######## alu8_seq ########
**alu8_seq: M3 wires**

(4 px per um)
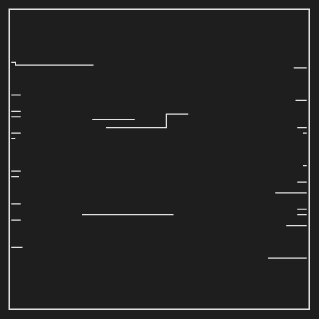

--- config.mk ---
export PLATFORM = sky130hd
export DESIGN_NAME = alu8_seq
export DESIGN_NICKNAME = d
export VERILOG_FILES = /design/src/rtl/alu8_seq_pkg.sv /design/src/rtl/alu8_seq_nib_alu.sv /design/src/rtl/alu8_seq.sv
export SDC_FILE = /design/constraint.sdc
export NUM_CORES = 1
export LEC_CHECK = 0
export CAP_MARGIN = 20
export CELL_PAD_IN_SITES_DETAIL_PLACEMENT = 1
export CELL_PAD_IN_SITES_GLOBAL_PLACEMENT = 1
export CORE_UTILIZATION = 37
export DETAILED_ROUTE_END_ITERATION = 16
export PLACE_DENSITY = 0.83
export REMOVE_ABC_BUFFERS = 1
export SYNTH_ARGS = -nofsm -noshare
export SYNTH_HDL_FRONTEND = slang
export SYNTH_SLANG_ARGS = --single-unit
--- constraint.sdc ---
create_clock -name clk -period 3.17 [get_ports clk]
set_input_delay 0.317 -clock clk [delete_from_list [all_inputs] [get_ports clk]]
set_output_delay 0.317 -clock clk [all_outputs]
set_load 0.05 [all_outputs]
--- src/rtl/alu8_seq_pkg.sv ---
// Shared types and widths for the nibble-serial 8-bit ALU.
package alu8_seq_pkg;

   localparam int unsigned NIB_W  = 4;
   localparam int unsigned DATA_W = 8;

   typedef enum logic [1:0] {
      ADD = 2'b00,
      SUB = 2'b01,
      AND = 2'b10,
      OR  = 2'b11
   } op_e;

   typedef enum logic [1:0] {
      IDLE,
      LO,
      HI,
      RESP
   } state_e;

endpackage

--- src/rtl/alu8_seq_nib_alu.sv ---
// Combinational 4-bit ALU slice; inverts b internally for SUB.
module nib_alu
   import alu8_seq_pkg::*;
(
   input  logic [NIB_W-1:0] a,
   input  logic [NIB_W-1:0] b,
   input  logic [1:0]       f,
   input  logic             cin,
   output logic [NIB_W-1:0] y,
   output logic             cout
);

   logic [NIB_W-1:0] b_eff;
   logic [NIB_W:0]   sum;

   always_comb begin
      b_eff = (op_e'(f) == SUB) ? ~b : b;
      sum   = {1'b0, a} + {1'b0, b_eff} + {{NIB_W{1'b0}}, cin};
      y     = sum[NIB_W-1:0];
      cout  = sum[NIB_W];
      case (op_e'(f))
         AND: begin
            y    = a & b;
            cout = 1'b0;
         end
         OR: begin
            y    = a | b;
            cout = 1'b0;
         end
         default: ;
      endcase
   end

endmodule

--- src/rtl/alu8_seq.sv ---
// 8-bit ADD/SUB/AND/OR computed as two nibble passes with valid/ready handshakes.
// Optional sticky overflow flag enabled by ALU8_SEQ_STICKY_OVF_EN.
module alu8_seq
   import alu8_seq_pkg::*;
(
   input  logic              clk,
   input  logic              rst_n,
   input  logic              req_valid,
   output logic              req_ready,
   input  logic [DATA_W-1:0] req_a,
   input  logic [DATA_W-1:0] req_b,
   input  logic [1:0]        req_f,
   output logic              rsp_valid,
   input  logic              rsp_ready,
   output logic [DATA_W-1:0] rsp_y,
   output logic              rsp_zero,
   output logic              rsp_ovf,
   output logic              rsp_carry,
   output logic              rsp_neg
`ifdef ALU8_SEQ_STICKY_OVF_EN
   ,
   input  logic              clr_sticky,
   output logic              sticky_ovf
`endif
);

   state_e            state;
   logic [DATA_W-1:0] a_q, b_q;
   op_e               op_q;
   logic [NIB_W-1:0]  lo_y_q;
   logic              lo_c_q;

   logic [NIB_W-1:0]  nib_a, nib_b, nib_y;
   logic              nib_cin, nib_cout;
   logic              arith, b7_eff, ovf_calc;
   logic [DATA_W-1:0] full_y;

   // Nibble select follows the pass; high pass chains the low-pass carry.
   always_comb begin
      arith    = (op_q == ADD) || (op_q == SUB);
      nib_a    = (state == HI) ? a_q[DATA_W-1:NIB_W] : a_q[NIB_W-1:0];
      nib_b    = (state == HI) ? b_q[DATA_W-1:NIB_W] : b_q[NIB_W-1:0];
      nib_cin  = (state == HI) ? lo_c_q : (op_q == SUB);
      b7_eff   = (op_q == SUB) ? ~b_q[DATA_W-1] : b_q[DATA_W-1];
      ovf_calc = arith && (a_q[DATA_W-1] == b7_eff) && (nib_y[NIB_W-1] != a_q[DATA_W-1]);
      full_y   = {nib_y, lo_y_q};
   end

   nib_alu u_nib_alu (
      .a    (nib_a),
      .b    (nib_b),
      .f    (op_q),
      .cin  (nib_cin),
      .y    (nib_y),
      .cout (nib_cout)
   );

   always_ff @(posedge clk or negedge rst_n) begin
      if (!rst_n) begin
         state     <= IDLE;
         req_ready <= 1'b1;
         rsp_valid <= 1'b0;
         a_q       <= '0;
         b_q       <= '0;
         op_q      <= ADD;
         lo_y_q    <= '0;
         lo_c_q    <= 1'b0;
         rsp_y     <= '0;
         rsp_zero  <= 1'b0;
         rsp_ovf   <= 1'b0;
         rsp_carry <= 1'b0;
         rsp_neg   <= 1'b0;
      end else begin
         case (state)
            IDLE: begin
               if (req_valid && req_ready) begin
                  a_q       <= req_a;
                  b_q       <= req_b;
                  op_q      <= op_e'(req_f);
                  req_ready <= 1'b0;
                  state     <= LO;
               end
            end
            LO: begin
               lo_y_q <= nib_y;
               lo_c_q <= nib_cout;
               state  <= HI;
            end
            HI: begin
               rsp_y     <= full_y;
               rsp_zero  <= (full_y == '0);
               rsp_neg   <= nib_y[NIB_W-1];
               rsp_carry <= arith && nib_cout;
               rsp_ovf   <= ovf_calc;
               rsp_valid <= 1'b1;
               state     <= RESP;
            end
            RESP: begin
               if (rsp_valid && rsp_ready) begin
                  rsp_valid <= 1'b0;
                  req_ready <= 1'b1;
                  state     <= IDLE;
               end
            end
            default: begin
               state     <= IDLE;
               req_ready <= 1'b1;
               rsp_valid <= 1'b0;
            end
         endcase
      end
   end

`ifdef ALU8_SEQ_STICKY_OVF_EN
   // Set has priority over clear when both land on the same edge.
   always_ff @(posedge clk or negedge rst_n) begin
      if (!rst_n) begin
         sticky_ovf <= 1'b0;
      end else if ((state == HI) && ovf_calc) begin
         sticky_ovf <= 1'b1;
      end else if (clr_sticky) begin
         sticky_ovf <= 1'b0;
      end
   end
`endif

endmodule

######## wb_port_arbiter ########
==> src/rtl/wb_arb_pkg.sv <==
// Shared types and constants for the register-file write-back port arbiter.
package wb_arb_pkg;

  localparam int unsigned SRC_N = 3;
  localparam int unsigned SRC_W = 2;
  localparam int unsigned AGE_W = 4;

  // Encoding matches the existing write-back multiplexer select.
  typedef enum logic [SRC_W-1:0] {
    SRC_A = 2'b00,
    SRC_B = 2'b01,
    SRC_C = 2'b10
  } wb_src_e;

  typedef enum logic {
    IDLE   = 1'b0,
    LOCKED = 1'b1
  } arb_state_e;

  // Base priority, slot 0 is highest: B > A > C.
  localparam logic [SRC_N*SRC_W-1:0] PRIO_ORDER = {SRC_C, SRC_A, SRC_B};

  typedef struct packed {
    logic    found;
    wb_src_e src;
  } arb_pick_t;

  // Highest base-priority source whose bit is set in mask.
  function automatic arb_pick_t prio_pick(input logic [SRC_N-1:0] mask);
    arb_pick_t p;
    wb_src_e   s;
    p.found = 1'b0;
    p.src   = SRC_A;
    for (int i = SRC_N - 1; i >= 0; i--) begin
      s = wb_src_e'(PRIO_ORDER[SRC_W*i +: SRC_W]);
      if (mask[s]) begin
        p.found = 1'b1;
        p.src   = s;
      end
    end
    return p;
  endfunction

endpackage

==> src/rtl/wb_age_counter.sv <==
// Per-source wait counter; flags a requester that has gone WAIT_MAX cycles unserved.
module wb_age_counter
  import wb_arb_pkg::*;
#(
  parameter int unsigned WAIT_MAX = 4
) (
  input  logic clk,
  input  logic rst_n,
  input  logic valid,
  input  logic accept,
  output logic aged
);

  localparam logic [AGE_W-1:0] AGE_MAX = AGE_W'(WAIT_MAX);

  logic [AGE_W-1:0] cnt_q;
  logic [AGE_W-1:0] cnt_d;

  // Clear on handshake or idle, otherwise count up and saturate.
  always_comb begin
    cnt_d = cnt_q;
    if (!valid || accept) begin
      cnt_d = '0;
    end else if (cnt_q != AGE_MAX) begin
      cnt_d = cnt_q + AGE_W'(1);
    end
  end

  // Counter register.
  always_ff @(posedge clk or negedge rst_n) begin
    if (!rst_n) begin
      cnt_q <= '0;
    end else begin
      cnt_q <= cnt_d;
    end
  end

  assign aged = (cnt_q == AGE_MAX);

endmodule

==> src/rtl/wb_port_arbiter.sv <==
// Arbitrates ALU / load / link results onto the single register-file write port.
module wb_port_arbiter
  import wb_arb_pkg::*;
#(
  parameter int unsigned RD_W     = 5,
  parameter int unsigned WAIT_MAX = 4
) (
  input  logic             clk,
  input  logic             rst_n,
  input  logic [SRC_N-1:0] req_valid,
  input  logic [RD_W-1:0]  rd_a,
  input  logic [RD_W-1:0]  rd_b,
  input  logic [RD_W-1:0]  rd_c,
  input  logic             wb_stall,
  output logic [SRC_N-1:0] req_ready,
  output logic [SRC_W-1:0] wb_sel,
  output logic             wb_we,
  output logic [RD_W-1:0]  wb_rd
);

  arb_state_e       state_q;
  arb_state_e       state_d;
  wb_src_e          lock_idx_q;
  wb_src_e          lock_idx_d;
  logic [SRC_N-1:0] aged;
  logic [SRC_N-1:0] src_accept;

  arb_pick_t        aged_pick;
  arb_pick_t        any_pick;
  wb_src_e          gnt_src;
  logic             gnt_valid;
  logic             accept;
  logic [RD_W-1:0]  gnt_rd;

  // One age tracker per source, cleared by that source's handshake.
  for (genvar g = 0; g < SRC_N; g++) begin : g_age
    wb_age_counter #(
      .WAIT_MAX (WAIT_MAX)
    ) u_age (
      .clk    (clk),
      .rst_n  (rst_n),
      .valid  (req_valid[g]),
      .accept (src_accept[g]),
      .aged   (aged[g])
    );
  end

  // Next state, grant selection and all port outputs.
  always_comb begin
    state_d    = state_q;
    lock_idx_d = lock_idx_q;
    gnt_src    = SRC_A;
    gnt_valid  = 1'b0;
    accept     = 1'b0;
    gnt_rd     = '0;
    src_accept = '0;
    req_ready  = '0;
    wb_we      = 1'b0;
    wb_sel     = SRC_A;
    wb_rd      = '0;

    aged_pick = prio_pick(req_valid & aged);
    any_pick  = prio_pick(req_valid);

    unique case (state_q)
      IDLE: begin
        // Aged requesters outrank everyone; base priority breaks ties.
        gnt_valid = any_pick.found;
        gnt_src   = aged_pick.found ? aged_pick.src : any_pick.src;
        if (gnt_valid) begin
          if (wb_stall) begin
            state_d    = LOCKED;
            lock_idx_d = gnt_src;
          end else begin
            accept = 1'b1;
          end
        end
      end
      LOCKED: begin
        // Grant frozen until the write lands or the requester vanishes.
        gnt_src   = lock_idx_q;
        gnt_valid = req_valid[lock_idx_q];
        if (!gnt_valid) begin
          state_d = IDLE;
        end else if (!wb_stall) begin
          accept  = 1'b1;
          state_d = IDLE;
        end
      end
      default: state_d = IDLE;
    endcase

    unique case (gnt_src)
      SRC_A:   gnt_rd = rd_a;
      SRC_B:   gnt_rd = rd_b;
      SRC_C:   gnt_rd = rd_c;
      default: gnt_rd = '0;
    endcase

    if (accept) begin
      src_accept = SRC_N'(1) << gnt_src;
    end

    // Outputs are held at zero for the whole time reset is asserted.
    if (rst_n) begin
      wb_we     = accept;
      req_ready = src_accept;
      if (|req_valid) begin
        wb_sel = gnt_src;
        wb_rd  = gnt_rd;
      end
    end
  end

  // FSM state and locked source.
  always_ff @(posedge clk or negedge rst_n) begin
    if (!rst_n) begin
      state_q    <= IDLE;
      lock_idx_q <= SRC_A;
    end else begin
      state_q    <= state_d;
      lock_idx_q <= lock_idx_d;
    end
  end

endmodule
==> config.mk <==
export PLATFORM = sky130hd
export DESIGN_NAME = wb_port_arbiter
export DESIGN_NICKNAME = d
export VERILOG_FILES = /design/src/rtl/wb_arb_pkg.sv /design/src/rtl/wb_age_counter.sv /design/src/rtl/wb_port_arbiter.sv
export SDC_FILE = /design/constraint.sdc
export NUM_CORES = 1
export LEC_CHECK = 0
export CAP_MARGIN = 20
export CORE_UTILIZATION = 50
export CTS_BUF_LIST = sky130_fd_sc_hd__clkbuf_8
export DETAILED_ROUTE_END_ITERATION = 10
export PLACE_DENSITY_LB_ADDON = 0.2
export RECOVER_POWER = 100
export SLEW_MARGIN = 20
export SYNTH_ARGS = -nofsm -noshare
export SYNTH_HDL_FRONTEND = slang
export SYNTH_SLANG_ARGS = --single-unit
==> constraint.sdc <==
create_clock -name clk -period 2.13 [get_ports clk]
set_input_delay 0.426 -clock clk [delete_from_list [all_inputs] [get_ports clk]]
set_output_delay 0.426 -clock clk [all_outputs]
set_load 0.03 [all_outputs]

==> screenshots <==
Sizing map.
picture 1
(10 px per um)
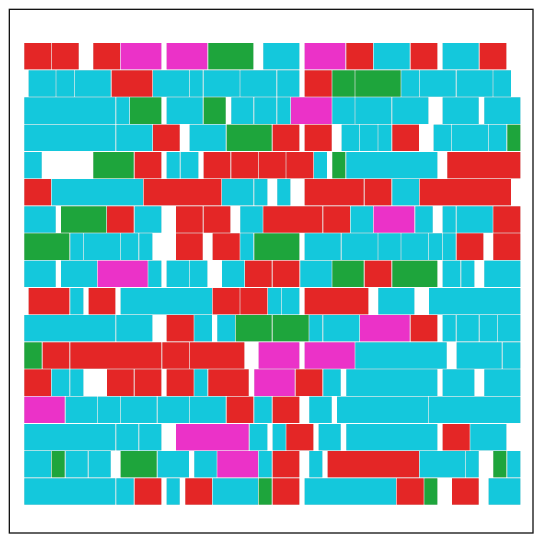
picture 2
(6 px per um)
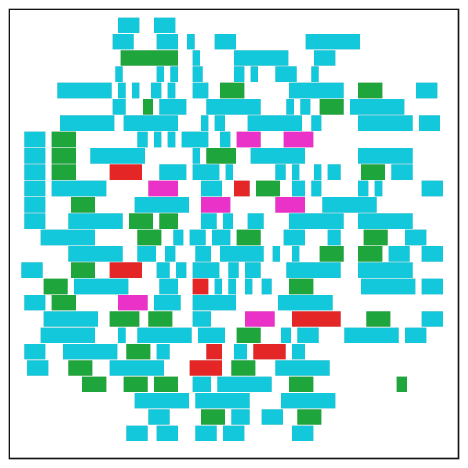
Of these, largest die: picture 2
| picture | from |
|---|---|
| picture 1 | wb_port_arbiter |
| picture 2 | alu8_seq |

Key to picture 2:
- x1 and smaller: cyan (cells 146; share 74%; most used dfrtp_1)
- x3 and x4: red (cells 8; share 4.0%; most used mux2_4)
- x6 and larger: magenta (cells 7; share 3.5%; most used clkbuf_8)
- x2: green (cells 37; share 19%; most used mux2_2)

**alu8_seq: M2 wires**

(4 px per um)
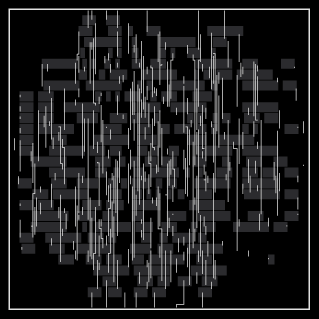
- nets with wire on the layer: 208
- main direction: vertical
- share of all routed wire: 49%
Routed WL: 3760 um
total number of vias: 1,299

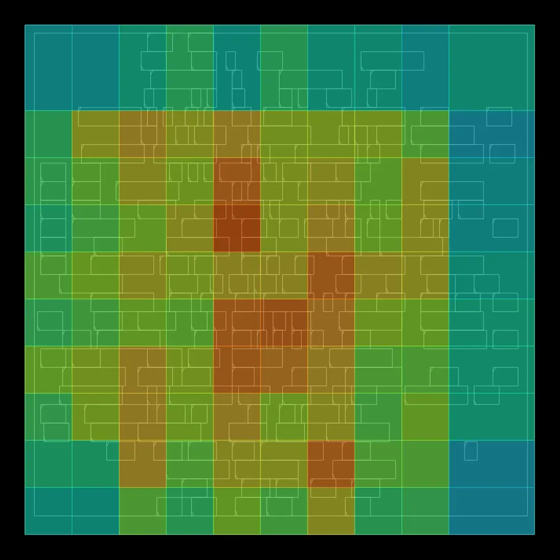
**Above:** alu8_seq (routing congestion map).
met3 Use GR: 4.02%
GR peak layer: met2

## Picture notes: 'M3 wires' of alu8_seq
- longest straight run: 22.5 um
- share of all routed wire: 3.6%
- nets with wire on the layer: 23
- wire length on this layer: 134 um

==> Slide: Implementation Results, alu8_seq <==
Synthesis and Place & Route Summary

CTS
  – CTS Buffer Depth: 2
  – Clock Tree Root: clkbuf_8
  – Post-CTS Setup Inserts: 0
  – Worst-path clk slew: 0.07 ns

GRT
  – Vias in the first global route: 1,326
  – Total Routing Usage GR: 15.8%

Synthesis
  – Adder share: 7.69%
  – Synthesis Warnings: 0
  – Register area share after synthesis: 48.8%
  – Count leader, synth: dfrtp_1
  – Mux frac, synth: 23.2%
  – Mapped Avg Cell Area: 12.3 um^2

Layout
  – Buffer share of cell area: 15.4%
  – Non-Clock Inverter Count: 10
  – Buffers, non-clock: 39

Floorplanning
  – Die area: 0.00557 mm^2
  – Starting Density: 38.2%
  – Row count: 26

Drt
  – Final ANT Viol Nets: 0
  – Vias per inst: 4.85

Placement
  – Dpl cell area: 0.00236 mm^2
  – Pre-CTS setup slack: 0.122 ns

Run status
  – Status: finished, final reports clean
[alu8_seq: report_power, final]
group | leakage (nW) | internal, W | switching, W | total, W
Combinational | 0.631 | 0.0000222 | 0.0000135 | 0.0000357
Sequential | 0.522 | 0.000485 | 0 | 0.000485
Clock | 0.0482 | 0.000175 | 0.000162 | 0.000337
[alu8_seq: final timing paths]
path / startpoint / end / slack (ns) / cells past startpoint
max in group asynchronous: rst_n / a_q[0] / 2.51 / 1
max reg2reg: state[0] / rsp_ovf / 0.19 / 11
max: state[0] / rsp_ovf / 0.19 / 11
min in group clk: req_ready / req_ready / 0.49 / 2
min reg2reg: req_ready / req_ready / 0.49 / 2
min: rst_n / a_q[7] / 0.13 / 1
[alu8_seq: cells by family after synthesis]
kind of cell / Yosys count
xor gates and xnor gates: 6
AOI/OAI and AO/OA: 25
and+or+nand+nor: 23
buffers and inverters: 18
adders and majority gates: 11
muxes: 38
DFF: 38
[alu8_seq: what timing repair did]
action	4_1_cts	5_1_grt
resized	0	2
setup endpoints to repair	0	4
hold endpoints to repair	0	0
[alu8_seq: registers in the layout, summed over array words and instances (netlist names), 2 cells and up]
register,count
state,2
op_q,2
rsp_y,8
b_q,8
a_q,8
lo_y_q,4
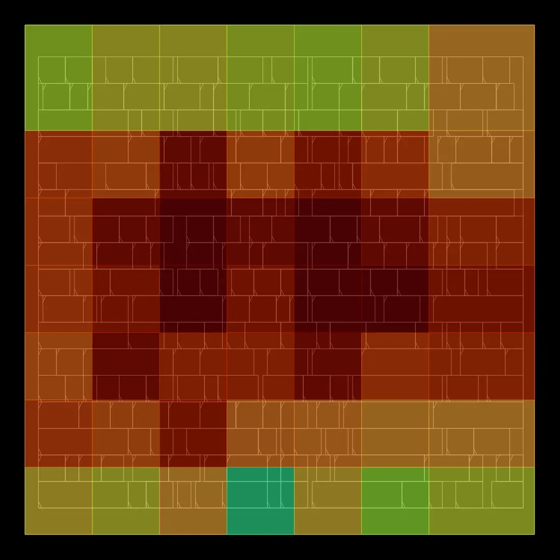
**Above:** wb_port_arbiter (routing congestion map).
Core Util, Final: 94.0%
met1 usage: 42.8%
Total Routing Usage GR: 38.1%

==> Slide: Implementation Results, wb_port_arbiter <==
Synthesis and Place & Route Summary

Drt
  – DRT met1 WL: 2320 um

GRT
  – Largest net degree at the start of global routing: 12
  – Total global routing overflow: 0

Placement
  – Dpl cell area: 0.00184 mm^2
  – Pre-CTS setup slack: -0.529 ns

Run status
  – Status: finished with violations
  – Failing checks: setup timing

Power
  – Psw: 0.000824 W

STA
  – Endpoints failing hold: 0
  – Sum of negative setup slack: -5.84 ns
  – Final setup viols: 19
  – Post-route setup slack: -0.546 ns

CTS
  – Post-cts sizing count: 26
  – Latency at later pin: 0.26 ns

Setup path
  – WS Path Type: in -> out
  – Crit path max fanout: 4

Synthesis
  – Post-Synth AOI/OAI Area: 23.0%
  – Main synth FF type: dfrtp_1
  – Synthesized net count: 172
  – Synthesis Warnings: 0
  – Mapped Avg Cell Area: 8.70 um^2
  – Area leader share: 29.8%

Min path
  – Hold Path Stages: 2
  – Hold Crit Endpoint: g_age[1].u_age.cnt_q[3]

Layout
  – Share of layout cells above drive strength 1: 42.9%
==> wb_port_arbiter: placed cells by master (no fill, tap or decap), drive strengths merged, types with 4 or more instances in the layout <==
cell           instances
o211a                  5
buf                   62
o21ai                 12
clkdlybuf4s50         17
mux2i                  5
nor2                  15
a211oi                 7
nor3                   7
nand2                  8
a21oi                  4
ha                     6
xnor2                  5
clkbuf                 6
and3                   8
nand3                  7
nand4                  5
inv                   11
dfrtp                 15
==> wb_port_arbiter: worst max-delay path, stage by stage <==
cell and delay (ns):
dlygate4sd2_1 0.34, or2_0 0.29, a21oi_1 0.15, a211oi_2 0.40
nand2_2 0.18, nor3_2 0.25, buf_4 0.20
==> wb_port_arbiter: Yosys cell counts, types with 5 or more instances <==
cell type / n
a211oi_1: 6
and3_1: 8
dfrtp_1: 15
ha_1: 6
inv_1: 11
mux2i_1: 5
nand2_1: 8
nand3_1: 6
nand4_1: 5
nor2_1: 15
nor3_1: 6
o211a_1: 5
o21ai_0: 8
xnor2_1: 5
==> wb_port_arbiter: final cells by class <==
cell class	instances	area, um^2
fill	68	139
clock inverter	1	5.00
tap	28	35.0
clock buffer	3	41.3
sequential	15	375
inverter	12	45.0
multi-input combinational	115	937
timing repair buffer	85	719

######## im_loader ########
**im_loader: M2 wires**

(3 px per um)
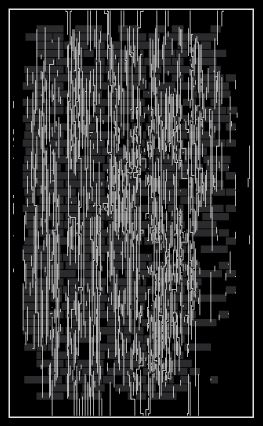

File: src/rtl/im_loader.sv
// Instruction-memory loader: turns a length-prefixed byte stream into big-endian
// 32-bit words written to the instruction store, holding the CPU until a load succeeds.
module im_loader #(
    parameter int ADDR_W = 12,
    parameter int BASE   = 0
) (
    input  logic              clk,
    input  logic              reset_n,
    input  logic              start,
    input  logic              in_valid,
    input  logic [7:0]        in_data,
    output logic              in_ready,
    output logic              im_we,
    output logic [ADDR_W-1:0] im_addr,
    output logic [31:0]       im_wdata,
    output logic              busy,
    output logic              done,
    output logic              error,
    output logic              cpu_hold,
    output logic [12:0]       word_count
);

    typedef enum logic [2:0] {
        IDLE,
        LEN_HI,
        LEN_LO,
        DATA,
        WRITE,
        DONE,
        ERR
    } state_t;

    state_t state_q, state_d;

    logic [7:0]        lenHi_q;
    logic [12:0]       len_q;
    logic [1:0]        byteCnt_q;
    logic [23:0]       shift_q;
    logic [ADDR_W-1:0] ptr_q;
    logic [12:0]       wordCount_q;

    logic              inReady_q;
    logic              imWe_q;
    logic [ADDR_W-1:0] imAddr_q;
    logic [31:0]       imWdata_q;
    logic              busy_q;
    logic              done_q;
    logic              error_q;
    logic              cpuHold_q;

    logic        accept;
    logic [15:0] lenIn;
    logic        lenBad;
    logic        lastWord;

    assign accept   = in_valid && inReady_q;
    assign lenIn    = {lenHi_q, in_data};
    assign lenBad   = (lenIn == 16'd0) || (lenIn > 16'd4096);
    assign lastWord = (wordCount_q + 13'd1) == len_q;

    always_comb begin
        state_d = state_q;
        unique case (state_q)
            IDLE, DONE, ERR: if (start) state_d = LEN_HI;
            LEN_HI:          if (accept) state_d = LEN_LO;
            LEN_LO:          if (accept) state_d = lenBad ? ERR : DATA;
            DATA:            if (accept && byteCnt_q == 2'd3) state_d = WRITE;
            WRITE:           state_d = lastWord ? DONE : DATA;
            default:         state_d = IDLE;
        endcase
    end

    // Status outputs are decoded from the next state so they are registered yet
    // line up with the state they describe.
    always_ff @(posedge clk or negedge reset_n) begin
        if (!reset_n) begin
            state_q     <= IDLE;
            lenHi_q     <= '0;
            len_q       <= '0;
            byteCnt_q   <= '0;
            shift_q     <= '0;
            ptr_q       <= '0;
            wordCount_q <= '0;
            inReady_q   <= 1'b0;
            imWe_q      <= 1'b0;
            imAddr_q    <= '0;
            imWdata_q   <= '0;
            busy_q      <= 1'b0;
            done_q      <= 1'b0;
            error_q     <= 1'b0;
            cpuHold_q   <= 1'b1;
        end else begin
            state_q   <= state_d;
            inReady_q <= (state_d == LEN_HI) || (state_d == LEN_LO) || (state_d == DATA);
            busy_q    <= (state_d == LEN_HI) || (state_d == LEN_LO) ||
                         (state_d == DATA)   || (state_d == WRITE);
            imWe_q    <= (state_d == WRITE);
            done_q    <= (state_d == DONE);
            error_q   <= (state_d == ERR);
            cpuHold_q <= (state_d != DONE);

            unique case (state_q)
                IDLE, DONE, ERR: begin
                    if (start) begin
                        ptr_q       <= ADDR_W'(BASE);
                        wordCount_q <= '0;
                        byteCnt_q   <= '0;
                    end
                end
                LEN_HI: begin
                    if (accept) lenHi_q <= in_data;
                end
                LEN_LO: begin
                    if (accept) len_q <= lenIn[12:0];
                end
                DATA: begin
                    if (accept) begin
                        shift_q   <= {shift_q[15:0], in_data};
                        byteCnt_q <= byteCnt_q + 2'd1;
                        if (byteCnt_q == 2'd3) begin
                            imAddr_q  <= ptr_q;
                            imWdata_q <= {shift_q, in_data};
                        end
                    end
                end
                WRITE: begin
                    ptr_q       <= ptr_q + 1'b1;
                    wordCount_q <= wordCount_q + 13'd1;
                end
                default: ;
            endcase
        end
    end

    assign in_ready   = inReady_q;
    assign im_we      = imWe_q;
    assign im_addr    = imAddr_q;
    assign im_wdata   = imWdata_q;
    assign busy       = busy_q;
    assign done       = done_q;
    assign error      = error_q;
    assign cpu_hold   = cpuHold_q;
    assign word_count = wordCount_q;

endmodule

File: config.mk
export PLATFORM = sky130hd
export DESIGN_NAME = im_loader
export DESIGN_NICKNAME = d
export VERILOG_FILES = /design/src/rtl/im_loader.sv
export SDC_FILE = /design/constraint.sdc
export NUM_CORES = 1
export LEC_CHECK = 0
export CAP_MARGIN = 10
export CORE_ASPECT_RATIO = 1.75
export CORE_MARGIN = 4
export CORE_UTILIZATION = 59
export DETAILED_ROUTE_END_ITERATION = 8
export PLACE_DENSITY = 0.85
export SYNTH_ARGS = -nofsm -noshare
export SYNTH_HDL_FRONTEND = slang
export SYNTH_SLANG_ARGS = --single-unit
File: constraint.sdc
create_clock -name clk -period 3.7 [get_ports clk]
set_input_delay 0.555 -clock clk [delete_from_list [all_inputs] [get_ports clk]]
set_output_delay 0.555 -clock clk [all_outputs]
set_load 0.03 [all_outputs]
######## nand_fn_exerciser ########
## src/rtl/nand_fn_exerciser.sv

```systemverilog
// Exhaustive stimulus/response checker for a 4-input, 1-output gate-level function block.
// It walks all 16 input vectors, lets each settle, samples w and reports mismatches against a golden table.
module nand_fn_exerciser #(
  parameter logic [15:0] EXPECTED = 16'h1BBB,
  parameter int unsigned SETTLE   = 4
) (
  input  logic       clk,
  input  logic       rst,
  input  logic       start,
  output logic       dut_a,
  output logic       dut_b,
  output logic       dut_c,
  output logic       dut_d,
  input  logic       dut_w,
  output logic       busy,
  output logic       done,
  output logic       pass,
  output logic [4:0] err_count,
  output logic       fail_valid,
  output logic [3:0] fail_vec
);

  typedef enum logic [1:0] {S_IDLE, S_WAIT, S_CHECK, S_DONE} state_t;

  localparam logic [7:0] CNT_INIT = 8'(SETTLE - 1);

  state_t     state_q, state_d;
  logic [3:0] vec_q, vec_d;
  logic [7:0] cnt_q, cnt_d;
  logic       busy_q, busy_d;
  logic       done_q, done_d;
  logic       pass_q, pass_d;
  logic [4:0] err_q, err_d;
  logic       fvalid_q, fvalid_d;
  logic [3:0] fvec_q, fvec_d;
  logic       mismatch;

  always_ff @(posedge clk or posedge rst) begin
    if (rst) begin
      state_q  <= S_IDLE;
      vec_q    <= '0;
      cnt_q    <= '0;
      busy_q   <= 1'b0;
      done_q   <= 1'b0;
      pass_q   <= 1'b0;
      err_q    <= '0;
      fvalid_q <= 1'b0;
      fvec_q   <= '0;
    end else begin
      state_q  <= state_d;
      vec_q    <= vec_d;
      cnt_q    <= cnt_d;
      busy_q   <= busy_d;
      done_q   <= done_d;
      pass_q   <= pass_d;
      err_q    <= err_d;
      fvalid_q <= fvalid_d;
      fvec_q   <= fvec_d;
    end
  end

  always_comb begin
    state_d = state_q;
    unique case (state_q)
      S_IDLE, S_DONE: if (start) state_d = S_WAIT;
      S_WAIT:         if (cnt_q == 8'd0) state_d = S_CHECK;
      S_CHECK:        state_d = (vec_q == 4'hF) ? S_DONE : S_WAIT;
      default:        state_d = S_IDLE;
    endcase
  end

  // dut_w goes straight into the compare: SETTLE must cover the gate's worst-case delay.
  assign mismatch = (dut_w != EXPECTED[vec_q]);

  always_comb begin
    vec_d    = vec_q;
    cnt_d    = cnt_q;
    busy_d   = busy_q;
    done_d   = done_q;
    pass_d   = pass_q;
    err_d    = err_q;
    fvalid_d = fvalid_q;
    fvec_d   = fvec_q;
    unique case (state_q)
      S_IDLE, S_DONE: begin
        if (start) begin
          vec_d    = '0;
          cnt_d    = CNT_INIT;
          busy_d   = 1'b1;
          done_d   = 1'b0;
          pass_d   = 1'b0;
          err_d    = '0;
          fvalid_d = 1'b0;
          fvec_d   = '0;
        end
      end
      S_WAIT: begin
        if (cnt_q != 8'd0) cnt_d = cnt_q - 8'd1;
      end
      S_CHECK: begin
        if (mismatch) begin
          err_d = err_q + 5'd1;
          if (!fvalid_q) begin
            fvec_d   = vec_q;
            fvalid_d = 1'b1;
          end
        end
        // Pass uses the count including this final vector's result.
        if (vec_q == 4'hF) begin
          busy_d = 1'b0;
          done_d = 1'b1;
          pass_d = (err_d == 5'd0);
        end else begin
          vec_d = vec_q + 4'd1;
          cnt_d = CNT_INIT;
        end
      end
      default: ;
    endcase
  end

  assign dut_a      = vec_q[3];
  assign dut_b      = vec_q[2];
  assign dut_c      = vec_q[1];
  assign dut_d      = vec_q[0];
  assign busy       = busy_q;
  assign done       = done_q;
  assign pass       = pass_q;
  assign err_count  = err_q;
  assign fail_valid = fvalid_q;
  assign fail_vec   = fvec_q;

endmodule

```

## config.mk

```make
export PLATFORM = sky130hd
export DESIGN_NAME = nand_fn_exerciser
export DESIGN_NICKNAME = d
export VERILOG_FILES = /design/src/rtl/nand_fn_exerciser.sv
export SDC_FILE = /design/constraint.sdc
export NUM_CORES = 1
export LEC_CHECK = 0
export ABC_AREA = 1
export CAP_MARGIN = 10
export CORE_MARGIN = 4
export CORE_UTILIZATION = 48
export CTS_BUF_LIST = sky130_fd_sc_hd__clkbuf_16
export DETAILED_ROUTE_END_ITERATION = 12
export GPL_ROUTABILITY_DRIVEN = 0
export PLACE_DENSITY = 0.76
export SYNTH_ARGS = -nofsm -noshare
export SYNTH_HDL_FRONTEND = slang
export SYNTH_SLANG_ARGS = --single-unit
export TNS_END_PERCENT = 30
```

## constraint.sdc

```tcl
create_clock -name clk -period 1.5 [get_ports clk]
set_input_delay 0.375 -clock clk [delete_from_list [all_inputs] [get_ports clk]]
set_output_delay 0.375 -clock clk [all_outputs]
set_load 0.01 [all_outputs]
```

**nand_fn_exerciser: sizing map**

(8 px per um)
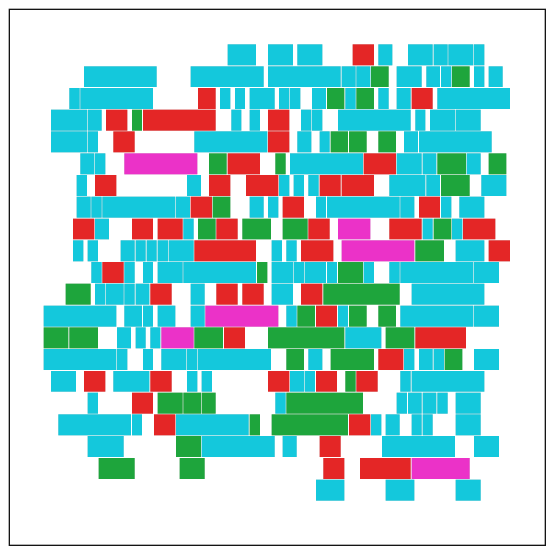
- x1 and smaller: cyan (cells 161; share 62%; most used nand2_1)
- x2: green (cells 44; share 17%; most used nand2_2)
- x3 and x4: red (cells 48; share 19%; most used buf_4)
- x6 and larger: magenta (cells 6; share 2.3%; most used clkbuf_16)

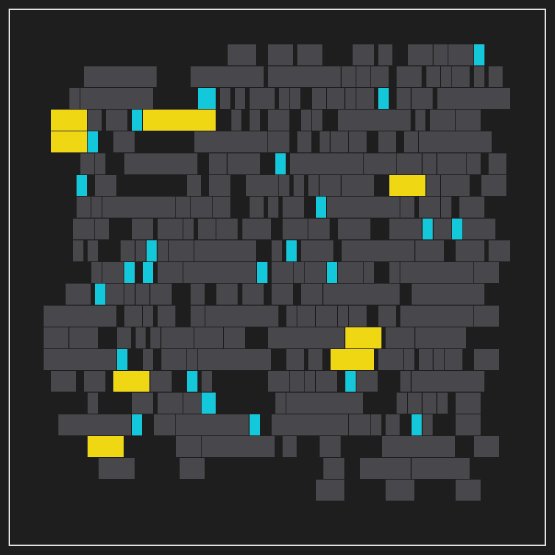
**Above:** nand_fn_exerciser (gate families picked out).
(8 px per um)
- fa/ha/maj cells: yellow (cells 8)
- inv cells: cyan (cells 24)
Commonest Layout Cell: nand2_1
non-filler cells, final: 305
combinational share of cell area: 41.6%

==> Slide: Implementation Results, nand_fn_exerciser <==
Synthesis and Place & Route Summary

GRT
  – Met1 usage: 20.7%

STA
  – Final setup viols: 11
  – Post-route setup slack: -0.0931 ns
  – FMAX: 0.628 GHz

Power
  – Leakage power: 1.18 nW
  – Clock group: 0.000629 W
  – Net switching fraction of the power: 42.5%

Flow run
  – OpenROAD warnings: 33

Synthesis
  – Ys async rst share: 100%
  – Yosys cell types: 32

Run status
  – Failing checks: setup timing
  – Status: finished with violations

Setup path
  – Crit-path cells: ha_1 > nand2_2 > nor2_4 > nor2_2 > and2_4 > clkinv_2 > o21ai_1 > a21oi_1

Floorplanning
  – Chip height: 66.8 um

Layout
  – Comb gates: 149
  – CLK BUF: 3
## nand_fn_exerciser: critical path, delay by kind of cell (launching register included)
kind | cells | cell delay, ns
AND/OR/NAND/NOR | 4 | 0.48
flip-flops | 1 | 0.43
AND-OR/OR-AND | 2 | 0.20
adder cells (fa/ha/maj) | 1 | 0.24
buffers and inverters | 1 | 0.11
## nand_fn_exerciser: cell usage in the layout, fill, tap and decap left out, drive strengths merged, types with 5 or more instances in the layout
cell type    Yosys  routed
a21oi            5       5
buf              3      36
dfrtp           27      27
dlygate4sd2      0      15
ha               8       8
inv             23      23
nand2           59      59
nand3           22      22
nor2            16      16
o21ai           20      20
xor2             7       7
## nand_fn_exerciser: worst min-delay path by stage
| stage | start | endpoint |
|---|---|---|
| floorplan | rst | busy |
| global placement | done | done |
| detailed placement | busy | busy |
| CTS | rst | fail_vec[1] |
| global route | rst | fail_vec[1] |
| finish | rst | fail_vec[1] |
## nand_fn_exerciser: flip-flops by register name (all words and copies together), names as in the netlist
register	flops
busy	1
done	1
cnt_q	8
err_count	5
state_q	2
pass	1
fail_vec	4
fail_valid	1
vec_q	4
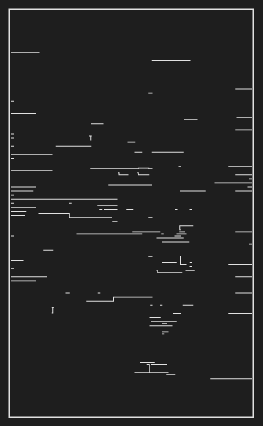
**Above:** im_loader (M3 wires).
(3 px per um)
- share of all routed wire: 4.4%
- nets with wire on the layer: 66
- longest straight run: 35.2 um
- main direction: horizontal
- wire length on this layer: 547 um
Routed WL: 12,500 um
met3 Use GR: 7.19%
total number of vias: 3,855

About 'M2 wires' of im_loader:
- nets with wire on the layer: 499
- wire length on this layer: 7,020 um
- main direction: vertical
- share of all routed wire: 56%
- longest straight run: 55.8 um
GR Util met2: 44.7%

==> Slide: Implementation Results, im_loader <==
Synthesis and Place & Route Summary

Layout
  – Logic area: 0.00224 mm^2
  – Sequential share of cell area: 45.1%
  – Fillcell total: 596
  – Final net count: 536
  – Non-Clock Inverter Count: 4

STA
  – Final setup viols: 0
  – Final period util: 67.2%
  – Final Max-Slew Violation Tally: 0

Setup path
  – Worst path arrival time: 2.83 ns
  – Crit start category: flip-flop
  – Reg2reg path depth: 7

Synthesis
  – Mux frac, synth: 18.2%
  – Top cells, area: dfrtp_1 57%, mux2_2 18%, o21ai_0 4.0%
  – XOR/XNOR Area Share: 3.04%
  – Synthesis Warnings: 0

Floorplanning
  – Row count: 46
  – I/O pins: 75

Power
  – Maximum VDD drop: 0.708 mV

CTS
  – Latency at later pin: 0.41 ns
  – H-tree level count: 4

Drt
  – Vias per inst: 5.89

Placement
  – Placed Cells: 622

Run status
  – Status: finished, final reports clean

GRT
  – First-pass GRT wire length: 20,700 um
  – Vias in the first global route: 4,156
  – Largest net degree at the start of global routing: 69
im_loader: routing by layer:
layer / vias up / part of all wire (%) / global-route usage [%] / wire length, um
met1: 1940 / 37 / 27.6 / 4600
met4: 0 / 2.6 / 11.5 / 321
met5: - / 0 / 0 / 0
met3: 32 / 4.4 / 7.19 / 547
li1: 1746 / - / - / -
met2: 137 / 56 / 44.7 / 7020
im_loader: worst min path at each step:
stage,slack (ns),depth (start not counted),from,end
4_1_cts,0.28,1,reset_n,word_count[4]
2_1_floorplan,0.26,0,reset_n,busy
5_1_grt,0.31,1,reset_n,word_count[0]
3_3_place_gp,0.48,1,ptr_q[8],ptr_q[8]
6_report,0.24,1,reset_n,word_count[2]
3_5_place_dp,0.49,1,im_addr[8],im_addr[8]
im_loader: per-stage QoR:
stage                     total power (W)  instance area (um^2)  util, %
final                             0.00563                  6940     76.4
after global routing              0.00590                  6940     76.4
after CTS                         0.00566                  6940     76.4
after detailed placement          0.00390                  6320     69.6
after global placement            0.00381                  6320     69.6
after floorplan                   0.00325                  5480        -
im_loader: power breakdown:
part	switching, W	total [W]	internal (W)
combinational	0.000912	0.00175	0.000837
sequential	0.000358	0.00217	0.00181
clock	0.000585	0.00171	0.00112

######## apb_gemm_csr ########
--- src/rtl/apb_gemm_csr.sv ---
// APB3/APB4 control/status register block for the GEMM accelerator.
// Optional ACCESS wait states are enabled by defining APB_CSR_WAIT_STATE_EN.
module apb_gemm_csr #(
    parameter int unsigned ADDR_WIDTH  = 32,
    parameter int unsigned DATA_WIDTH  = 32,
    parameter int unsigned PSTRB_WIDTH = 4,
    parameter int unsigned PPROT_WIDTH = 3,
    parameter int unsigned DIM_WIDTH   = 16,
    parameter logic [31:0] ID_VALUE    = 32'h4745_4D4D,
    parameter int unsigned WAIT_STATES = 2
) (
    input  logic                   clk,
    input  logic                   reset,
    input  logic [ADDR_WIDTH-1:0]  s_apb_paddr,
    input  logic                   s_apb_psel,
    input  logic                   s_apb_penable,
    input  logic                   s_apb_pwrite,
    input  logic [DATA_WIDTH-1:0]  s_apb_pwdata,
    input  logic [PSTRB_WIDTH-1:0] s_apb_pstrb,
    input  logic [PPROT_WIDTH-1:0] s_apb_pprot,
    output logic [DATA_WIDTH-1:0]  s_apb_prdata,
    output logic                   s_apb_pready,
    output logic                   s_apb_pslverr,
    output logic                   gemm_start,
    output logic [DIM_WIDTH-1:0]   gemm_m,
    output logic [DIM_WIDTH-1:0]   gemm_n,
    output logic [DIM_WIDTH-1:0]   gemm_k,
    output logic [31:0]            gemm_a_addr,
    output logic [31:0]            gemm_b_addr,
    output logic [31:0]            gemm_c_addr,
    input  logic                   gemm_busy,
    input  logic                   gemm_done,
    output logic                   irq
);

`ifdef APB_CSR_WAIT_STATE_EN
    localparam int unsigned CntW = (WAIT_STATES > 1) ? $clog2(WAIT_STATES + 1) : 1;
    typedef enum logic [1:0] {StIdle, StAccess, StWait} state_e;
    logic [CntW-1:0] cnt_q, cnt_d;
    logic unused_ok;
    assign unused_ok = ^{s_apb_pprot, s_apb_paddr[ADDR_WIDTH-1:8]};
`else
    typedef enum logic [0:0] {StIdle, StAccess} state_e;
    logic unused_ok;
    assign unused_ok = ^{s_apb_pprot, s_apb_paddr[ADDR_WIDTH-1:8], (WAIT_STATES == 0)};
`endif

    state_e                 state_q, state_d;
    logic [7:0]             off_q, off_d;
    logic                   write_q, write_d, err_q, err_d;
    logic [DATA_WIDTH-1:0]  wdata_q, wdata_d, prdata_q, prdata_d;
    logic [PSTRB_WIDTH-1:0] strb_q, strb_d;
    logic                   pready_q, pready_d, pslverr_q, pslverr_d;
    logic                   gemm_start_q, gemm_start_d, irq_q, irq_d;
    logic                   irq_en_q, irq_en_d, done_q, done_d;
    logic [DIM_WIDTH-1:0]   m_q, m_d, n_q, n_d, k_q, k_d;
    logic [31:0]            a_q, a_d, b_q, b_d, c_q, c_d;

    logic [7:0]            off;
    logic                  setup_err, is_cfg, commit, clr_done;
    logic [DATA_WIDTH-1:0] rdata;

    function automatic logic [DATA_WIDTH-1:0] merge_bytes(
        input logic [DATA_WIDTH-1:0]  old_val,
        input logic [DATA_WIDTH-1:0]  new_val,
        input logic [PSTRB_WIDTH-1:0] strb
    );
        logic [DATA_WIDTH-1:0] res;
        res = old_val;
        for (int i = 0; i < PSTRB_WIDTH; i++) begin
            if (strb[i]) res[8*i +: 8] = new_val[8*i +: 8];
        end
        return res;
    endfunction

    assign off = s_apb_paddr[7:0];

    // Error check and read mux evaluated on the live SETUP-cycle inputs.
    always_comb begin
        setup_err = 1'b0;
        rdata     = '0;
        is_cfg    = (off >= 8'h08) && (off <= 8'h1C);
        if (off[1:0] != 2'b00 || off > 8'h20) begin
            setup_err = 1'b1;
        end else if (s_apb_pwrite) begin
            if (off == 8'h20) setup_err = 1'b1;
            if (is_cfg && gemm_busy) setup_err = 1'b1;
            if (off == 8'h00 && s_apb_pstrb[0] && s_apb_pwdata[0] && gemm_busy) setup_err = 1'b1;
        end
        case (off)
            8'h00:   rdata = DATA_WIDTH'({irq_en_q, 1'b0});
            8'h04:   rdata = DATA_WIDTH'({done_q, gemm_busy});
            8'h08:   rdata = DATA_WIDTH'(m_q);
            8'h0C:   rdata = DATA_WIDTH'(n_q);
            8'h10:   rdata = DATA_WIDTH'(k_q);
            8'h14:   rdata = a_q;
            8'h18:   rdata = b_q;
            8'h1C:   rdata = c_q;
            8'h20:   rdata = ID_VALUE;
            default: rdata = '0;
        endcase
    end

    always_comb begin
        state_d   = state_q;
        off_d     = off_q;
        write_d   = write_q;
        wdata_d   = wdata_q;
        strb_d    = strb_q;
        err_d     = err_q;
        pready_d  = pready_q;
        pslverr_d = pslverr_q;
        prdata_d  = prdata_q;
        commit    = 1'b0;
`ifdef APB_CSR_WAIT_STATE_EN
        cnt_d     = cnt_q;
`endif
        unique case (state_q)
            StIdle: begin
                if (s_apb_psel && !s_apb_penable) begin
                    off_d    = off;
                    write_d  = s_apb_pwrite;
                    wdata_d  = s_apb_pwdata;
                    strb_d   = s_apb_pstrb;
                    err_d    = setup_err;
                    prdata_d = (!s_apb_pwrite && !setup_err) ? rdata : '0;
`ifdef APB_CSR_WAIT_STATE_EN
                    if (WAIT_STATES == 0) begin
                        state_d   = StAccess;
                        pready_d  = 1'b1;
                        pslverr_d = setup_err;
                    end else begin
                        state_d = StWait;
                        cnt_d   = CntW'(WAIT_STATES - 1);
                    end
`else
                    state_d   = StAccess;
                    pready_d  = 1'b1;
                    pslverr_d = setup_err;
`endif
                end
            end
`ifdef APB_CSR_WAIT_STATE_EN
            StWait: begin
                if (cnt_q == '0) begin
                    state_d   = StAccess;
                    pready_d  = 1'b1;
                    pslverr_d = err_q;
                end else begin
                    cnt_d = cnt_q - 1'b1;
                end
            end
`endif
            StAccess: begin
                commit    = s_apb_psel && s_apb_penable && write_q && !err_q;
                state_d   = StIdle;
                pready_d  = 1'b0;
                pslverr_d = 1'b0;
                prdata_d  = '0;
            end
            default: state_d = StIdle;
        endcase
    end

    always_comb begin
        irq_en_d     = irq_en_q;
        m_d          = m_q;
        n_d          = n_q;
        k_d          = k_q;
        a_d          = a_q;
        b_d          = b_q;
        c_d          = c_q;
        gemm_start_d = 1'b0;
        clr_done     = 1'b0;
        if (commit) begin
            case (off_q)
                8'h00: if (strb_q[0]) begin
                    irq_en_d     = wdata_q[1];
                    gemm_start_d = wdata_q[0];
                    clr_done     = wdata_q[0] | wdata_q[2];
                end
                8'h04: if (strb_q[0]) clr_done = wdata_q[1];
                8'h08: m_d = DIM_WIDTH'(merge_bytes(DATA_WIDTH'(m_q), wdata_q, strb_q));
                8'h0C: n_d = DIM_WIDTH'(merge_bytes(DATA_WIDTH'(n_q), wdata_q, strb_q));
                8'h10: k_d = DIM_WIDTH'(merge_bytes(DATA_WIDTH'(k_q), wdata_q, strb_q));
                8'h14: a_d = merge_bytes(a_q, wdata_q, strb_q);
                8'h18: b_d = merge_bytes(b_q, wdata_q, strb_q);
                8'h1C: c_d = merge_bytes(c_q, wdata_q, strb_q);
                default: ;
            endcase
        end
        // A completion arriving on the clearing edge must not be lost.
        done_d = (done_q & ~clr_done) | gemm_done;
        irq_d  = done_q & irq_en_q;
    end

    always_ff @(posedge clk) begin
        if (!reset) begin
            state_q      <= StIdle;
            off_q        <= '0;
            write_q      <= 1'b0;
            wdata_q      <= '0;
            strb_q       <= '0;
            err_q        <= 1'b0;
            pready_q     <= 1'b0;
            pslverr_q    <= 1'b0;
            prdata_q     <= '0;
            gemm_start_q <= 1'b0;
            irq_q        <= 1'b0;
            irq_en_q     <= 1'b0;
            done_q       <= 1'b0;
            m_q          <= '0;
            n_q          <= '0;
            k_q          <= '0;
            a_q          <= '0;
            b_q          <= '0;
            c_q          <= '0;
`ifdef APB_CSR_WAIT_STATE_EN
            cnt_q        <= '0;
`endif
        end else begin
            state_q      <= state_d;
            off_q        <= off_d;
            write_q      <= write_d;
            wdata_q      <= wdata_d;
            strb_q       <= strb_d;
            err_q        <= err_d;
            pready_q     <= pready_d;
            pslverr_q    <= pslverr_d;
            prdata_q     <= prdata_d;
            gemm_start_q <= gemm_start_d;
            irq_q        <= irq_d;
            irq_en_q     <= irq_en_d;
            done_q       <= done_d;
            m_q          <= m_d;
            n_q          <= n_d;
            k_q          <= k_d;
            a_q          <= a_d;
            b_q          <= b_d;
            c_q          <= c_d;
`ifdef APB_CSR_WAIT_STATE_EN
            cnt_q        <= cnt_d;
`endif
        end
    end

    assign s_apb_prdata  = prdata_q;
    assign s_apb_pready  = pready_q;
    assign s_apb_pslverr = pslverr_q;
    assign gemm_start    = gemm_start_q;
    assign gemm_m        = m_q;
    assign gemm_n        = n_q;
    assign gemm_k        = k_q;
    assign gemm_a_addr   = a_q;
    assign gemm_b_addr   = b_q;
    assign gemm_c_addr   = c_q;
    assign irq           = irq_q;

endmodule

--- config.mk ---
export PLATFORM = sky130hd
export DESIGN_NAME = apb_gemm_csr
export DESIGN_NICKNAME = d
export VERILOG_FILES = /design/src/rtl/apb_gemm_csr.sv
export SDC_FILE = /design/constraint.sdc
export NUM_CORES = 1
export LEC_CHECK = 0
export CORE_UTILIZATION = 40
export CTS_CLUSTER_SIZE = 25
export DETAILED_ROUTE_END_ITERATION = 6
export PLACE_DENSITY = 0.79
export SKIP_CTS_REPAIR_TIMING = 1
export SYNTH_ARGS = -nofsm -noshare
export SYNTH_HDL_FRONTEND = slang
export SYNTH_SLANG_ARGS = --single-unit
--- constraint.sdc ---
create_clock -name clk -period 3.92 [get_ports clk]
set_input_delay 0.392 -clock clk [delete_from_list [all_inputs] [get_ports clk]]
set_output_delay 0.392 -clock clk [all_outputs]
set_load 0.03 [all_outputs]
######## clock_mode_ctrl ########
--- src/rtl/clock_pkg.sv ---
// Shared types and field limits for the HH:MM:SS mode controller.
package clock_pkg;

   localparam int HOUR_W   = 5;
   localparam int MIN_W    = 6;
   localparam int SEC_W    = 6;
   localparam int HOUR_MAX = 23;
   localparam int MIN_MAX  = 59;
   localparam int SEC_MAX  = 59;

   typedef enum logic [2:0] {
      RUN       = 3'd0,
      SET_HOUR  = 3'd1,
      SET_MIN   = 3'd2,
      SET_SEC   = 3'd3,
      SET_AHOUR = 3'd4,
      SET_AMIN  = 3'd5
   } mode_t;

   // Field +1 with wrap to zero; never carries into the neighbouring field.
   function automatic logic [5:0] wrap_inc(input logic [5:0] v, input logic [5:0] max_v);
      return (v >= max_v) ? 6'd0 : v + 6'd1;
   endfunction

endpackage

--- src/rtl/btn_sync_edge.sv ---
// Two-flop synchroniser for one raw button, with a registered rising-edge pulse.
// level is aligned with pulse so a held button can be timed from its edge cycle.
module btn_sync_edge (
   input  logic clk,
   input  logic rst,
   input  logic btn,
   output logic level,
   output logic pulse
);

   logic sync_1;
   logic sync_2;

   always_ff @(posedge clk or posedge rst) begin
      if (rst) begin
         sync_1 <= 1'b0;
         sync_2 <= 1'b0;
         level  <= 1'b0;
         pulse  <= 1'b0;
      end else begin
         sync_1 <= btn;
         sync_2 <= sync_1;
         level  <= sync_2;
         pulse  <= sync_2 & ~level;
      end
   end

endmodule

--- src/rtl/clock_mode_ctrl.sv ---
// Button-driven run/pause and time-set sequencer for the HH:MM:SS counter.
// Optional alarm (SET_AHOUR/SET_AMIN states, alarm_ring) enabled by defining CLOCK_ALARM_EN.
//
// state     | meaning
// RUN       | counter free (running) or paused; btn_run toggles, btn_mode enters edit
// SET_HOUR  | editing load_hour
// SET_MIN   | editing load_min
// SET_SEC   | editing load_sec
// SET_AHOUR | editing alarm hour (alarm build only)
// SET_AMIN  | editing alarm minute (alarm build only)
module clock_mode_ctrl
   import clock_pkg::*;
#(
   parameter int REPEAT_DLY = 50_000_000,
   parameter int REPEAT_PER = 10_000_000
`ifdef CLOCK_ALARM_EN
   , parameter int ALARM_SECS = 60
`endif
) (
   input  logic              clk,
   input  logic              rst,
   input  logic              tick_1hz,
   input  logic              btn_mode,
   input  logic              btn_inc,
   input  logic              btn_run,
   input  logic [HOUR_W-1:0] cur_hour,
   input  logic [MIN_W-1:0]  cur_min,
   input  logic [SEC_W-1:0]  cur_sec,
   output logic              core_start,
   output logic              core_pause,
   output logic              core_load,
   output logic [HOUR_W-1:0] load_hour,
   output logic [MIN_W-1:0]  load_min,
   output logic [SEC_W-1:0]  load_sec,
   output mode_t             mode,
   output logic              blink,
   output logic              alarm_ring
);

   localparam int RPT_MAX = (REPEAT_DLY > REPEAT_PER) ? REPEAT_DLY : REPEAT_PER;
   localparam int RPT_W   = $clog2(RPT_MAX + 1);

   logic             mode_p, inc_p, run_p;
   logic             mode_lvl, inc_lvl, run_lvl;
   logic             unused_lvl;
   logic             running;
   logic             start_pend;
   logic             do_inc;
   logic [RPT_W-1:0] rpt_cnt;
   mode_t            edit_next;

   btn_sync_edge u_mode (.clk(clk), .rst(rst), .btn(btn_mode), .level(mode_lvl), .pulse(mode_p));
   btn_sync_edge u_inc  (.clk(clk), .rst(rst), .btn(btn_inc),  .level(inc_lvl),  .pulse(inc_p));
   btn_sync_edge u_run  (.clk(clk), .rst(rst), .btn(btn_run),  .level(run_lvl),  .pulse(run_p));

   assign unused_lvl = mode_lvl ^ run_lvl;

`ifdef CLOCK_ALARM_EN
   localparam int ALM_W = $clog2(ALARM_SECS + 1);
   logic [HOUR_W-1:0] alarm_hour;
   logic [MIN_W-1:0]  alarm_min;
   logic [ALM_W-1:0]  alarm_cnt;
   logic              any_p;
   logic              alarm_hit;
   logic              alarm_clr;
   assign any_p     = mode_p | inc_p | run_p;
   assign alarm_hit = (cur_hour == alarm_hour) && (cur_min == alarm_min) && (cur_sec == '0);
   assign alarm_clr = alarm_ring & any_p;
`else
   assign alarm_ring = 1'b0;
`endif

   always_comb begin
      edit_next = RUN;
      case (mode)
         SET_HOUR:  edit_next = SET_MIN;
         SET_MIN:   edit_next = SET_SEC;
`ifdef CLOCK_ALARM_EN
         SET_SEC:   edit_next = SET_AHOUR;
         SET_AHOUR: edit_next = SET_AMIN;
`endif
         default:   edit_next = RUN;
      endcase
   end

   // A mode edge in the same cycle swallows any increment.
   always_comb begin
      do_inc = 1'b0;
      if (mode != RUN && !mode_p)
         do_inc = inc_p | (inc_lvl & (rpt_cnt == RPT_W'(1)));
   end

   always_ff @(posedge clk or posedge rst) begin
      if (rst) begin
         mode       <= RUN;
         running    <= 1'b0;
         start_pend <= 1'b0;
         core_start <= 1'b0;
         core_pause <= 1'b0;
         core_load  <= 1'b0;
         load_hour  <= '0;
         load_min   <= '0;
         load_sec   <= '0;
         blink      <= 1'b1;
         rpt_cnt    <= '0;
`ifdef CLOCK_ALARM_EN
         alarm_hour <= '0;
         alarm_min  <= '0;
         alarm_cnt  <= '0;
         alarm_ring <= 1'b0;
`endif
      end else begin
         core_start <= start_pend;
         start_pend <= 1'b0;
         core_pause <= 1'b0;
         core_load  <= 1'b0;
         case (mode)
            RUN: begin
               blink   <= 1'b1;
               rpt_cnt <= '0;
`ifdef CLOCK_ALARM_EN
               if (alarm_clr) begin
                  alarm_ring <= 1'b0;
                  alarm_cnt  <= '0;
               end else
`endif
               if (mode_p) begin
                  mode       <= SET_HOUR;
                  core_pause <= 1'b1;
                  load_hour  <= cur_hour;
                  load_min   <= cur_min;
                  load_sec   <= cur_sec;
               end else if (run_p) begin
                  running <= ~running;
                  if (running)
                     core_pause <= 1'b1;
                  else
                     core_start <= 1'b1;
               end
`ifdef CLOCK_ALARM_EN
               if (!alarm_clr && tick_1hz) begin
                  if (alarm_hit) begin
                     alarm_ring <= 1'b1;
                     alarm_cnt  <= ALM_W'(ALARM_SECS);
                  end else if (alarm_cnt == ALM_W'(1)) begin
                     alarm_ring <= 1'b0;
                     alarm_cnt  <= '0;
                  end else if (alarm_cnt != '0) begin
                     alarm_cnt <= alarm_cnt - ALM_W'(1);
                  end
               end
`endif
            end
            default: begin
               if (mode_p) begin
                  rpt_cnt <= '0;
                  blink   <= 1'b1;
                  mode    <= edit_next;
                  if (edit_next == RUN) begin
                     core_load  <= 1'b1;
                     start_pend <= running;
                  end
               end else begin
                  if (do_inc) begin
                     blink <= 1'b1;
                     case (mode)
                        SET_HOUR:  load_hour  <= HOUR_W'(wrap_inc(6'(load_hour), 6'(HOUR_MAX)));
                        SET_MIN:   load_min   <= wrap_inc(load_min, 6'(MIN_MAX));
                        SET_SEC:   load_sec   <= wrap_inc(load_sec, 6'(SEC_MAX));
`ifdef CLOCK_ALARM_EN
                        SET_AHOUR: alarm_hour <= HOUR_W'(wrap_inc(6'(alarm_hour), 6'(HOUR_MAX)));
                        SET_AMIN:  alarm_min  <= wrap_inc(alarm_min, 6'(MIN_MAX));
`endif
                        default:   mode <= RUN;
                     endcase
                  end else if (tick_1hz) begin
                     blink <= ~blink;
                  end
                  // Repeat timer is armed only by a fresh edge and dies on release.
                  if (inc_p)
                     rpt_cnt <= RPT_W'(REPEAT_DLY);
                  else if (!inc_lvl)
                     rpt_cnt <= '0;
                  else if (rpt_cnt == RPT_W'(1))
                     rpt_cnt <= RPT_W'(REPEAT_PER);
                  else if (rpt_cnt != '0)
                     rpt_cnt <= rpt_cnt - RPT_W'(1);
               end
            end
         endcase
      end
   end

endmodule

--- config.mk ---
export PLATFORM = sky130hd
export DESIGN_NAME = clock_mode_ctrl
export DESIGN_NICKNAME = d
export VERILOG_FILES = /design/src/rtl/clock_pkg.sv /design/src/rtl/btn_sync_edge.sv /design/src/rtl/clock_mode_ctrl.sv
export SDC_FILE = /design/constraint.sdc
export NUM_CORES = 1
export LEC_CHECK = 0
export CORE_MARGIN = 10
export CORE_UTILIZATION = 57
export CTS_BUF_LIST = sky130_fd_sc_hd__clkbuf_4
export DETAILED_ROUTE_END_ITERATION = 16
export GPL_TIMING_DRIVEN = 0
export HOLD_SLACK_MARGIN = 0.02
export PLACE_DENSITY = 0.85
export REMOVE_ABC_BUFFERS = 1
export SYNTH_ARGS = -nofsm -noshare
export SYNTH_HDL_FRONTEND = slang
export SYNTH_SLANG_ARGS = --single-unit
--- constraint.sdc ---
create_clock -name clk -period 3.5 [get_ports clk]
set_input_delay 0.7 -clock clk [delete_from_list [all_inputs] [get_ports clk]]
set_output_delay 0.7 -clock clk [all_outputs]
set_load 0.02 [all_outputs]

==> notes/layouts.md <==
Pictures saved along the way, in no particular order.

M2 wires.
shot_01.png
(2 px per um)
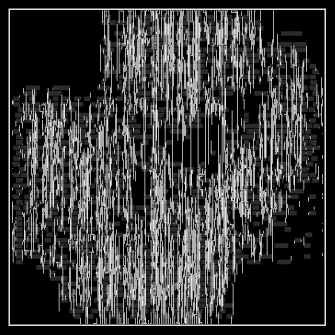
shot_02.png
(3 px per um)
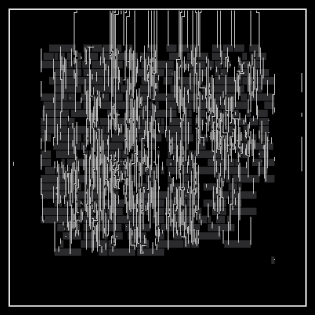
shot_01.png is apb_gemm_csr.
shot_02.png is clock_mode_ctrl.

Key to shot_02.png:
- nets with wire on the layer: 376
- wire length on this layer: 4,170 um

**apb_gemm_csr: M3 wires**

(2 px per um)
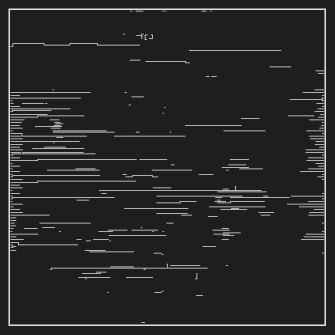
- main direction: horizontal
- wire length on this layer: 2,340 um
Routed WL: 30,700 um
met3 Use GR: 5.20%

==> Slide: Implementation Results, apb_gemm_csr <==
Synthesis and Place & Route Summary

Synthesis
  – Post-Synth AOI/OAI Area: 11.9%
  – Top cells, area: dfxtp_1 48%, mux2i_1 18%, nand2_1 12%
  – Post-Syn Area: 0.00964 mm^2

Floorplanning
  – Core Footprint: 0.0235 mm^2

GRT
  – Vias in the first global route: 8,378
  – Largest net degree at the start of global routing: 58

Power
  – Maximum VDD drop: 0.272 mV
  – Psw: 0.00114 W
  – Internal cell power: 0.00385 W
  – Reg power frac: 47.5%

CTS
  – Worst-path clk slew: 0.06 ns

Layout
  – Final net count: 1,332
  – Core Util, Final: 55.5%
  – Share of layout cells above drive strength 1: 8.88%
  – Commonest Layout Cell: nand2_1
  – Non-filler cells, final: 1,591

Drt
  – Total number of vias: 8,614
  – DRT iter0 DRCs: 614
  – Routed len/inst: 19.3 um

STA
  – Hold slack: 0.425 ns
  – RSZ-0062 raised after global routing: false

Setup path
  – Reg2Reg Launch Point: state_q
  – Critical R2R Capture: gemm_b_addr[4]

Run status
  – Status: finished, final reports clean
apb_gemm_csr: per-layer routing:
| metal | GRT usage [%] | part of all wire [%] |
|---|---|---|
| met1 | 31.7 | 42 |
| met2 | 40.5 | 47 |
| met3 | 5.20 | 7.6 |
| met4 | 7.07 | 2.6 |
| met5 | 0 | 0 |
apb_gemm_csr: worst max-delay path, cell delays in order:
cell	delay, ns
clkdlybuf4s50_1	0.68
or4b_1	0.89
o32ai_4	0.39
nand2_1	0.35
a221oi_1	0.38
apb_gemm_csr: Yosys cell counts, drive strengths merged (3+ instances only):
library cell	instances
nor3	10
buf	21
a32o	8
a221oi	10
a2bb2oi	3
nor2	25
a21oi	64
o2bb2ai	8
nand2	301
or2	4
a22o	3
dfxtp	229
a22oi	17
mux2	13
nor4	3
nor3b	3
nand3b	3
nor4b	3
clkbuf	49
nand4	3
o22ai	7
o21ai	28
nand3	9
o211ai	8
o221ai	6
mux2i	169
nor2b	3
or3	3
o22a	4
or3b	3
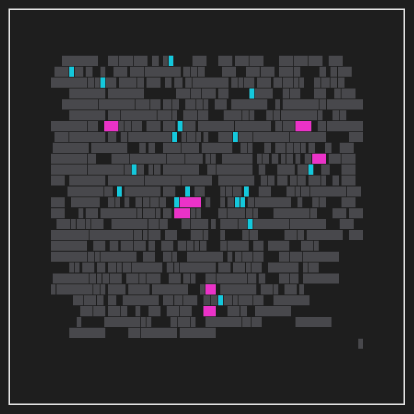
**Above:** clock_mode_ctrl (gate families picked out).
(4 px per um)
- non-inverting ao/oa cells: magenta (cells 7; where middle)
- inv cells: cyan (cells 17)

==> Slide: Implementation Results, clock_mode_ctrl <==
Synthesis and Place & Route Summary

Setup path
  – Worst path arrival time: 3.45 ns
  – Crit-path cells: inv_1 > ha_4 > clkinv_1 > ha_1 > nor4b_1 > nand4b_1 > nor4_1 > and2_1 > nand2b_2 > a21oi_1
  – Crit path max fanout: 37

Power
  – Group drawing the most power: combinational cells
  – Total power: 0.00451 W

Layout
  – Buffer share of cell area: 11.2%
  – Non-Clock Inverter Count: 17
  – Commonest Layout Cell: dfrtp_1
  – Buffers, non-clock: 46
  – Fillcell total: 432

GRT
  – Vias in the first global route: 2,922

CTS
  – Hold buffers post-CTS: 0
  – Worst-path clk slew: 0.12 ns

Min path
  – Hold path startpoint: u_inc.sync_1

Synthesis
  – Register area share after synthesis: 45.0%

STA
  – Slew at the pin with the worst max-slew slack: 0.718 ns

Flow run
  – OpenROAD warnings: 31

Run status
  – Status: finished, final reports clean

Placement
  – Placed Cells: 477
## clock_mode_ctrl: per-layer routing
metal,GRT usage (%),vias to the layer above,wire (um)
met1,20.6,1463,3480
met3,6.27,20,557
met2,28.1,77,4170
met5,0,-,0
li1,-,1421,-
met4,7.06,0,181
## clock_mode_ctrl: Yosys cell counts, types with 3 or more instances
master,number,area (um^2)
a21oi_1,30,150
o21ai_1,4,20.0
xor2_1,10,87.6
clkbuf_1,7,26.3
dfrtp_1,62,1550
nor3_1,16,80.1
buf_2,3,15.0
a21oi_2,6,52.6
nor2_1,37,139
ha_1,12,150
nand3_1,8,40.0
xnor2_1,9,78.8
nand3b_1,3,22.5
a22oi_1,5,37.5
and2_1,3,18.8
o21ai_0,24,120
nand2_1,29,109
inv_1,16,60.1
nor4_1,10,62.6
or3_1,5,31.3
a211oi_1,4,30.0
nor2b_1,6,37.5
nand2b_1,5,31.3
## clock_mode_ctrl: kinds of logic after synthesis
logic type                 after synthesis  share of synthesized area (%)
and+or+nand+nor                        145                           23.0
AOI/OAI and AO/OA                       98                           19.1
DFF                                     63                           45.0
buffers and inverters                   30                           3.75
xor gates and xnor gates                19                           4.75
adders and majority gates               12                           4.29
other                                    1                          0.107

######## instr_fetch_unit_flat ########
[config.mk]
export PLATFORM = sky130hd
export DESIGN_NAME = instr_fetch_unit_flat
export DESIGN_NICKNAME = d
export VERILOG_FILES = /design/src/rtl/instr_fetch_unit_pkg.sv /design/src/rtl/instr_fetch_unit_if.sv /design/src/rtl/instr_fetch_unit_perf_counters.sv /design/src/rtl/instr_fetch_unit.sv /design/src/flat_wrapper.sv
export SDC_FILE = /design/constraint.sdc
export NUM_CORES = 1
export LEC_CHECK = 0
export CORE_MARGIN = 8
export CORE_UTILIZATION = 44
export DETAILED_ROUTE_END_ITERATION = 10
export GPL_TIMING_DRIVEN = 0
export PLACE_DENSITY = 0.8
export SLEW_MARGIN = 20
export SYNTH_ARGS = -nofsm -noshare
export SYNTH_HDL_FRONTEND = slang
export SYNTH_SLANG_ARGS = --single-unit
[constraint.sdc]
create_clock -name clk -period 3.3 [get_ports clk]
set_input_delay 0.495 -clock clk [delete_from_list [all_inputs] [get_ports clk]]
set_output_delay 0.495 -clock clk [all_outputs]
set_load 0.005 [all_outputs]
[src/rtl/instr_fetch_unit_pkg.sv]
`default_nettype none
// ============================================================================
// Module      : kgp_risc_pkg
// Description : Shared KGP-RISC definitions. Holds the fetch-unit state
//               encoding and the instruction field layout, which the
//               control unit also uses.
// Revision    : 1.0 - initial release
// ============================================================================
package kgp_risc_pkg;

    // Fetch/issue sequencer states
    typedef enum logic [1:0] {
        ST_FETCH = 2'd0,
        ST_ISSUE = 2'd1,
        ST_DRAIN = 2'd2
    } ifu_state_t;

    // Instruction word layout: opcode | func | rs | rt | imm
    localparam int c_INSTR_W    = 32;
    localparam int c_OPCODE_W   = 2;
    localparam int c_FUNC_W     = 4;
    localparam int c_REG_W      = 5;
    localparam int c_IMM_W      = 16;

    localparam int c_OPCODE_LSB = 30;
    localparam int c_FUNC_LSB   = 26;
    localparam int c_RS_LSB     = 21;
    localparam int c_RT_LSB     = 16;
    localparam int c_IMM_LSB    = 0;

endpackage : kgp_risc_pkg
`default_nettype wire

[src/rtl/instr_fetch_unit_if.sv]
`default_nettype none
// ============================================================================
// Module      : instr_fetch_unit_if
// Description : Bundles the instruction-memory request/ack bus, the decode
//               valid/ready issue channel and the execute redirect into one
//               interface. The master modport is the fetch unit; the slave
//               modport is its environment (memory, decode, execute).
// Revision    : 1.0 - initial release
// ============================================================================
interface instr_fetch_unit_if #(
    parameter int ADDR_W = 32
);
    import kgp_risc_pkg::*;

    // Instruction memory
    logic                  imem_req;
    logic [ADDR_W-1:0]     imem_addr;
    logic                  imem_ack;
    logic [c_INSTR_W-1:0]  imem_rdata;

    // Issue channel toward decode/control
    logic                  id_valid;
    logic                  id_ready;
    logic [c_OPCODE_W-1:0] id_opcode;
    logic [c_FUNC_W-1:0]   id_func;
    logic [c_REG_W-1:0]    id_rs;
    logic [c_REG_W-1:0]    id_rt;
    logic [c_IMM_W-1:0]    id_imm;
    logic [ADDR_W-1:0]     id_pc;

    // Redirect from execute
    logic                  redirect_valid;
    logic [ADDR_W-1:0]     redirect_pc;

    modport master (
        output imem_req, imem_addr,
        input  imem_ack, imem_rdata,
        output id_valid, id_opcode, id_func, id_rs, id_rt, id_imm, id_pc,
        input  id_ready,
        input  redirect_valid, redirect_pc
    );

    modport slave (
        input  imem_req, imem_addr,
        output imem_ack, imem_rdata,
        input  id_valid, id_opcode, id_func, id_rs, id_rt, id_imm, id_pc,
        output id_ready,
        output redirect_valid, redirect_pc
    );

endinterface : instr_fetch_unit_if
`default_nettype wire

[src/rtl/instr_fetch_unit_perf_counters.sv]
`default_nettype none
// ============================================================================
// Module      : ifu_perf_counters
// Description : Free-running 32-bit issue and stall event counters for the
//               fetch unit. Both wrap at 2^32 and clear on reset.
// Revision    : 1.0 - initial release
// ============================================================================
module ifu_perf_counters (
    input  wire logic        clk,
    input  wire logic        rst,
    input  wire logic        i_issue,
    input  wire logic        i_stall,
    output logic [31:0]      o_issued,
    output logic [31:0]      o_stall
);

    logic [31:0] r_issued;
    logic [31:0] r_stall;

    // Count accepted handshakes and stall cycles; natural 32-bit wrap
    always_ff @(posedge clk or posedge rst) begin
        if (rst) begin
            r_issued <= '0;
            r_stall  <= '0;
        end else begin
            if (i_issue) r_issued <= r_issued + 32'd1;
            if (i_stall) r_stall  <= r_stall + 32'd1;
        end
    end

    assign o_issued = r_issued;
    assign o_stall  = r_stall;

endmodule : ifu_perf_counters
`default_nettype wire

[src/rtl/instr_fetch_unit.sv]
`default_nettype none
// ============================================================================
// Module      : instr_fetch_unit
// Description : KGP-RISC instruction fetch and issue sequencer. Holds the PC,
//               fetches words over a req/ack bus, splits them into decode
//               fields and issues them over valid/ready. Execute redirects
//               reload the PC and flush in-flight work (DRAIN absorbs an
//               outstanding memory response).
//               Optional macro IFU_PERF_CNT_EN adds perf_issued/perf_stall.
// Revision    : 1.0 - initial release
// ============================================================================
module instr_fetch_unit
    import kgp_risc_pkg::*;
#(
    parameter int                ADDR_W   = 32,
    parameter logic [ADDR_W-1:0] RESET_PC = '0
) (
    input  wire logic            clk,
    input  wire logic            rst,
    instr_fetch_unit_if.master   ifu
`ifdef IFU_PERF_CNT_EN
    ,
    output logic [31:0]          perf_issued,
    output logic [31:0]          perf_stall
`endif
);

    // Clears the two low address bits of a redirect target
    localparam logic [ADDR_W-1:0] c_ALIGN_MASK = {{(ADDR_W-2){1'b1}}, 2'b00};

    ifu_state_t           r_state;
    ifu_state_t           w_state_nxt;
    logic [ADDR_W-1:0]    r_pc;
    logic [ADDR_W-1:0]    w_pc_nxt;
    logic [ADDR_W-1:0]    w_redir_pc;
    logic [ADDR_W-1:0]    w_pc_inc;
    logic [c_INSTR_W-1:0] r_instr;
    logic [ADDR_W-1:0]    r_id_pc;
    logic                 w_capture;
    logic                 w_fetch_act;

    assign w_redir_pc  = ifu.redirect_pc & c_ALIGN_MASK;
    assign w_pc_inc    = r_pc + ADDR_W'(4);
    // The request is held low while reset is asserted so it only rises after release
    assign w_fetch_act = (r_state == ST_FETCH) && !rst;

    // State register
    always_ff @(posedge clk or posedge rst) begin
        if (rst) r_state <= ST_FETCH;
        else     r_state <= w_state_nxt;
    end

    // Next-state, PC update and capture decisions; redirect has priority
    always_comb begin
        w_state_nxt = r_state;
        w_pc_nxt    = r_pc;
        w_capture   = 1'b0;
        case (r_state)
            ST_FETCH: begin
                if (ifu.redirect_valid) begin
                    w_pc_nxt    = w_redir_pc;
                    // An ack in the same cycle is simply dropped; otherwise
                    // the response is still owed and must be absorbed.
                    w_state_nxt = ifu.imem_ack ? ST_FETCH : ST_DRAIN;
                end else if (ifu.imem_ack) begin
                    w_capture   = 1'b1;
                    w_state_nxt = ST_ISSUE;
                end
            end
            ST_ISSUE: begin
                if (ifu.redirect_valid) begin
                    w_pc_nxt    = w_redir_pc;
                    w_state_nxt = ST_FETCH;
                end else if (ifu.id_ready) begin
                    w_pc_nxt    = w_pc_inc;
                    w_state_nxt = ST_FETCH;
                end
            end
            ST_DRAIN: begin
                if (ifu.redirect_valid) w_pc_nxt = w_redir_pc;
                if (ifu.imem_ack)       w_state_nxt = ST_FETCH;
            end
            default: begin
                w_state_nxt = ST_FETCH;
            end
        endcase
    end

    // Program counter
    always_ff @(posedge clk or posedge rst) begin
        if (rst) r_pc <= RESET_PC;
        else     r_pc <= w_pc_nxt;
    end

    // Issue register: instruction word and its PC, held stable through ISSUE
    always_ff @(posedge clk or posedge rst) begin
        if (rst) begin
            r_instr <= '0;
            r_id_pc <= '0;
        end else if (w_capture) begin
            r_instr <= ifu.imem_rdata;
            r_id_pc <= r_pc;
        end
    end

    assign ifu.imem_req  = w_fetch_act;
    assign ifu.imem_addr = r_pc;
    assign ifu.id_valid  = (r_state == ST_ISSUE);
    assign ifu.id_opcode = r_instr[c_OPCODE_LSB +: c_OPCODE_W];
    assign ifu.id_func   = r_instr[c_FUNC_LSB   +: c_FUNC_W];
    assign ifu.id_rs     = r_instr[c_RS_LSB     +: c_REG_W];
    assign ifu.id_rt     = r_instr[c_RT_LSB     +: c_REG_W];
    assign ifu.id_imm    = r_instr[c_IMM_LSB    +: c_IMM_W];
    assign ifu.id_pc     = r_id_pc;

`ifdef IFU_PERF_CNT_EN
    logic w_issue_evt;
    logic w_stall_evt;

    // A handshake coinciding with a redirect still counts as an issue
    assign w_issue_evt = (r_state == ST_ISSUE) && ifu.id_ready;
    assign w_stall_evt = (w_fetch_act && !ifu.imem_ack) || (r_state == ST_DRAIN);

    ifu_perf_counters u_perf (
        .clk      (clk),
        .rst      (rst),
        .i_issue  (w_issue_evt),
        .i_stall  (w_stall_evt),
        .o_issued (perf_issued),
        .o_stall  (perf_stall)
    );
`endif

endmodule : instr_fetch_unit
`default_nettype wire
[src/flat_wrapper.sv]
// flat-port wrapper written by rule: the top's interface ports become plain ports
module instr_fetch_unit_flat import kgp_risc_pkg::*;
#(
    parameter int                ADDR_W   = 32,
    parameter logic [ADDR_W-1:0] RESET_PC = '0
)
  (clk, rst, ifu_imem_req, ifu_imem_addr, ifu_imem_ack, ifu_imem_rdata, ifu_id_valid, ifu_id_opcode, ifu_id_func, ifu_id_rs, ifu_id_rt, ifu_id_imm, ifu_id_pc, ifu_id_ready, ifu_redirect_valid, ifu_redirect_pc);
  instr_fetch_unit_if #(.ADDR_W(ADDR_W)) ifu_i ();
  input  wire logic clk;
  input  wire logic rst;
  output wire logic [$bits(ifu_i.imem_req)-1:0] ifu_imem_req;
  output wire logic [$bits(ifu_i.imem_addr)-1:0] ifu_imem_addr;
  input wire logic [$bits(ifu_i.imem_ack)-1:0] ifu_imem_ack;
  input wire logic [$bits(ifu_i.imem_rdata)-1:0] ifu_imem_rdata;
  output wire logic [$bits(ifu_i.id_valid)-1:0] ifu_id_valid;
  output wire logic [$bits(ifu_i.id_opcode)-1:0] ifu_id_opcode;
  output wire logic [$bits(ifu_i.id_func)-1:0] ifu_id_func;
  output wire logic [$bits(ifu_i.id_rs)-1:0] ifu_id_rs;
  output wire logic [$bits(ifu_i.id_rt)-1:0] ifu_id_rt;
  output wire logic [$bits(ifu_i.id_imm)-1:0] ifu_id_imm;
  output wire logic [$bits(ifu_i.id_pc)-1:0] ifu_id_pc;
  input wire logic [$bits(ifu_i.id_ready)-1:0] ifu_id_ready;
  input wire logic [$bits(ifu_i.redirect_valid)-1:0] ifu_redirect_valid;
  input wire logic [$bits(ifu_i.redirect_pc)-1:0] ifu_redirect_pc;
  assign ifu_imem_req = ifu_i.imem_req;
  assign ifu_imem_addr = ifu_i.imem_addr;
  assign ifu_i.imem_ack = ifu_imem_ack;
  assign ifu_i.imem_rdata = ifu_imem_rdata;
  assign ifu_id_valid = ifu_i.id_valid;
  assign ifu_id_opcode = ifu_i.id_opcode;
  assign ifu_id_func = ifu_i.id_func;
  assign ifu_id_rs = ifu_i.id_rs;
  assign ifu_id_rt = ifu_i.id_rt;
  assign ifu_id_imm = ifu_i.id_imm;
  assign ifu_id_pc = ifu_i.id_pc;
  assign ifu_i.id_ready = ifu_id_ready;
  assign ifu_i.redirect_valid = ifu_redirect_valid;
  assign ifu_i.redirect_pc = ifu_redirect_pc;
  instr_fetch_unit #(.ADDR_W(ADDR_W), .RESET_PC(RESET_PC)) u_core (.clk(clk), .rst(rst), .ifu(ifu_i));
endmodule
######## motoro3_regfile ########
<file path="config.mk">
export PLATFORM = sky130hd
export DESIGN_NAME = motoro3_regfile
export DESIGN_NICKNAME = d
export VERILOG_FILES = /design/src/rtl/motoro3_regfile.sv
export SDC_FILE = /design/constraint.sdc
export NUM_CORES = 1
export LEC_CHECK = 0
export CAP_MARGIN = 0
export CORE_MARGIN = 5
export CORE_UTILIZATION = 23
export CTS_CLUSTER_DIAMETER = 50
export DETAILED_ROUTE_END_ITERATION = 16
export PLACE_DENSITY = 0.49
export REMOVE_ABC_BUFFERS = 1
export SETUP_SLACK_MARGIN = 0.5
export SYNTH_ARGS = -nofsm -noshare
export SYNTH_HDL_FRONTEND = slang
export SYNTH_SLANG_ARGS = --single-unit
</file>
<file path="constraint.sdc">
create_clock -name clk -period 2.2 [get_ports clk]
set_input_delay 0.44 -clock clk [delete_from_list [all_inputs] [get_ports clk]]
set_output_delay 0.44 -clock clk [all_outputs]
set_load 0.02 [all_outputs]
</file>
<file path="src/rtl/motoro3_regfile.sv">
// motoro3_regfile - writable control-register block for the 3-phase motor driver
//
// The host writes four shadow registers: speed, power, pwmLen and pwmMin.
// Shadow values reach the live outputs only when the PWM generator signals a
// period wrap, so a PWM period never sees a half-applied configuration.
//
// Optional feature macro: M3R_SPEED_RAMP_EN
//   defined   - the live speed slews toward the committed target in steps of
//               RAMP_STEP counts, one step every RAMP_DIV clocks
//   undefined - the live speed loads the target directly at commit, and
//               m3r_ramp_busy is tied low
//
// Ports
//   clk, nRst              system clock, asynchronous active-low reset
//   wr_en/wr_addr/wr_data  one-cycle write into a shadow register
//                          (0 speed, 1 power, 2 pwmLen, 3 pwmMin)
//   rd_addr/rd_data        registered read of a shadow register, zero-extended
//   pwm_period_end         commit strobe from the PWM generator
//   m3r_*                  live outputs to the step/PWM generators
module motoro3_regfile #(
  parameter int SPD_W     = 25,
  parameter int PWR_W     = 8,
  parameter int PWM_W     = 12,
  parameter int SPD_RST   = 1_666_667,
  parameter int PWR_RST   = 'h10,
  parameter int LEN_RST   = 512,
  parameter int MIN_RST   = 32,
  parameter int RAMP_DIV  = 1024,
  parameter int RAMP_STEP = 1024
) (
  input  logic             clk,
  input  logic             nRst,
  input  logic             wr_en,
  input  logic [1:0]       wr_addr,
  input  logic [SPD_W-1:0] wr_data,
  input  logic [1:0]       rd_addr,
  output logic [SPD_W-1:0] rd_data,
  input  logic             pwm_period_end,
  output logic [SPD_W-1:0] m3r_stepCNT_speedSET,
  output logic [PWR_W-1:0] m3r_power_percent,
  output logic [PWM_W-1:0] m3r_pwmLenWant,
  output logic [PWM_W-1:0] m3r_pwmMinMask,
  output logic             m3r_ramp_busy
);

  localparam logic [SPD_W-1:0] SPD_RST_V = SPD_W'(SPD_RST);
  localparam logic [PWR_W-1:0] PWR_RST_V = PWR_W'(PWR_RST);
  localparam logic [PWM_W-1:0] LEN_RST_V = PWM_W'(LEN_RST);
  localparam logic [PWM_W-1:0] MIN_RST_V = PWM_W'(MIN_RST);

  logic [SPD_W-1:0] sh_speed;
  logic [PWR_W-1:0] sh_power;
  logic [PWM_W-1:0] sh_len;
  logic [PWM_W-1:0] sh_min;

  logic [SPD_W-1:0] nxt_speed;
  logic [PWR_W-1:0] nxt_power;
  logic [PWM_W-1:0] nxt_len;
  logic [PWM_W-1:0] nxt_min;
  logic [PWM_W-1:0] commit_len;

  // Shadow contents after this cycle's write, clamps included. The commit
  // path uses these values too, so a write landing in the same cycle as a
  // period wrap is part of that commit.
  always_comb begin
    nxt_speed = sh_speed;
    nxt_power = sh_power;
    nxt_len   = sh_len;
    nxt_min   = sh_min;
    if (wr_en) begin
      case (wr_addr)
        2'd0: nxt_speed = (wr_data == '0) ? SPD_W'(1) : wr_data;
        2'd1: nxt_power = (wr_data[PWR_W-1:0] == '0) ? PWR_W'(1) : wr_data[PWR_W-1:0];
        2'd2: nxt_len   = wr_data[PWM_W-1:0];
        default: nxt_min = (wr_data[PWM_W-1:0] < MIN_RST_V) ? MIN_RST_V : wr_data[PWM_W-1:0];
      endcase
    end
    // The period must be at least as long as the minimum on-time.
    commit_len = (nxt_len < nxt_min) ? nxt_min : nxt_len;
  end

  // Shadow registers hold whatever the host last wrote.
  always_ff @(posedge clk or negedge nRst) begin
    if (!nRst) begin
      sh_speed <= SPD_RST_V;
      sh_power <= PWR_RST_V;
      sh_len   <= LEN_RST_V;
      sh_min   <= MIN_RST_V;
    end else begin
      sh_speed <= nxt_speed;
      sh_power <= nxt_power;
      sh_len   <= nxt_len;
      sh_min   <= nxt_min;
    end
  end

  // Read port samples the shadow as it stood before this edge, so a write
  // becomes visible to reads issued from the following cycle.
  always_ff @(posedge clk or negedge nRst) begin
    if (!nRst) begin
      rd_data <= '0;
    end else begin
      case (rd_addr)
        2'd0: rd_data <= sh_speed;
        2'd1: rd_data <= SPD_W'(sh_power);
        2'd2: rd_data <= SPD_W'(sh_len);
        default: rd_data <= SPD_W'(sh_min);
      endcase
    end
  end

  // Power and PWM shape outputs change only at a period wrap.
  always_ff @(posedge clk or negedge nRst) begin
    if (!nRst) begin
      m3r_power_percent <= PWR_RST_V;
      m3r_pwmLenWant    <= LEN_RST_V;
      m3r_pwmMinMask    <= MIN_RST_V;
    end else if (pwm_period_end) begin
      m3r_power_percent <= nxt_power;
      m3r_pwmLenWant    <= commit_len;
      m3r_pwmMinMask    <= nxt_min;
    end
  end

`ifdef M3R_SPEED_RAMP_EN
  localparam int CNT_W = (RAMP_DIV > 2) ? $clog2(RAMP_DIV) : 1;
  localparam logic [CNT_W-1:0] TICK_LAST = CNT_W'(RAMP_DIV - 1);
  localparam logic [SPD_W-1:0] STEP_V    = SPD_W'(RAMP_STEP);

  logic [SPD_W-1:0] target;
  logic [CNT_W-1:0] tick_cnt;
  logic             tick;
  logic [SPD_W-1:0] ramp_next;

  // One ramp step: move by STEP_V, but land exactly on the target when the
  // remaining gap is small so the live value never overshoots or wraps.
  always_comb begin
    tick      = (tick_cnt == TICK_LAST);
    ramp_next = m3r_stepCNT_speedSET;
    if (target > m3r_stepCNT_speedSET) begin
      if ((target - m3r_stepCNT_speedSET) <= STEP_V) ramp_next = target;
      else ramp_next = m3r_stepCNT_speedSET + STEP_V;
    end else if (target < m3r_stepCNT_speedSET) begin
      if ((m3r_stepCNT_speedSET - target) <= STEP_V) ramp_next = target;
      else ramp_next = m3r_stepCNT_speedSET - STEP_V;
    end
  end

  // Free-running tick phase, committed target and slewing live speed. A new
  // target redirects the ramp from wherever live currently is; the tick
  // phase keeps running undisturbed.
  always_ff @(posedge clk or negedge nRst) begin
    if (!nRst) begin
      tick_cnt             <= '0;
      target               <= SPD_RST_V;
      m3r_stepCNT_speedSET <= SPD_RST_V;
      m3r_ramp_busy        <= 1'b0;
    end else begin
      tick_cnt      <= tick ? '0 : tick_cnt + 1'b1;
      m3r_ramp_busy <= (m3r_stepCNT_speedSET != target);
      if (tick) m3r_stepCNT_speedSET <= ramp_next;
      if (pwm_period_end) target <= nxt_speed;
    end
  end
`else
  // Without the ramp the live speed is the committed target itself.
  always_ff @(posedge clk or negedge nRst) begin
    if (!nRst) begin
      m3r_stepCNT_speedSET <= SPD_RST_V;
    end else if (pwm_period_end) begin
      m3r_stepCNT_speedSET <= nxt_speed;
    end
  end

  assign m3r_ramp_busy = 1'b0;
`endif

endmodule

</file>
**motoro3_regfile: gate families picked out**

(3 px per um)
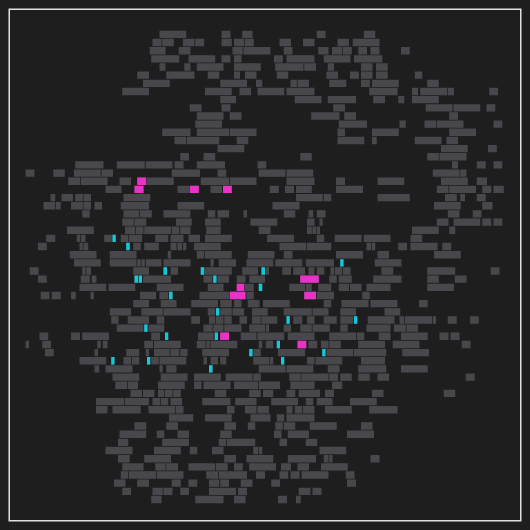
- non-inverting ao/oa cells: magenta (cells 10; where middle)
- inv cells: cyan (cells 24)

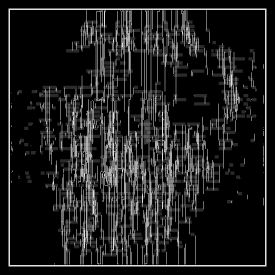
**Above:** motoro3_regfile (M2 wires).
(1.5 px per um)
- nets with wire on the layer: 606
- wire length on this layer: 8,720 um
GR Util met2: 19.5%
total number of vias: 4,063

==> Slide: Implementation Results, motoro3_regfile <==
Synthesis and Place & Route Summary

Run status
  – Status: finished with violations
  – Failing checks: setup timing

Drt
  – Drt first pass iters: 4
  – Final ANT Viol Nets: 0

GRT
  – First-pass GRT wire length: 26,400 um

Layout
  – Buffers, non-clock: 193

STA
  – Slew at the pin with the worst max-slew slack: 0.842 ns
  – Post-route setup slack: -0.451 ns
  – Final setup viols: 12
  – Endpoints failing hold: 0

Synthesis
  – Yosys cell count: 415

Power
  – PwrDens: 1040 mW/mm^2

CTS
  – H-tree level count: 4

Setup path
  – Crit. End Element: flip-flop
  – Worst path arrival time: 2.94 ns

Floorplanning
  – # Taps: 330
motoro3_regfile: tightest hold or removal path, cell delays in order:
cell    delay (ns)
buf_6         0.07
buf_4         0.10
mux2_4        0.14
motoro3_regfile: report_power, final:
group / internal, W / switching, W
Combinational: 0.00128 / 0.00142
Sequential: 0.00318 / 0.000282
Clock: 0.00192 / 0.00119
Total: 0.00639 / 0.00290
motoro3_regfile: timing repair:
action	4_1_cts	5_1_grt
endpoints found under the hold margin	42	0
setup buffers	4	4
cloned	1	2
hold buffers	1	0
pin swaps	31	14
endpoints found under the setup margin	153	27
gates resized	198	24
motoro3_regfile: metal layers:
layer	part of all wire, %	wire length, um	up-vias	GRT usage, %
li1	-	-	1886	-
met1	44	7710	2054	15.6
met2	50	8720	106	19.5
met3	4.8	837	17	2.93
met4	1.2	206	0	3.82
met5	0	0	-	0
motoro3_regfile: registers in the layout, indices dropped and copies added (netlist names):
name and count:
m3r_stepCNT_speedSET 25, m3r_power_percent 8, sh_min 12, sh_len 12, sh_speed 25, rd_data 25
sh_power 8, m3r_pwmLenWant 12, m3r_pwmMinMask 12
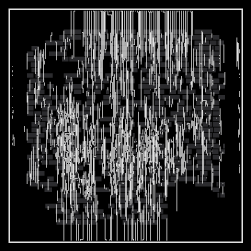
**Above:** instr_fetch_unit_flat (M2 wires).
(2 px per um)
- nets with wire on the layer: 565
- share of all routed wire: 50%
total number of vias: 3,849
GR Util met2: 33.6%
Routed WL: 13,300 um

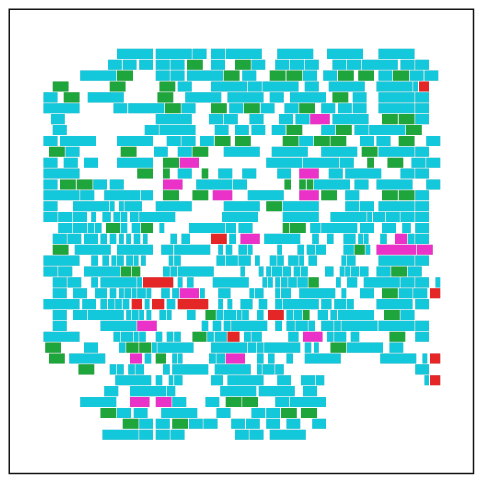
**Above:** instr_fetch_unit_flat (sizing map).
(4 px per um)
- x3 and x4: red (cells 11; share 2.0%; most used buf_4)
- x6 and larger: magenta (cells 17; share 3.1%; most used clkbuf_8)
- x2: green (cells 81; share 15%; most used mux2_2)
- x1 and smaller: cyan (cells 448; share 80%; most used clkdlybuf4s50_1)

==> Slide: Implementation Results, instr_fetch_unit_flat <==
Synthesis and Place & Route Summary

Setup path
  – Critical R2R Capture: u_core.ifu.imem_addr[24]
  – Reg2Reg Launch Point: u_core.ifu.imem_addr[2]

STA
  – Sum of negative setup slack: 0 ns
  – Final period util: 72.4%

GRT
  – Total global routing overflow: 0

Synthesis
  – Yosys cell types: 51
  – Main synth FF type: dfrtp_1
  – Gate Count Post-Synth: 379

Run status
  – Status: finished, final reports clean

Placement
  – Dpl cell area: 0.00617 mm^2

Min path
  – Hold Path Stages: 3

Power
  – Psw: 0.00104 W
  – Logic pwr share: 34.2%

CTS
  – Post-cts sizing count: 0

Floorplanning
  – Starting Density: 44.9%
  – Die Wd: 116 um

Drt
  – Routed len/inst: 19.3 um
==> instr_fetch_unit_flat: cell families (layout without fill, tap and decap cells) <==
kind of cell    after synthesis  count (layout)  synth area share (%)
flops                        94              94                  53.8
mux                          63              63                  16.2
other cells                   1               4                0.0858
compound gates               87              87                  12.5
fa+ha+maj                     1               1                 0.286
buf+inv                      28             203                  3.72
simple gates                105             105                  13.4
==> instr_fetch_unit_flat: sequential cells by signal (all words and copies together) (netlist names) <==
register	count
u_core.r_state	2
u_core.ifu.id_pc	30
u_core.r_instr	32
u_core.ifu.imem_addr	30
==> instr_fetch_unit_flat: per-layer routing <==
layer  vias to the layer above  part of all wire [%]  track usage, %
met5                         -                     0               0
met4                         0                   1.7            7.00
met3                        21                   8.7            5.89
met2                       185                    50            33.6
met1                      1887                    40            24.8
li1                       1756                     -               -
==> instr_fetch_unit_flat: cell type report <==
class	instances	share of cell area (%)
Clock inverter	5	0.552
Clock buffer	10	2.17
Inverter	2	0.197
Buffer	26	2.44
Sequential cell	94	37.1
Tap cell	133	2.62
Timing Repair Buffer	160	25.5
Multi-Input combinational cell	260	29.4

######## ras_ckpt ########
**ras_ckpt: gate families picked out**

(2 px per um)
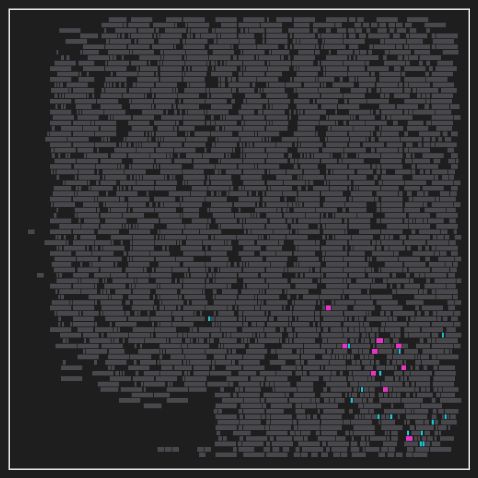

### config.mk
export PLATFORM = sky130hd
export DESIGN_NAME = ras_ckpt
export DESIGN_NICKNAME = d
export VERILOG_FILES = /design/src/rtl/ras_pkg.sv /design/src/rtl/ras_ckpt_queue.sv /design/src/rtl/ras_ckpt.sv
export SDC_FILE = /design/constraint.sdc
export NUM_CORES = 1
export LEC_CHECK = 0
export CORE_MARGIN = 3
export CORE_UTILIZATION = 62
export DETAILED_ROUTE_END_ITERATION = 8
export PLACE_DENSITY = 0.81
export SLEW_MARGIN = 20
export SYNTH_ARGS = -nofsm -noshare
export SYNTH_HDL_FRONTEND = slang
export SYNTH_SLANG_ARGS = --single-unit
### constraint.sdc
create_clock -name clk -period 7.8 [get_ports clk]
set_input_delay 2.34 -clock clk [delete_from_list [all_inputs] [get_ports clk]]
set_output_delay 2.34 -clock clk [all_outputs]
set_load 0.01 [all_outputs]
### src/rtl/ras_pkg.sv
// Shared types and constants for the return-address stack and its checkpoint queue.
package ras_pkg;

  localparam int unsigned RAS_ADDR_W     = 32;
  localparam int unsigned RAS_DEPTH_LOG2 = 4;

  localparam logic [RAS_ADDR_W-1:0] ZERO_WORD = '0;

  // Default-width snapshot record; the top level re-declares it at its own widths.
  typedef struct packed {
    logic [RAS_DEPTH_LOG2-1:0] tp;
    logic [RAS_DEPTH_LOG2:0]   cnt;
    logic [RAS_ADDR_W-1:0]     top_val;
  } ckpt_rec_t;

  function automatic logic [15:0] sat_inc16(input logic [15:0] v);
    return (v == 16'hFFFF) ? v : v + 16'd1;
  endfunction

endpackage

### src/rtl/ras_ckpt_queue.sv
// Circular checkpoint storage: alloc at tail, release at head, truncate-to-id on restore.
module ras_ckpt_queue
  import ras_pkg::*;
#(
  parameter int unsigned CKPT_LOG2 = 2,
  parameter type         rec_t     = ckpt_rec_t
) (
  input  logic                 clk,
  input  logic                 rst_n,
  input  logic                 i_alloc,
  input  rec_t                 i_rec,
  input  logic                 i_release,
  input  logic                 i_restore,
  input  logic [CKPT_LOG2-1:0] i_restore_id,
  output rec_t                 o_sel_rec,
  output logic [CKPT_LOG2-1:0] o_tail,
  output logic                 o_full
);

  localparam int unsigned         CKPT_NUM = 1 << CKPT_LOG2;
  localparam logic [CKPT_LOG2:0]  USED_MAX = (CKPT_LOG2 + 1)'(CKPT_NUM);

  rec_t                 r_slot [CKPT_NUM];
  logic [CKPT_LOG2-1:0] r_head, r_tail, w_head_d, w_tail_d;
  logic [CKPT_LOG2:0]   r_used, w_used_d;
  logic                 w_full, w_alloc_ok, w_rel_ok;
  logic [CKPT_LOG2-1:0] w_dist;
  logic [CKPT_LOG2:0]   w_inc, w_dec;

  assign w_full     = (r_used == USED_MAX);
  assign w_alloc_ok = i_alloc & ~i_restore & ~w_full;
  assign w_rel_ok   = i_release & (r_used != '0);
  assign w_dist     = i_restore_id - r_head;
  assign w_inc      = (CKPT_LOG2 + 1)'(w_alloc_ok);
  assign w_dec      = (CKPT_LOG2 + 1)'(w_rel_ok);

  always_comb begin
    w_head_d = r_head;
    w_tail_d = r_tail;
    w_used_d = r_used;
    if (i_restore) begin
      w_tail_d = i_restore_id;
      // Restoring the oldest slot empties the queue; head stays equal to tail so
      // that tail - head keeps tracking the occupancy.
      if (w_dist != '0) begin
        w_used_d = {1'b0, w_dist} - w_dec;
        w_head_d = r_head + CKPT_LOG2'(w_rel_ok);
      end else begin
        w_used_d = '0;
      end
    end else begin
      w_tail_d = r_tail + CKPT_LOG2'(w_alloc_ok);
      w_head_d = r_head + CKPT_LOG2'(w_rel_ok);
      w_used_d = r_used + w_inc - w_dec;
    end
  end

  always_ff @(posedge clk) begin
    if (!rst_n) begin
      r_head <= '0;
      r_tail <= '0;
      r_used <= '0;
      for (int unsigned i = 0; i < CKPT_NUM; i++) begin
        r_slot[i] <= '0;
      end
    end else begin
      r_head <= w_head_d;
      r_tail <= w_tail_d;
      r_used <= w_used_d;
      if (w_alloc_ok) begin
        r_slot[r_tail] <= i_rec;
      end
    end
  end

  assign o_sel_rec = r_slot[i_restore_id];
  assign o_tail    = r_tail;
  assign o_full    = w_full;

endmodule

### src/rtl/ras_ckpt.sv
// Return-address stack with checkpointed single-cycle misprediction repair.
// Optional RAS_PERF_CNT_EN adds overflow/underflow/restore event counters.
module ras_ckpt
  import ras_pkg::*;
#(
  parameter int unsigned ADDR_W     = RAS_ADDR_W,
  parameter int unsigned DEPTH_LOG2 = 4,
  parameter int unsigned CKPT_LOG2  = 2
) (
  input  logic                 clk,
  input  logic                 rst_n,
  input  logic                 push,
  input  logic                 pop,
  input  logic [ADDR_W-1:0]    push_addr,
  output logic [ADDR_W-1:0]    top_addr,
  output logic                 top_valid,
  input  logic                 ckpt_alloc,
  output logic [CKPT_LOG2-1:0] ckpt_id,
  output logic                 ckpt_full,
  input  logic                 ckpt_release,
  input  logic                 restore,
  input  logic [CKPT_LOG2-1:0] restore_id
`ifdef RAS_PERF_CNT_EN
  ,
  output logic [15:0]          overflow_cnt,
  output logic [15:0]          underflow_cnt,
  output logic [15:0]          restore_cnt
`endif
);

  localparam int unsigned          DEPTH   = 1 << DEPTH_LOG2;
  localparam logic [DEPTH_LOG2:0]  CNT_MAX = (DEPTH_LOG2 + 1)'(DEPTH);

  typedef struct packed {
    logic [DEPTH_LOG2-1:0] tp;
    logic [DEPTH_LOG2:0]   cnt;
    logic [ADDR_W-1:0]     top_val;
  } rec_t;

  logic [ADDR_W-1:0]     r_entry [DEPTH];
  logic [DEPTH_LOG2-1:0] r_tp, w_tp_d, w_wr_idx;
  logic [DEPTH_LOG2:0]   r_cnt, w_cnt_d;
  logic                  w_wr_en;
  logic [ADDR_W-1:0]     w_wr_data;
  rec_t                  w_snap, w_sel_rec;
  logic [CKPT_LOG2-1:0]  w_tail;
  logic                  w_full;

  // Snapshot reflects the state before this cycle's push/pop.
  assign w_snap = '{tp: r_tp, cnt: r_cnt, top_val: r_entry[r_tp]};

  ras_ckpt_queue #(
    .CKPT_LOG2 (CKPT_LOG2),
    .rec_t     (rec_t)
  ) u_queue (
    .clk          (clk),
    .rst_n        (rst_n),
    .i_alloc      (ckpt_alloc),
    .i_rec        (w_snap),
    .i_release    (ckpt_release),
    .i_restore    (restore),
    .i_restore_id (restore_id),
    .o_sel_rec    (w_sel_rec),
    .o_tail       (w_tail),
    .o_full       (w_full)
  );

  always_comb begin
    w_tp_d    = r_tp;
    w_cnt_d   = r_cnt;
    w_wr_en   = 1'b0;
    w_wr_idx  = r_tp;
    w_wr_data = push_addr;
    if (restore) begin
      // Writing the saved top back undoes a pop-then-push overwrite.
      w_tp_d    = w_sel_rec.tp;
      w_cnt_d   = w_sel_rec.cnt;
      w_wr_en   = 1'b1;
      w_wr_idx  = w_sel_rec.tp;
      w_wr_data = w_sel_rec.top_val;
    end else if (push && pop) begin
      w_wr_en = 1'b1;
    end else if (push) begin
      w_tp_d   = r_tp + 1'b1;
      w_wr_en  = 1'b1;
      w_wr_idx = w_tp_d;
      if (r_cnt != CNT_MAX) begin
        w_cnt_d = r_cnt + 1'b1;
      end
    end else if (pop && (r_cnt != '0)) begin
      w_tp_d  = r_tp - 1'b1;
      w_cnt_d = r_cnt - 1'b1;
    end
  end

  always_ff @(posedge clk) begin
    if (!rst_n) begin
      r_tp  <= '0;
      r_cnt <= '0;
      for (int unsigned i = 0; i < DEPTH; i++) begin
        r_entry[i] <= ADDR_W'(ZERO_WORD);
      end
    end else begin
      r_tp  <= w_tp_d;
      r_cnt <= w_cnt_d;
      if (w_wr_en) begin
        r_entry[w_wr_idx] <= w_wr_data;
      end
    end
  end

  assign top_addr  = r_entry[r_tp];
  assign top_valid = (r_cnt != '0);
  assign ckpt_id   = w_tail;
  assign ckpt_full = w_full;

`ifdef RAS_PERF_CNT_EN
  logic [15:0] r_ovf_cnt, r_unf_cnt, r_rst_cnt;

  always_ff @(posedge clk) begin
    if (!rst_n) begin
      r_ovf_cnt <= '0;
      r_unf_cnt <= '0;
      r_rst_cnt <= '0;
    end else begin
      if (!restore && push && !pop && (r_cnt == CNT_MAX)) begin
        r_ovf_cnt <= sat_inc16(r_ovf_cnt);
      end
      if (!restore && pop && !push && (r_cnt == '0)) begin
        r_unf_cnt <= sat_inc16(r_unf_cnt);
      end
      if (restore) begin
        r_rst_cnt <= sat_inc16(r_rst_cnt);
      end
    end
  end

  assign overflow_cnt  = r_ovf_cnt;
  assign underflow_cnt = r_unf_cnt;
  assign restore_cnt   = r_rst_cnt;
`endif

endmodule
######## scan_display_n_flat ########
File: config.mk
export PLATFORM = sky130hd
export DESIGN_NAME = scan_display_n_flat
export DESIGN_NICKNAME = d
export VERILOG_FILES = /design/src/rtl/disp_pkg.sv /design/src/rtl/scan_display_n_if.sv /design/src/rtl/hex7seg.sv /design/src/rtl/scan_display_n.sv /design/src/flat_wrapper.sv
export SDC_FILE = /design/constraint.sdc
export NUM_CORES = 1
export LEC_CHECK = 0
export ABC_AREA = 1
export CAP_MARGIN = 20
export CORE_ASPECT_RATIO = 0.7
export CORE_MARGIN = 3
export CORE_UTILIZATION = 50
export DETAILED_ROUTE_END_ITERATION = 8
export PLACE_DENSITY_LB_ADDON = 0.1
export RECOVER_POWER = 25
export SYNTH_ARGS = -nofsm -noshare
export SYNTH_HDL_FRONTEND = slang
export SYNTH_HIERARCHICAL = 1
export SYNTH_SLANG_ARGS = --single-unit
export TNS_END_PERCENT = 1
File: constraint.sdc
create_clock -name clk -period 3.5 [get_ports clk]
set_clock_uncertainty 0.15 [all_clocks]
set_input_delay 0.7 -clock clk [delete_from_list [all_inputs] [get_ports clk]]
set_output_delay 0.7 -clock clk [all_outputs]
set_load 0.005 [all_outputs]
File: src/rtl/disp_pkg.sv
// Shared constants for the multiplexed seven-segment display: segment bit
// positions, hex glyph patterns and the frame register layout.
package disp_pkg;

  localparam int MAX_DIGITS = 8;

  localparam int SEG_A  = 0;
  localparam int SEG_B  = 1;
  localparam int SEG_C  = 2;
  localparam int SEG_D  = 3;
  localparam int SEG_E  = 4;
  localparam int SEG_F  = 5;
  localparam int SEG_G  = 6;
  localparam int SEG_DP = 7;

  // Glyphs are {g,f,e,d,c,b,a}, 1 = segment lit.
  localparam logic [6:0] GLYPH_0 = 7'h3F;
  localparam logic [6:0] GLYPH_1 = 7'h06;
  localparam logic [6:0] GLYPH_2 = 7'h5B;
  localparam logic [6:0] GLYPH_3 = 7'h4F;
  localparam logic [6:0] GLYPH_4 = 7'h66;
  localparam logic [6:0] GLYPH_5 = 7'h6D;
  localparam logic [6:0] GLYPH_6 = 7'h7D;
  localparam logic [6:0] GLYPH_7 = 7'h07;
  localparam logic [6:0] GLYPH_8 = 7'h7F;
  localparam logic [6:0] GLYPH_9 = 7'h6F;
  localparam logic [6:0] GLYPH_A = 7'h77;
  localparam logic [6:0] GLYPH_B = 7'h7C;
  localparam logic [6:0] GLYPH_C = 7'h39;
  localparam logic [6:0] GLYPH_D = 7'h5E;
  localparam logic [6:0] GLYPH_E = 7'h79;
  localparam logic [6:0] GLYPH_F = 7'h71;

  typedef struct packed {
    logic [4*MAX_DIGITS-1:0] digits;
    logic [MAX_DIGITS-1:0]   dp;
    logic [MAX_DIGITS-1:0]   blink;
    logic                    lz;
  } frame_t;

endpackage

File: src/rtl/scan_display_n_if.sv
// Control and display bus of the scanned display; master is the system side,
// slave is the display controller.
interface scan_display_n_if #(
  parameter int NUM_DIGITS = 8
);
  logic                    power_on;
  logic                    scan_tick;
  logic [4*NUM_DIGITS-1:0] digits;
  logic [NUM_DIGITS-1:0]   dp_mask;
  logic [NUM_DIGITS-1:0]   blink_mask;
  logic                    lz_en;
  logic [7:0]              seg;
  logic [NUM_DIGITS-1:0]   an;
  logic                    frame_start;

  modport master (
    output power_on, scan_tick, digits, dp_mask, blink_mask, lz_en,
    input  seg, an, frame_start
  );

  modport slave (
    input  power_on, scan_tick, digits, dp_mask, blink_mask, lz_en,
    output seg, an, frame_start
  );
endinterface

File: src/rtl/hex7seg.sv
// Combinational hex nibble to seven-segment decoder, active-high segments.
module hex7seg
  import disp_pkg::*;
(
  input  logic [3:0] nibble,
  input  logic       dp,
  output logic [7:0] seg
);

  logic [6:0] glyph_s;

  // Nibble to glyph lookup
  always_comb begin
    glyph_s = GLYPH_0;
    case (nibble)
      4'h0:    glyph_s = GLYPH_0;
      4'h1:    glyph_s = GLYPH_1;
      4'h2:    glyph_s = GLYPH_2;
      4'h3:    glyph_s = GLYPH_3;
      4'h4:    glyph_s = GLYPH_4;
      4'h5:    glyph_s = GLYPH_5;
      4'h6:    glyph_s = GLYPH_6;
      4'h7:    glyph_s = GLYPH_7;
      4'h8:    glyph_s = GLYPH_8;
      4'h9:    glyph_s = GLYPH_9;
      4'hA:    glyph_s = GLYPH_A;
      4'hB:    glyph_s = GLYPH_B;
      4'hC:    glyph_s = GLYPH_C;
      4'hD:    glyph_s = GLYPH_D;
      4'hE:    glyph_s = GLYPH_E;
      4'hF:    glyph_s = GLYPH_F;
      default: glyph_s = GLYPH_0;
    endcase
  end

  // Place glyph and decimal point at their segment positions
  always_comb begin
    seg              = 8'h00;
    seg[SEG_G:SEG_A] = glyph_s;
    seg[SEG_DP]      = dp;
  end

endmodule

File: src/rtl/scan_display_n.sv
// Multiplexed N-digit seven-segment scanner with tear-free frame latch,
// per-digit blink, leading-zero suppression and registered outputs.
module scan_display_n
  import disp_pkg::*;
#(
  parameter int NUM_DIGITS = 8,
  parameter int BLINK_DIV  = 2500,
  parameter int ACTIVE_LOW = 1
) (
  input logic              clk,
  input logic              rst,
  scan_display_n_if.slave  bus
);

  localparam int IDX_W = (NUM_DIGITS > 1) ? $clog2(NUM_DIGITS) : 1;
  localparam int CNT_W = (BLINK_DIV > 1) ? $clog2(BLINK_DIV) : 1;
  localparam logic [IDX_W-1:0] IDX_LAST = IDX_W'(NUM_DIGITS - 1);
  localparam logic [IDX_W-1:0] IDX_ZERO = {IDX_W{1'b0}};
  localparam logic [CNT_W-1:0] CNT_LAST = CNT_W'(BLINK_DIV - 1);
  localparam logic [CNT_W-1:0] CNT_ZERO = {CNT_W{1'b0}};
  // XOR masks that turn internal active-high values into output polarity
  localparam logic [7:0] SEG_OFF = (ACTIVE_LOW != 0) ? 8'hFF : 8'h00;
  localparam logic [NUM_DIGITS-1:0] AN_OFF =
      (ACTIVE_LOW != 0) ? {NUM_DIGITS{1'b1}} : {NUM_DIGITS{1'b0}};

  logic [IDX_W-1:0]      idx_r;
  logic [CNT_W-1:0]      cnt_r;
  logic                  phase_r;
  logic                  live_r;
  frame_t                frame_r;
  logic [7:0]            seg_r;
  logic [NUM_DIGITS-1:0] an_r;
  logic                  fs_r;

  logic                  tick_s;
  logic [IDX_W-1:0]      idx_nx_s;
  frame_t                frame_in_s;
  frame_t                frame_sel_s;
  logic [3:0]            nib_s;
  logic                  dp_s;
  logic                  upper_zero_s;
  logic                  blank_s;
  logic [7:0]            glyph_s;
  logic [7:0]            seg_on_s;
  logic [NUM_DIGITS-1:0] an_on_s;

  // live_r masks the scan tick on the first edge after reset release
  assign tick_s = bus.scan_tick & bus.power_on & live_r;

  // Next scan index with wrap
  always_comb begin
    idx_nx_s = IDX_ZERO;
    if (idx_r == IDX_LAST) begin
      idx_nx_s = IDX_ZERO;
    end else begin
      idx_nx_s = idx_r + IDX_W'(1);
    end
  end

  // Frame contents for the digit being selected; digit 0 sees the new frame
  always_comb begin
    frame_in_s        = '0;
    frame_in_s.digits = (4*MAX_DIGITS)'(bus.digits);
    frame_in_s.dp     = MAX_DIGITS'(bus.dp_mask);
    frame_in_s.blink  = MAX_DIGITS'(bus.blink_mask);
    frame_in_s.lz     = bus.lz_en;
    if (idx_r == IDX_ZERO) begin
      frame_sel_s = frame_in_s;
    end else begin
      frame_sel_s = frame_r;
    end
  end

  // Blanking: blink phase, or a zero with only zeros above it
  always_comb begin
    nib_s        = frame_sel_s.digits[{idx_r, 2'b00} +: 4];
    dp_s         = frame_sel_s.dp[idx_r];
    upper_zero_s = 1'b1;
    for (int i = 0; i < NUM_DIGITS; i++) begin
      upper_zero_s = upper_zero_s &
                     ((i < int'(idx_r)) | (frame_sel_s.digits[4*i +: 4] == 4'h0));
    end
    blank_s = (frame_sel_s.blink[idx_r] & phase_r) |
              (frame_sel_s.lz & upper_zero_s & (idx_r != IDX_ZERO));
  end

  hex7seg u_hex7seg (
    .nibble (nib_s),
    .dp     (dp_s),
    .seg    (glyph_s)
  );

  // Active-high segment and anode patterns before polarity
  always_comb begin
    an_on_s = NUM_DIGITS'(1) << idx_r;
    if (blank_s) begin
      seg_on_s = 8'h00;
    end else begin
      seg_on_s = glyph_s;
    end
  end

  // Scan index, blink counter/phase and reset-release qualifier
  always_ff @(posedge clk or posedge rst) begin
    if (rst) begin
      idx_r   <= IDX_ZERO;
      cnt_r   <= CNT_ZERO;
      phase_r <= 1'b0;
      live_r  <= 1'b0;
    end else begin
      live_r <= 1'b1;
      if (!bus.power_on) begin
        idx_r   <= IDX_ZERO;
        cnt_r   <= CNT_ZERO;
        phase_r <= 1'b0;
      end else if (tick_s) begin
        idx_r <= idx_nx_s;
        if (cnt_r == CNT_LAST) begin
          cnt_r   <= CNT_ZERO;
          phase_r <= ~phase_r;
        end else begin
          cnt_r <= cnt_r + CNT_W'(1);
        end
      end
    end
  end

  // Frame latch when digit 0 is selected
  always_ff @(posedge clk or posedge rst) begin
    if (rst) begin
      frame_r <= '0;
    end else if (tick_s && (idx_r == IDX_ZERO)) begin
      frame_r <= frame_in_s;
    end
  end

  // Output register; power-off wins over a coincident tick
  always_ff @(posedge clk or posedge rst) begin
    if (rst) begin
      seg_r <= SEG_OFF;
      an_r  <= AN_OFF;
      fs_r  <= 1'b0;
    end else if (!bus.power_on) begin
      seg_r <= SEG_OFF;
      an_r  <= AN_OFF;
      fs_r  <= 1'b0;
    end else if (tick_s) begin
      seg_r <= seg_on_s ^ SEG_OFF;
      an_r  <= an_on_s ^ AN_OFF;
      fs_r  <= (idx_r == IDX_ZERO);
    end else begin
      fs_r  <= 1'b0;
    end
  end

  assign bus.seg         = seg_r;
  assign bus.an          = an_r;
  assign bus.frame_start = fs_r;

endmodule
File: src/flat_wrapper.sv
// flat-port wrapper written by rule: the top's interface ports become plain ports
module scan_display_n_flat import disp_pkg::*;
#(
  parameter int NUM_DIGITS = 8,
  parameter int BLINK_DIV  = 2500,
  parameter int ACTIVE_LOW = 1
)
  (clk, rst, bus_power_on, bus_scan_tick, bus_digits, bus_dp_mask, bus_blink_mask, bus_lz_en, bus_seg, bus_an, bus_frame_start);
  scan_display_n_if #(.NUM_DIGITS(NUM_DIGITS)) bus_i ();
  input logic clk;
  input logic rst;
  input wire logic [$bits(bus_i.power_on)-1:0] bus_power_on;
  input wire logic [$bits(bus_i.scan_tick)-1:0] bus_scan_tick;
  input wire logic [$bits(bus_i.digits)-1:0] bus_digits;
  input wire logic [$bits(bus_i.dp_mask)-1:0] bus_dp_mask;
  input wire logic [$bits(bus_i.blink_mask)-1:0] bus_blink_mask;
  input wire logic [$bits(bus_i.lz_en)-1:0] bus_lz_en;
  output wire logic [$bits(bus_i.seg)-1:0] bus_seg;
  output wire logic [$bits(bus_i.an)-1:0] bus_an;
  output wire logic [$bits(bus_i.frame_start)-1:0] bus_frame_start;
  assign bus_i.power_on = bus_power_on;
  assign bus_i.scan_tick = bus_scan_tick;
  assign bus_i.digits = bus_digits;
  assign bus_i.dp_mask = bus_dp_mask;
  assign bus_i.blink_mask = bus_blink_mask;
  assign bus_i.lz_en = bus_lz_en;
  assign bus_seg = bus_i.seg;
  assign bus_an = bus_i.an;
  assign bus_frame_start = bus_i.frame_start;
  scan_display_n #(.NUM_DIGITS(NUM_DIGITS), .BLINK_DIV(BLINK_DIV), .ACTIVE_LOW(ACTIVE_LOW)) u_core (.clk(clk), .rst(rst), .bus(bus_i));
endmodule
**scan_display_n_flat: M3 wires**

(2 px per um)
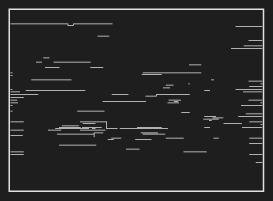
- main direction: horizontal
- wire length on this layer: 768 um
- nets with wire on the layer: 76
- share of all routed wire: 6.1%
Routed WL: 12,700 um
met3 Use GR: 4.73%
total number of vias: 4,639

==> Slide: Implementation Results, scan_display_n_flat <==
Synthesis and Place & Route Summary

Run status
  – Status: finished with violations
  – Failing checks: capacitance limit, slew limit

GRT
  – Largest net degree at the start of global routing: 51
  – GR peak layer: met2
  – Met1 usage: 34.0%

STA
  – Final Max-Slew Violation Tally: 35
  – RSZ-0062 raised after global routing: false
  – Endpoints failing hold: 0

Layout
  – Area Overhead vs Synth: 21.1%
  – Largest reg by FF count: u_core/frame_r
  – Non-filler cells, final: 882
  – Core Util, Final: 62.7%

Placement
  – Port bufs: 69
  – Placed Cells: 866

Synthesis
  – Adder share: 3.45%
  – Yosys cell types: 43
  – Yosys cell count: 685
  – Top logic family: simple AND/OR/NAND/NOR gates

Drt
  – Drt first pass iters: 5
  – DRT iter0 DRCs: 358
  – Uppermost layer routed: met4

Flow run
  – Maxcap violations: 1

Setup path
  – CP bufs+invs: 6

Power
  – Maximum VDD drop: 0.339 mV
## scan_display_n_flat: worst paths after layout
check	start	endpoint	slack, ns	depth (start not counted)
max	u_core/idx_r[0]	u_core/bus.seg[6]	0.34	21
min	u_core/frame_r[19]	u_core/frame_r[19]	0.36	1
max reg2reg	u_core/idx_r[0]	u_core/bus.seg[6]	0.34	21
min reg2reg	u_core/frame_r[19]	u_core/frame_r[19]	0.36	1
max in group asynchronous	rst	u_core/idx_r[1]	0.45	3
min in group asynchronous	rst	u_core/frame_r[6]	1.02	2
## scan_display_n_flat: area by class of cell
| class | count | area, um^2 |
|---|---|---|
| clock inverters | 7 | 75.1 |
| repair buffers | 87 | 823 |
| inverters | 94 | 362 |
| multi-input cells | 474 | 2400 |
| clock buffers | 9 | 225 |
| well taps | 128 | 160 |
| flip-flops and latches | 83 | 2100 |
| fillers | 870 | 3650 |
## scan_display_n_flat: where the power goes
part	internal (W)	switching, W	total (W)	leakage (nW)
Sequential	0.00132	0.000113	0.00143	1.02
Clock	0.000556	0.000406	0.000962	0.138
Combinational	0.000830	0.00145	0.00228	1.69
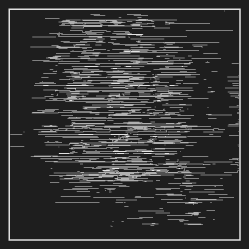
**Above:** ras_ckpt (M3 wires).
(1 px per um)
- nets with wire on the layer: 430
- share of all routed wire: 15%
- main direction: horizontal

## Picture notes: 'gate families picked out' of ras_ckpt
- non-inverting ao/oa cells: magenta (cells 9; where bottom right)
- inv cells: cyan (cells 15; where bottom right)
combinational share of cell area: 27.6%
non-filler cells, final: 2,770
Commonest Layout Cell: edfxtp_1

==> Slide: Implementation Results, ras_ckpt <==
Synthesis and Place & Route Summary

Floorplanning
  – # Taps: 664
  – Die Wd: 229 um

STA
  – Final period util: 78.1%

Power
  – PwrDens: 254 mW/mm^2
  – Leakage power: 12.0 nW

CTS
  – CTS tree: yes
  – CTS Buffer Depth: 3

Synthesis
  – Flops after synth: 696
  – Count leader, synth: edfxtp_1
  – Mapped Avg Cell Area: 15.4 um^2
  – Post-synth area from yosys stat: 0.0309 mm^2

Flow run
  – OpenROAD warnings: 28

Placement
  – Port bufs: 76
  – GP Congestion: 0.882

Drt
  – Final ANT Viol Nets: 0
  – Routed len/inst: 29.4 um

GRT
  – Largest net degree at the start of global routing: 91

Layout
  – Max-area cell class: registers
  – Comb gates: 1,115

Setup path
  – Crit path max fanout: 39
  – Stages on worst setup path: 4
  – Reg2reg path depth: 9

Run status
  – Status: finished, final reports clean
==> ras_ckpt: logic make-up (layout without fill, tap and decap cells) <==
| logic type | count (synthesis) | in the layout | share of synthesized area [%] |
|---|---|---|---|
| fa+ha+maj | 14 | 14 | 0.616 |
| flops | 696 | 696 | 67.0 |
| buf+inv | 199 | 295 | 2.67 |
| mux | 238 | 238 | 15.9 |
| compound gates | 60 | 60 | 1.36 |
| simple gates | 793 | 793 | 12.2 |
| xor+xnor | 10 | 10 | 0.328 |
==> ras_ckpt: where the power goes <==
part / total [W] / switching, W / internal [W]
Combinational: 0.00121 / 0.000736 / 0.000477
Sequential: 0.00441 / 0.000108 / 0.00431
Clock: 0.00324 / 0.00142 / 0.00182
Total: 0.00887 / 0.00227 / 0.00661
==> ras_ckpt: per-layer routing <==
metal,vias to the layer above,track usage [%],part of all wire [%]
met5,-,0,0.016
met4,2,7.75,2.2
met3,138,7.90,15
met2,1518,46.5,47
met1,9663,47.3,36
li1,7655,-,-
==> ras_ckpt: registers in the layout (all words and copies together), names as in the netlist, named ones only <==
name,count
r_tp,4
u_queue.r_used,3
u_queue.o_tail,2
u_queue.r_head,2
r_cnt,5
u_queue.r_slot,164
r_entry,512

==> layout pictures side by side <==
M2 wires.
(a)
(2 px per um)
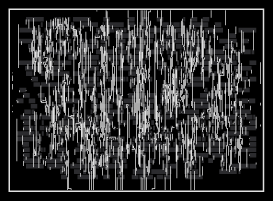
(b)
(1 px per um)
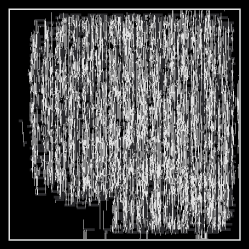
Of these, largest die: (b)
For scan_display_n_flat, see (a).
For ras_ckpt, see (b).

Key to (a):
- share of all routed wire: 44%
- main direction: vertical
- wire length on this layer: 5,530 um
- nets with wire on the layer: 653



## Gallery

Gate families picked out.
Plate I
(4 px per um)
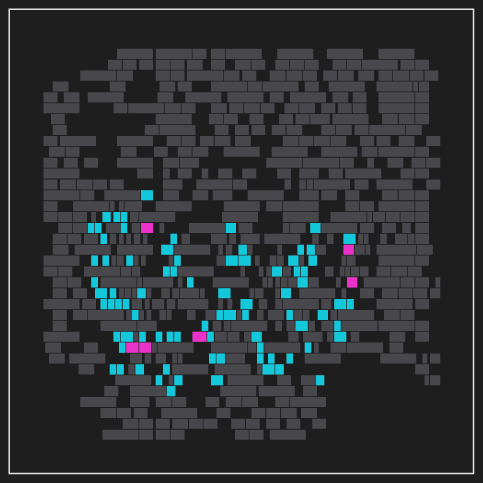
Plate II
(6 px per um)
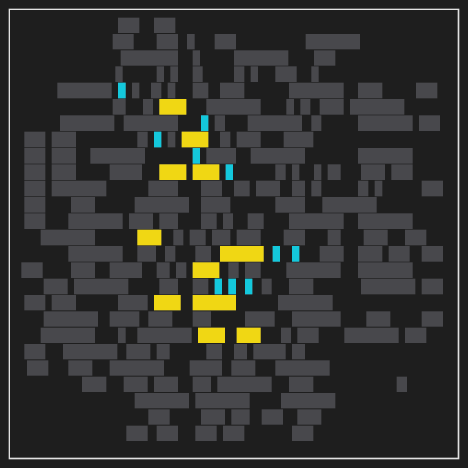
Plate III
(4 px per um)
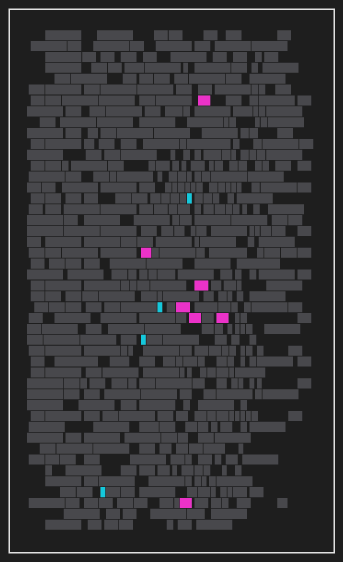
Plate IV
(4 px per um)
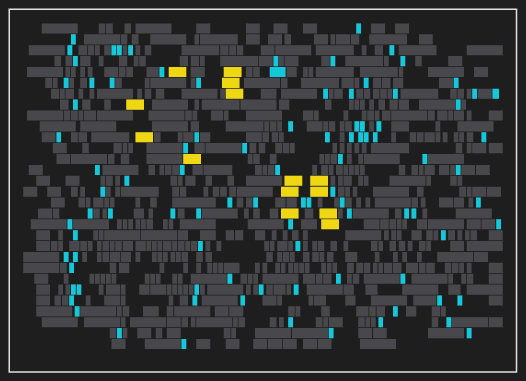
Plate V
(10 px per um)
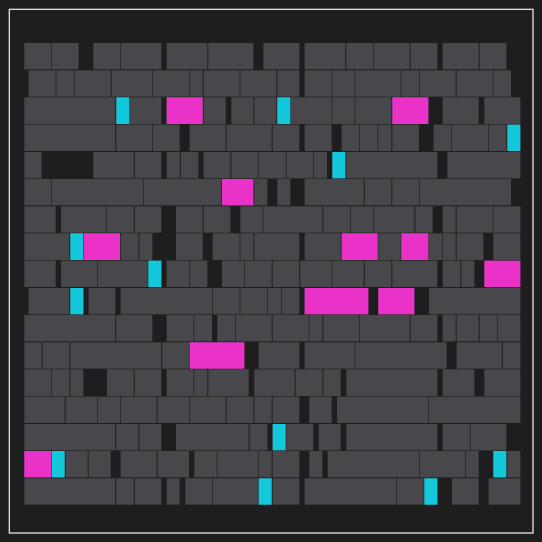
Plate VI
(3 px per um)
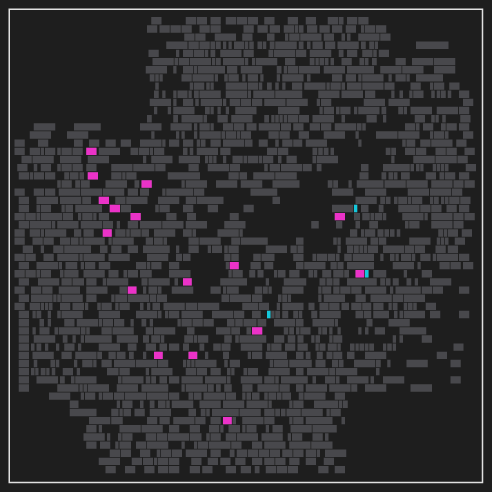
Plate IV: scan_display_n_flat
Plate I: instr_fetch_unit_flat
Plate II: alu8_seq
Plate V: wb_port_arbiter
Plate VI: apb_gemm_csr
Plate III: im_loader
Of these, largest die: Plate VI
Of these, most cells: Plate VI


==> gallery <==
Sizing map.
panel A
(4 px per um)
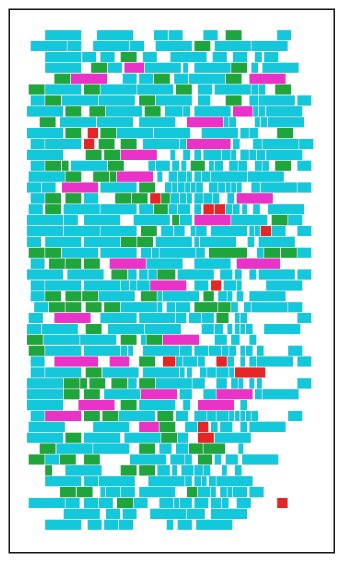
panel B
(4 px per um)
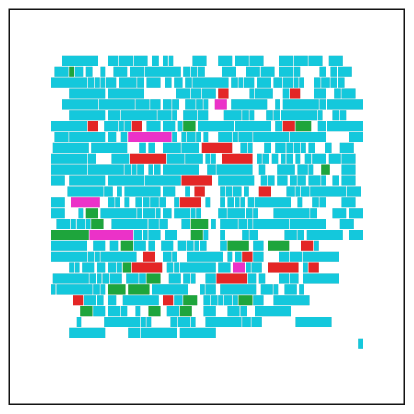
panel C
(2 px per um)
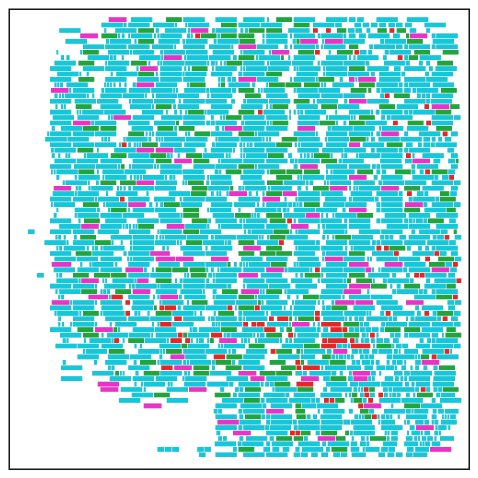
panel D
(3 px per um)
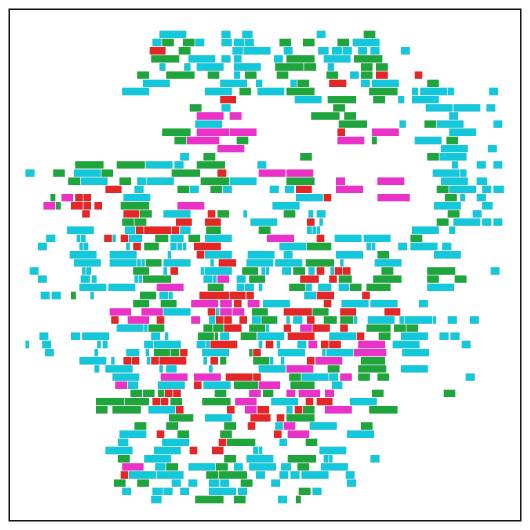
panel E
(4 px per um)
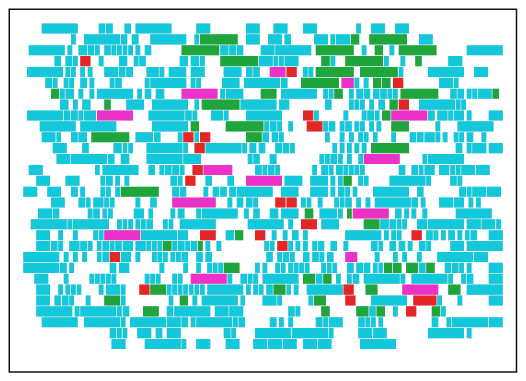
panel F
(3 px per um)
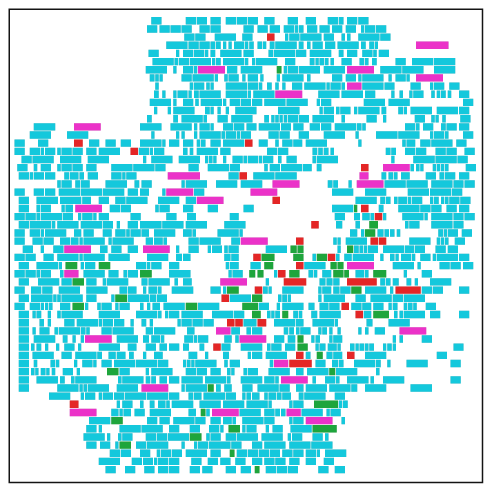
panel A: im_loader
panel D: motoro3_regfile
panel C: ras_ckpt
panel B: clock_mode_ctrl
panel F: apb_gemm_csr
panel E: scan_display_n_flat
Of these, most cells: panel C
Of these, largest die: panel C

Key to panel F:
- x3 and x4: red (cells 32; share 2.5%; most used buf_4)
- x1 and smaller: cyan (cells 1,159; share 91%; most used nand2_1)
- x2: green (cells 48; share 3.8%; most used mux2_2)
- x6 and larger: magenta (cells 33; share 2.6%; most used clkbuf_16)

Power is estimated from default activity; no workload was simulated.
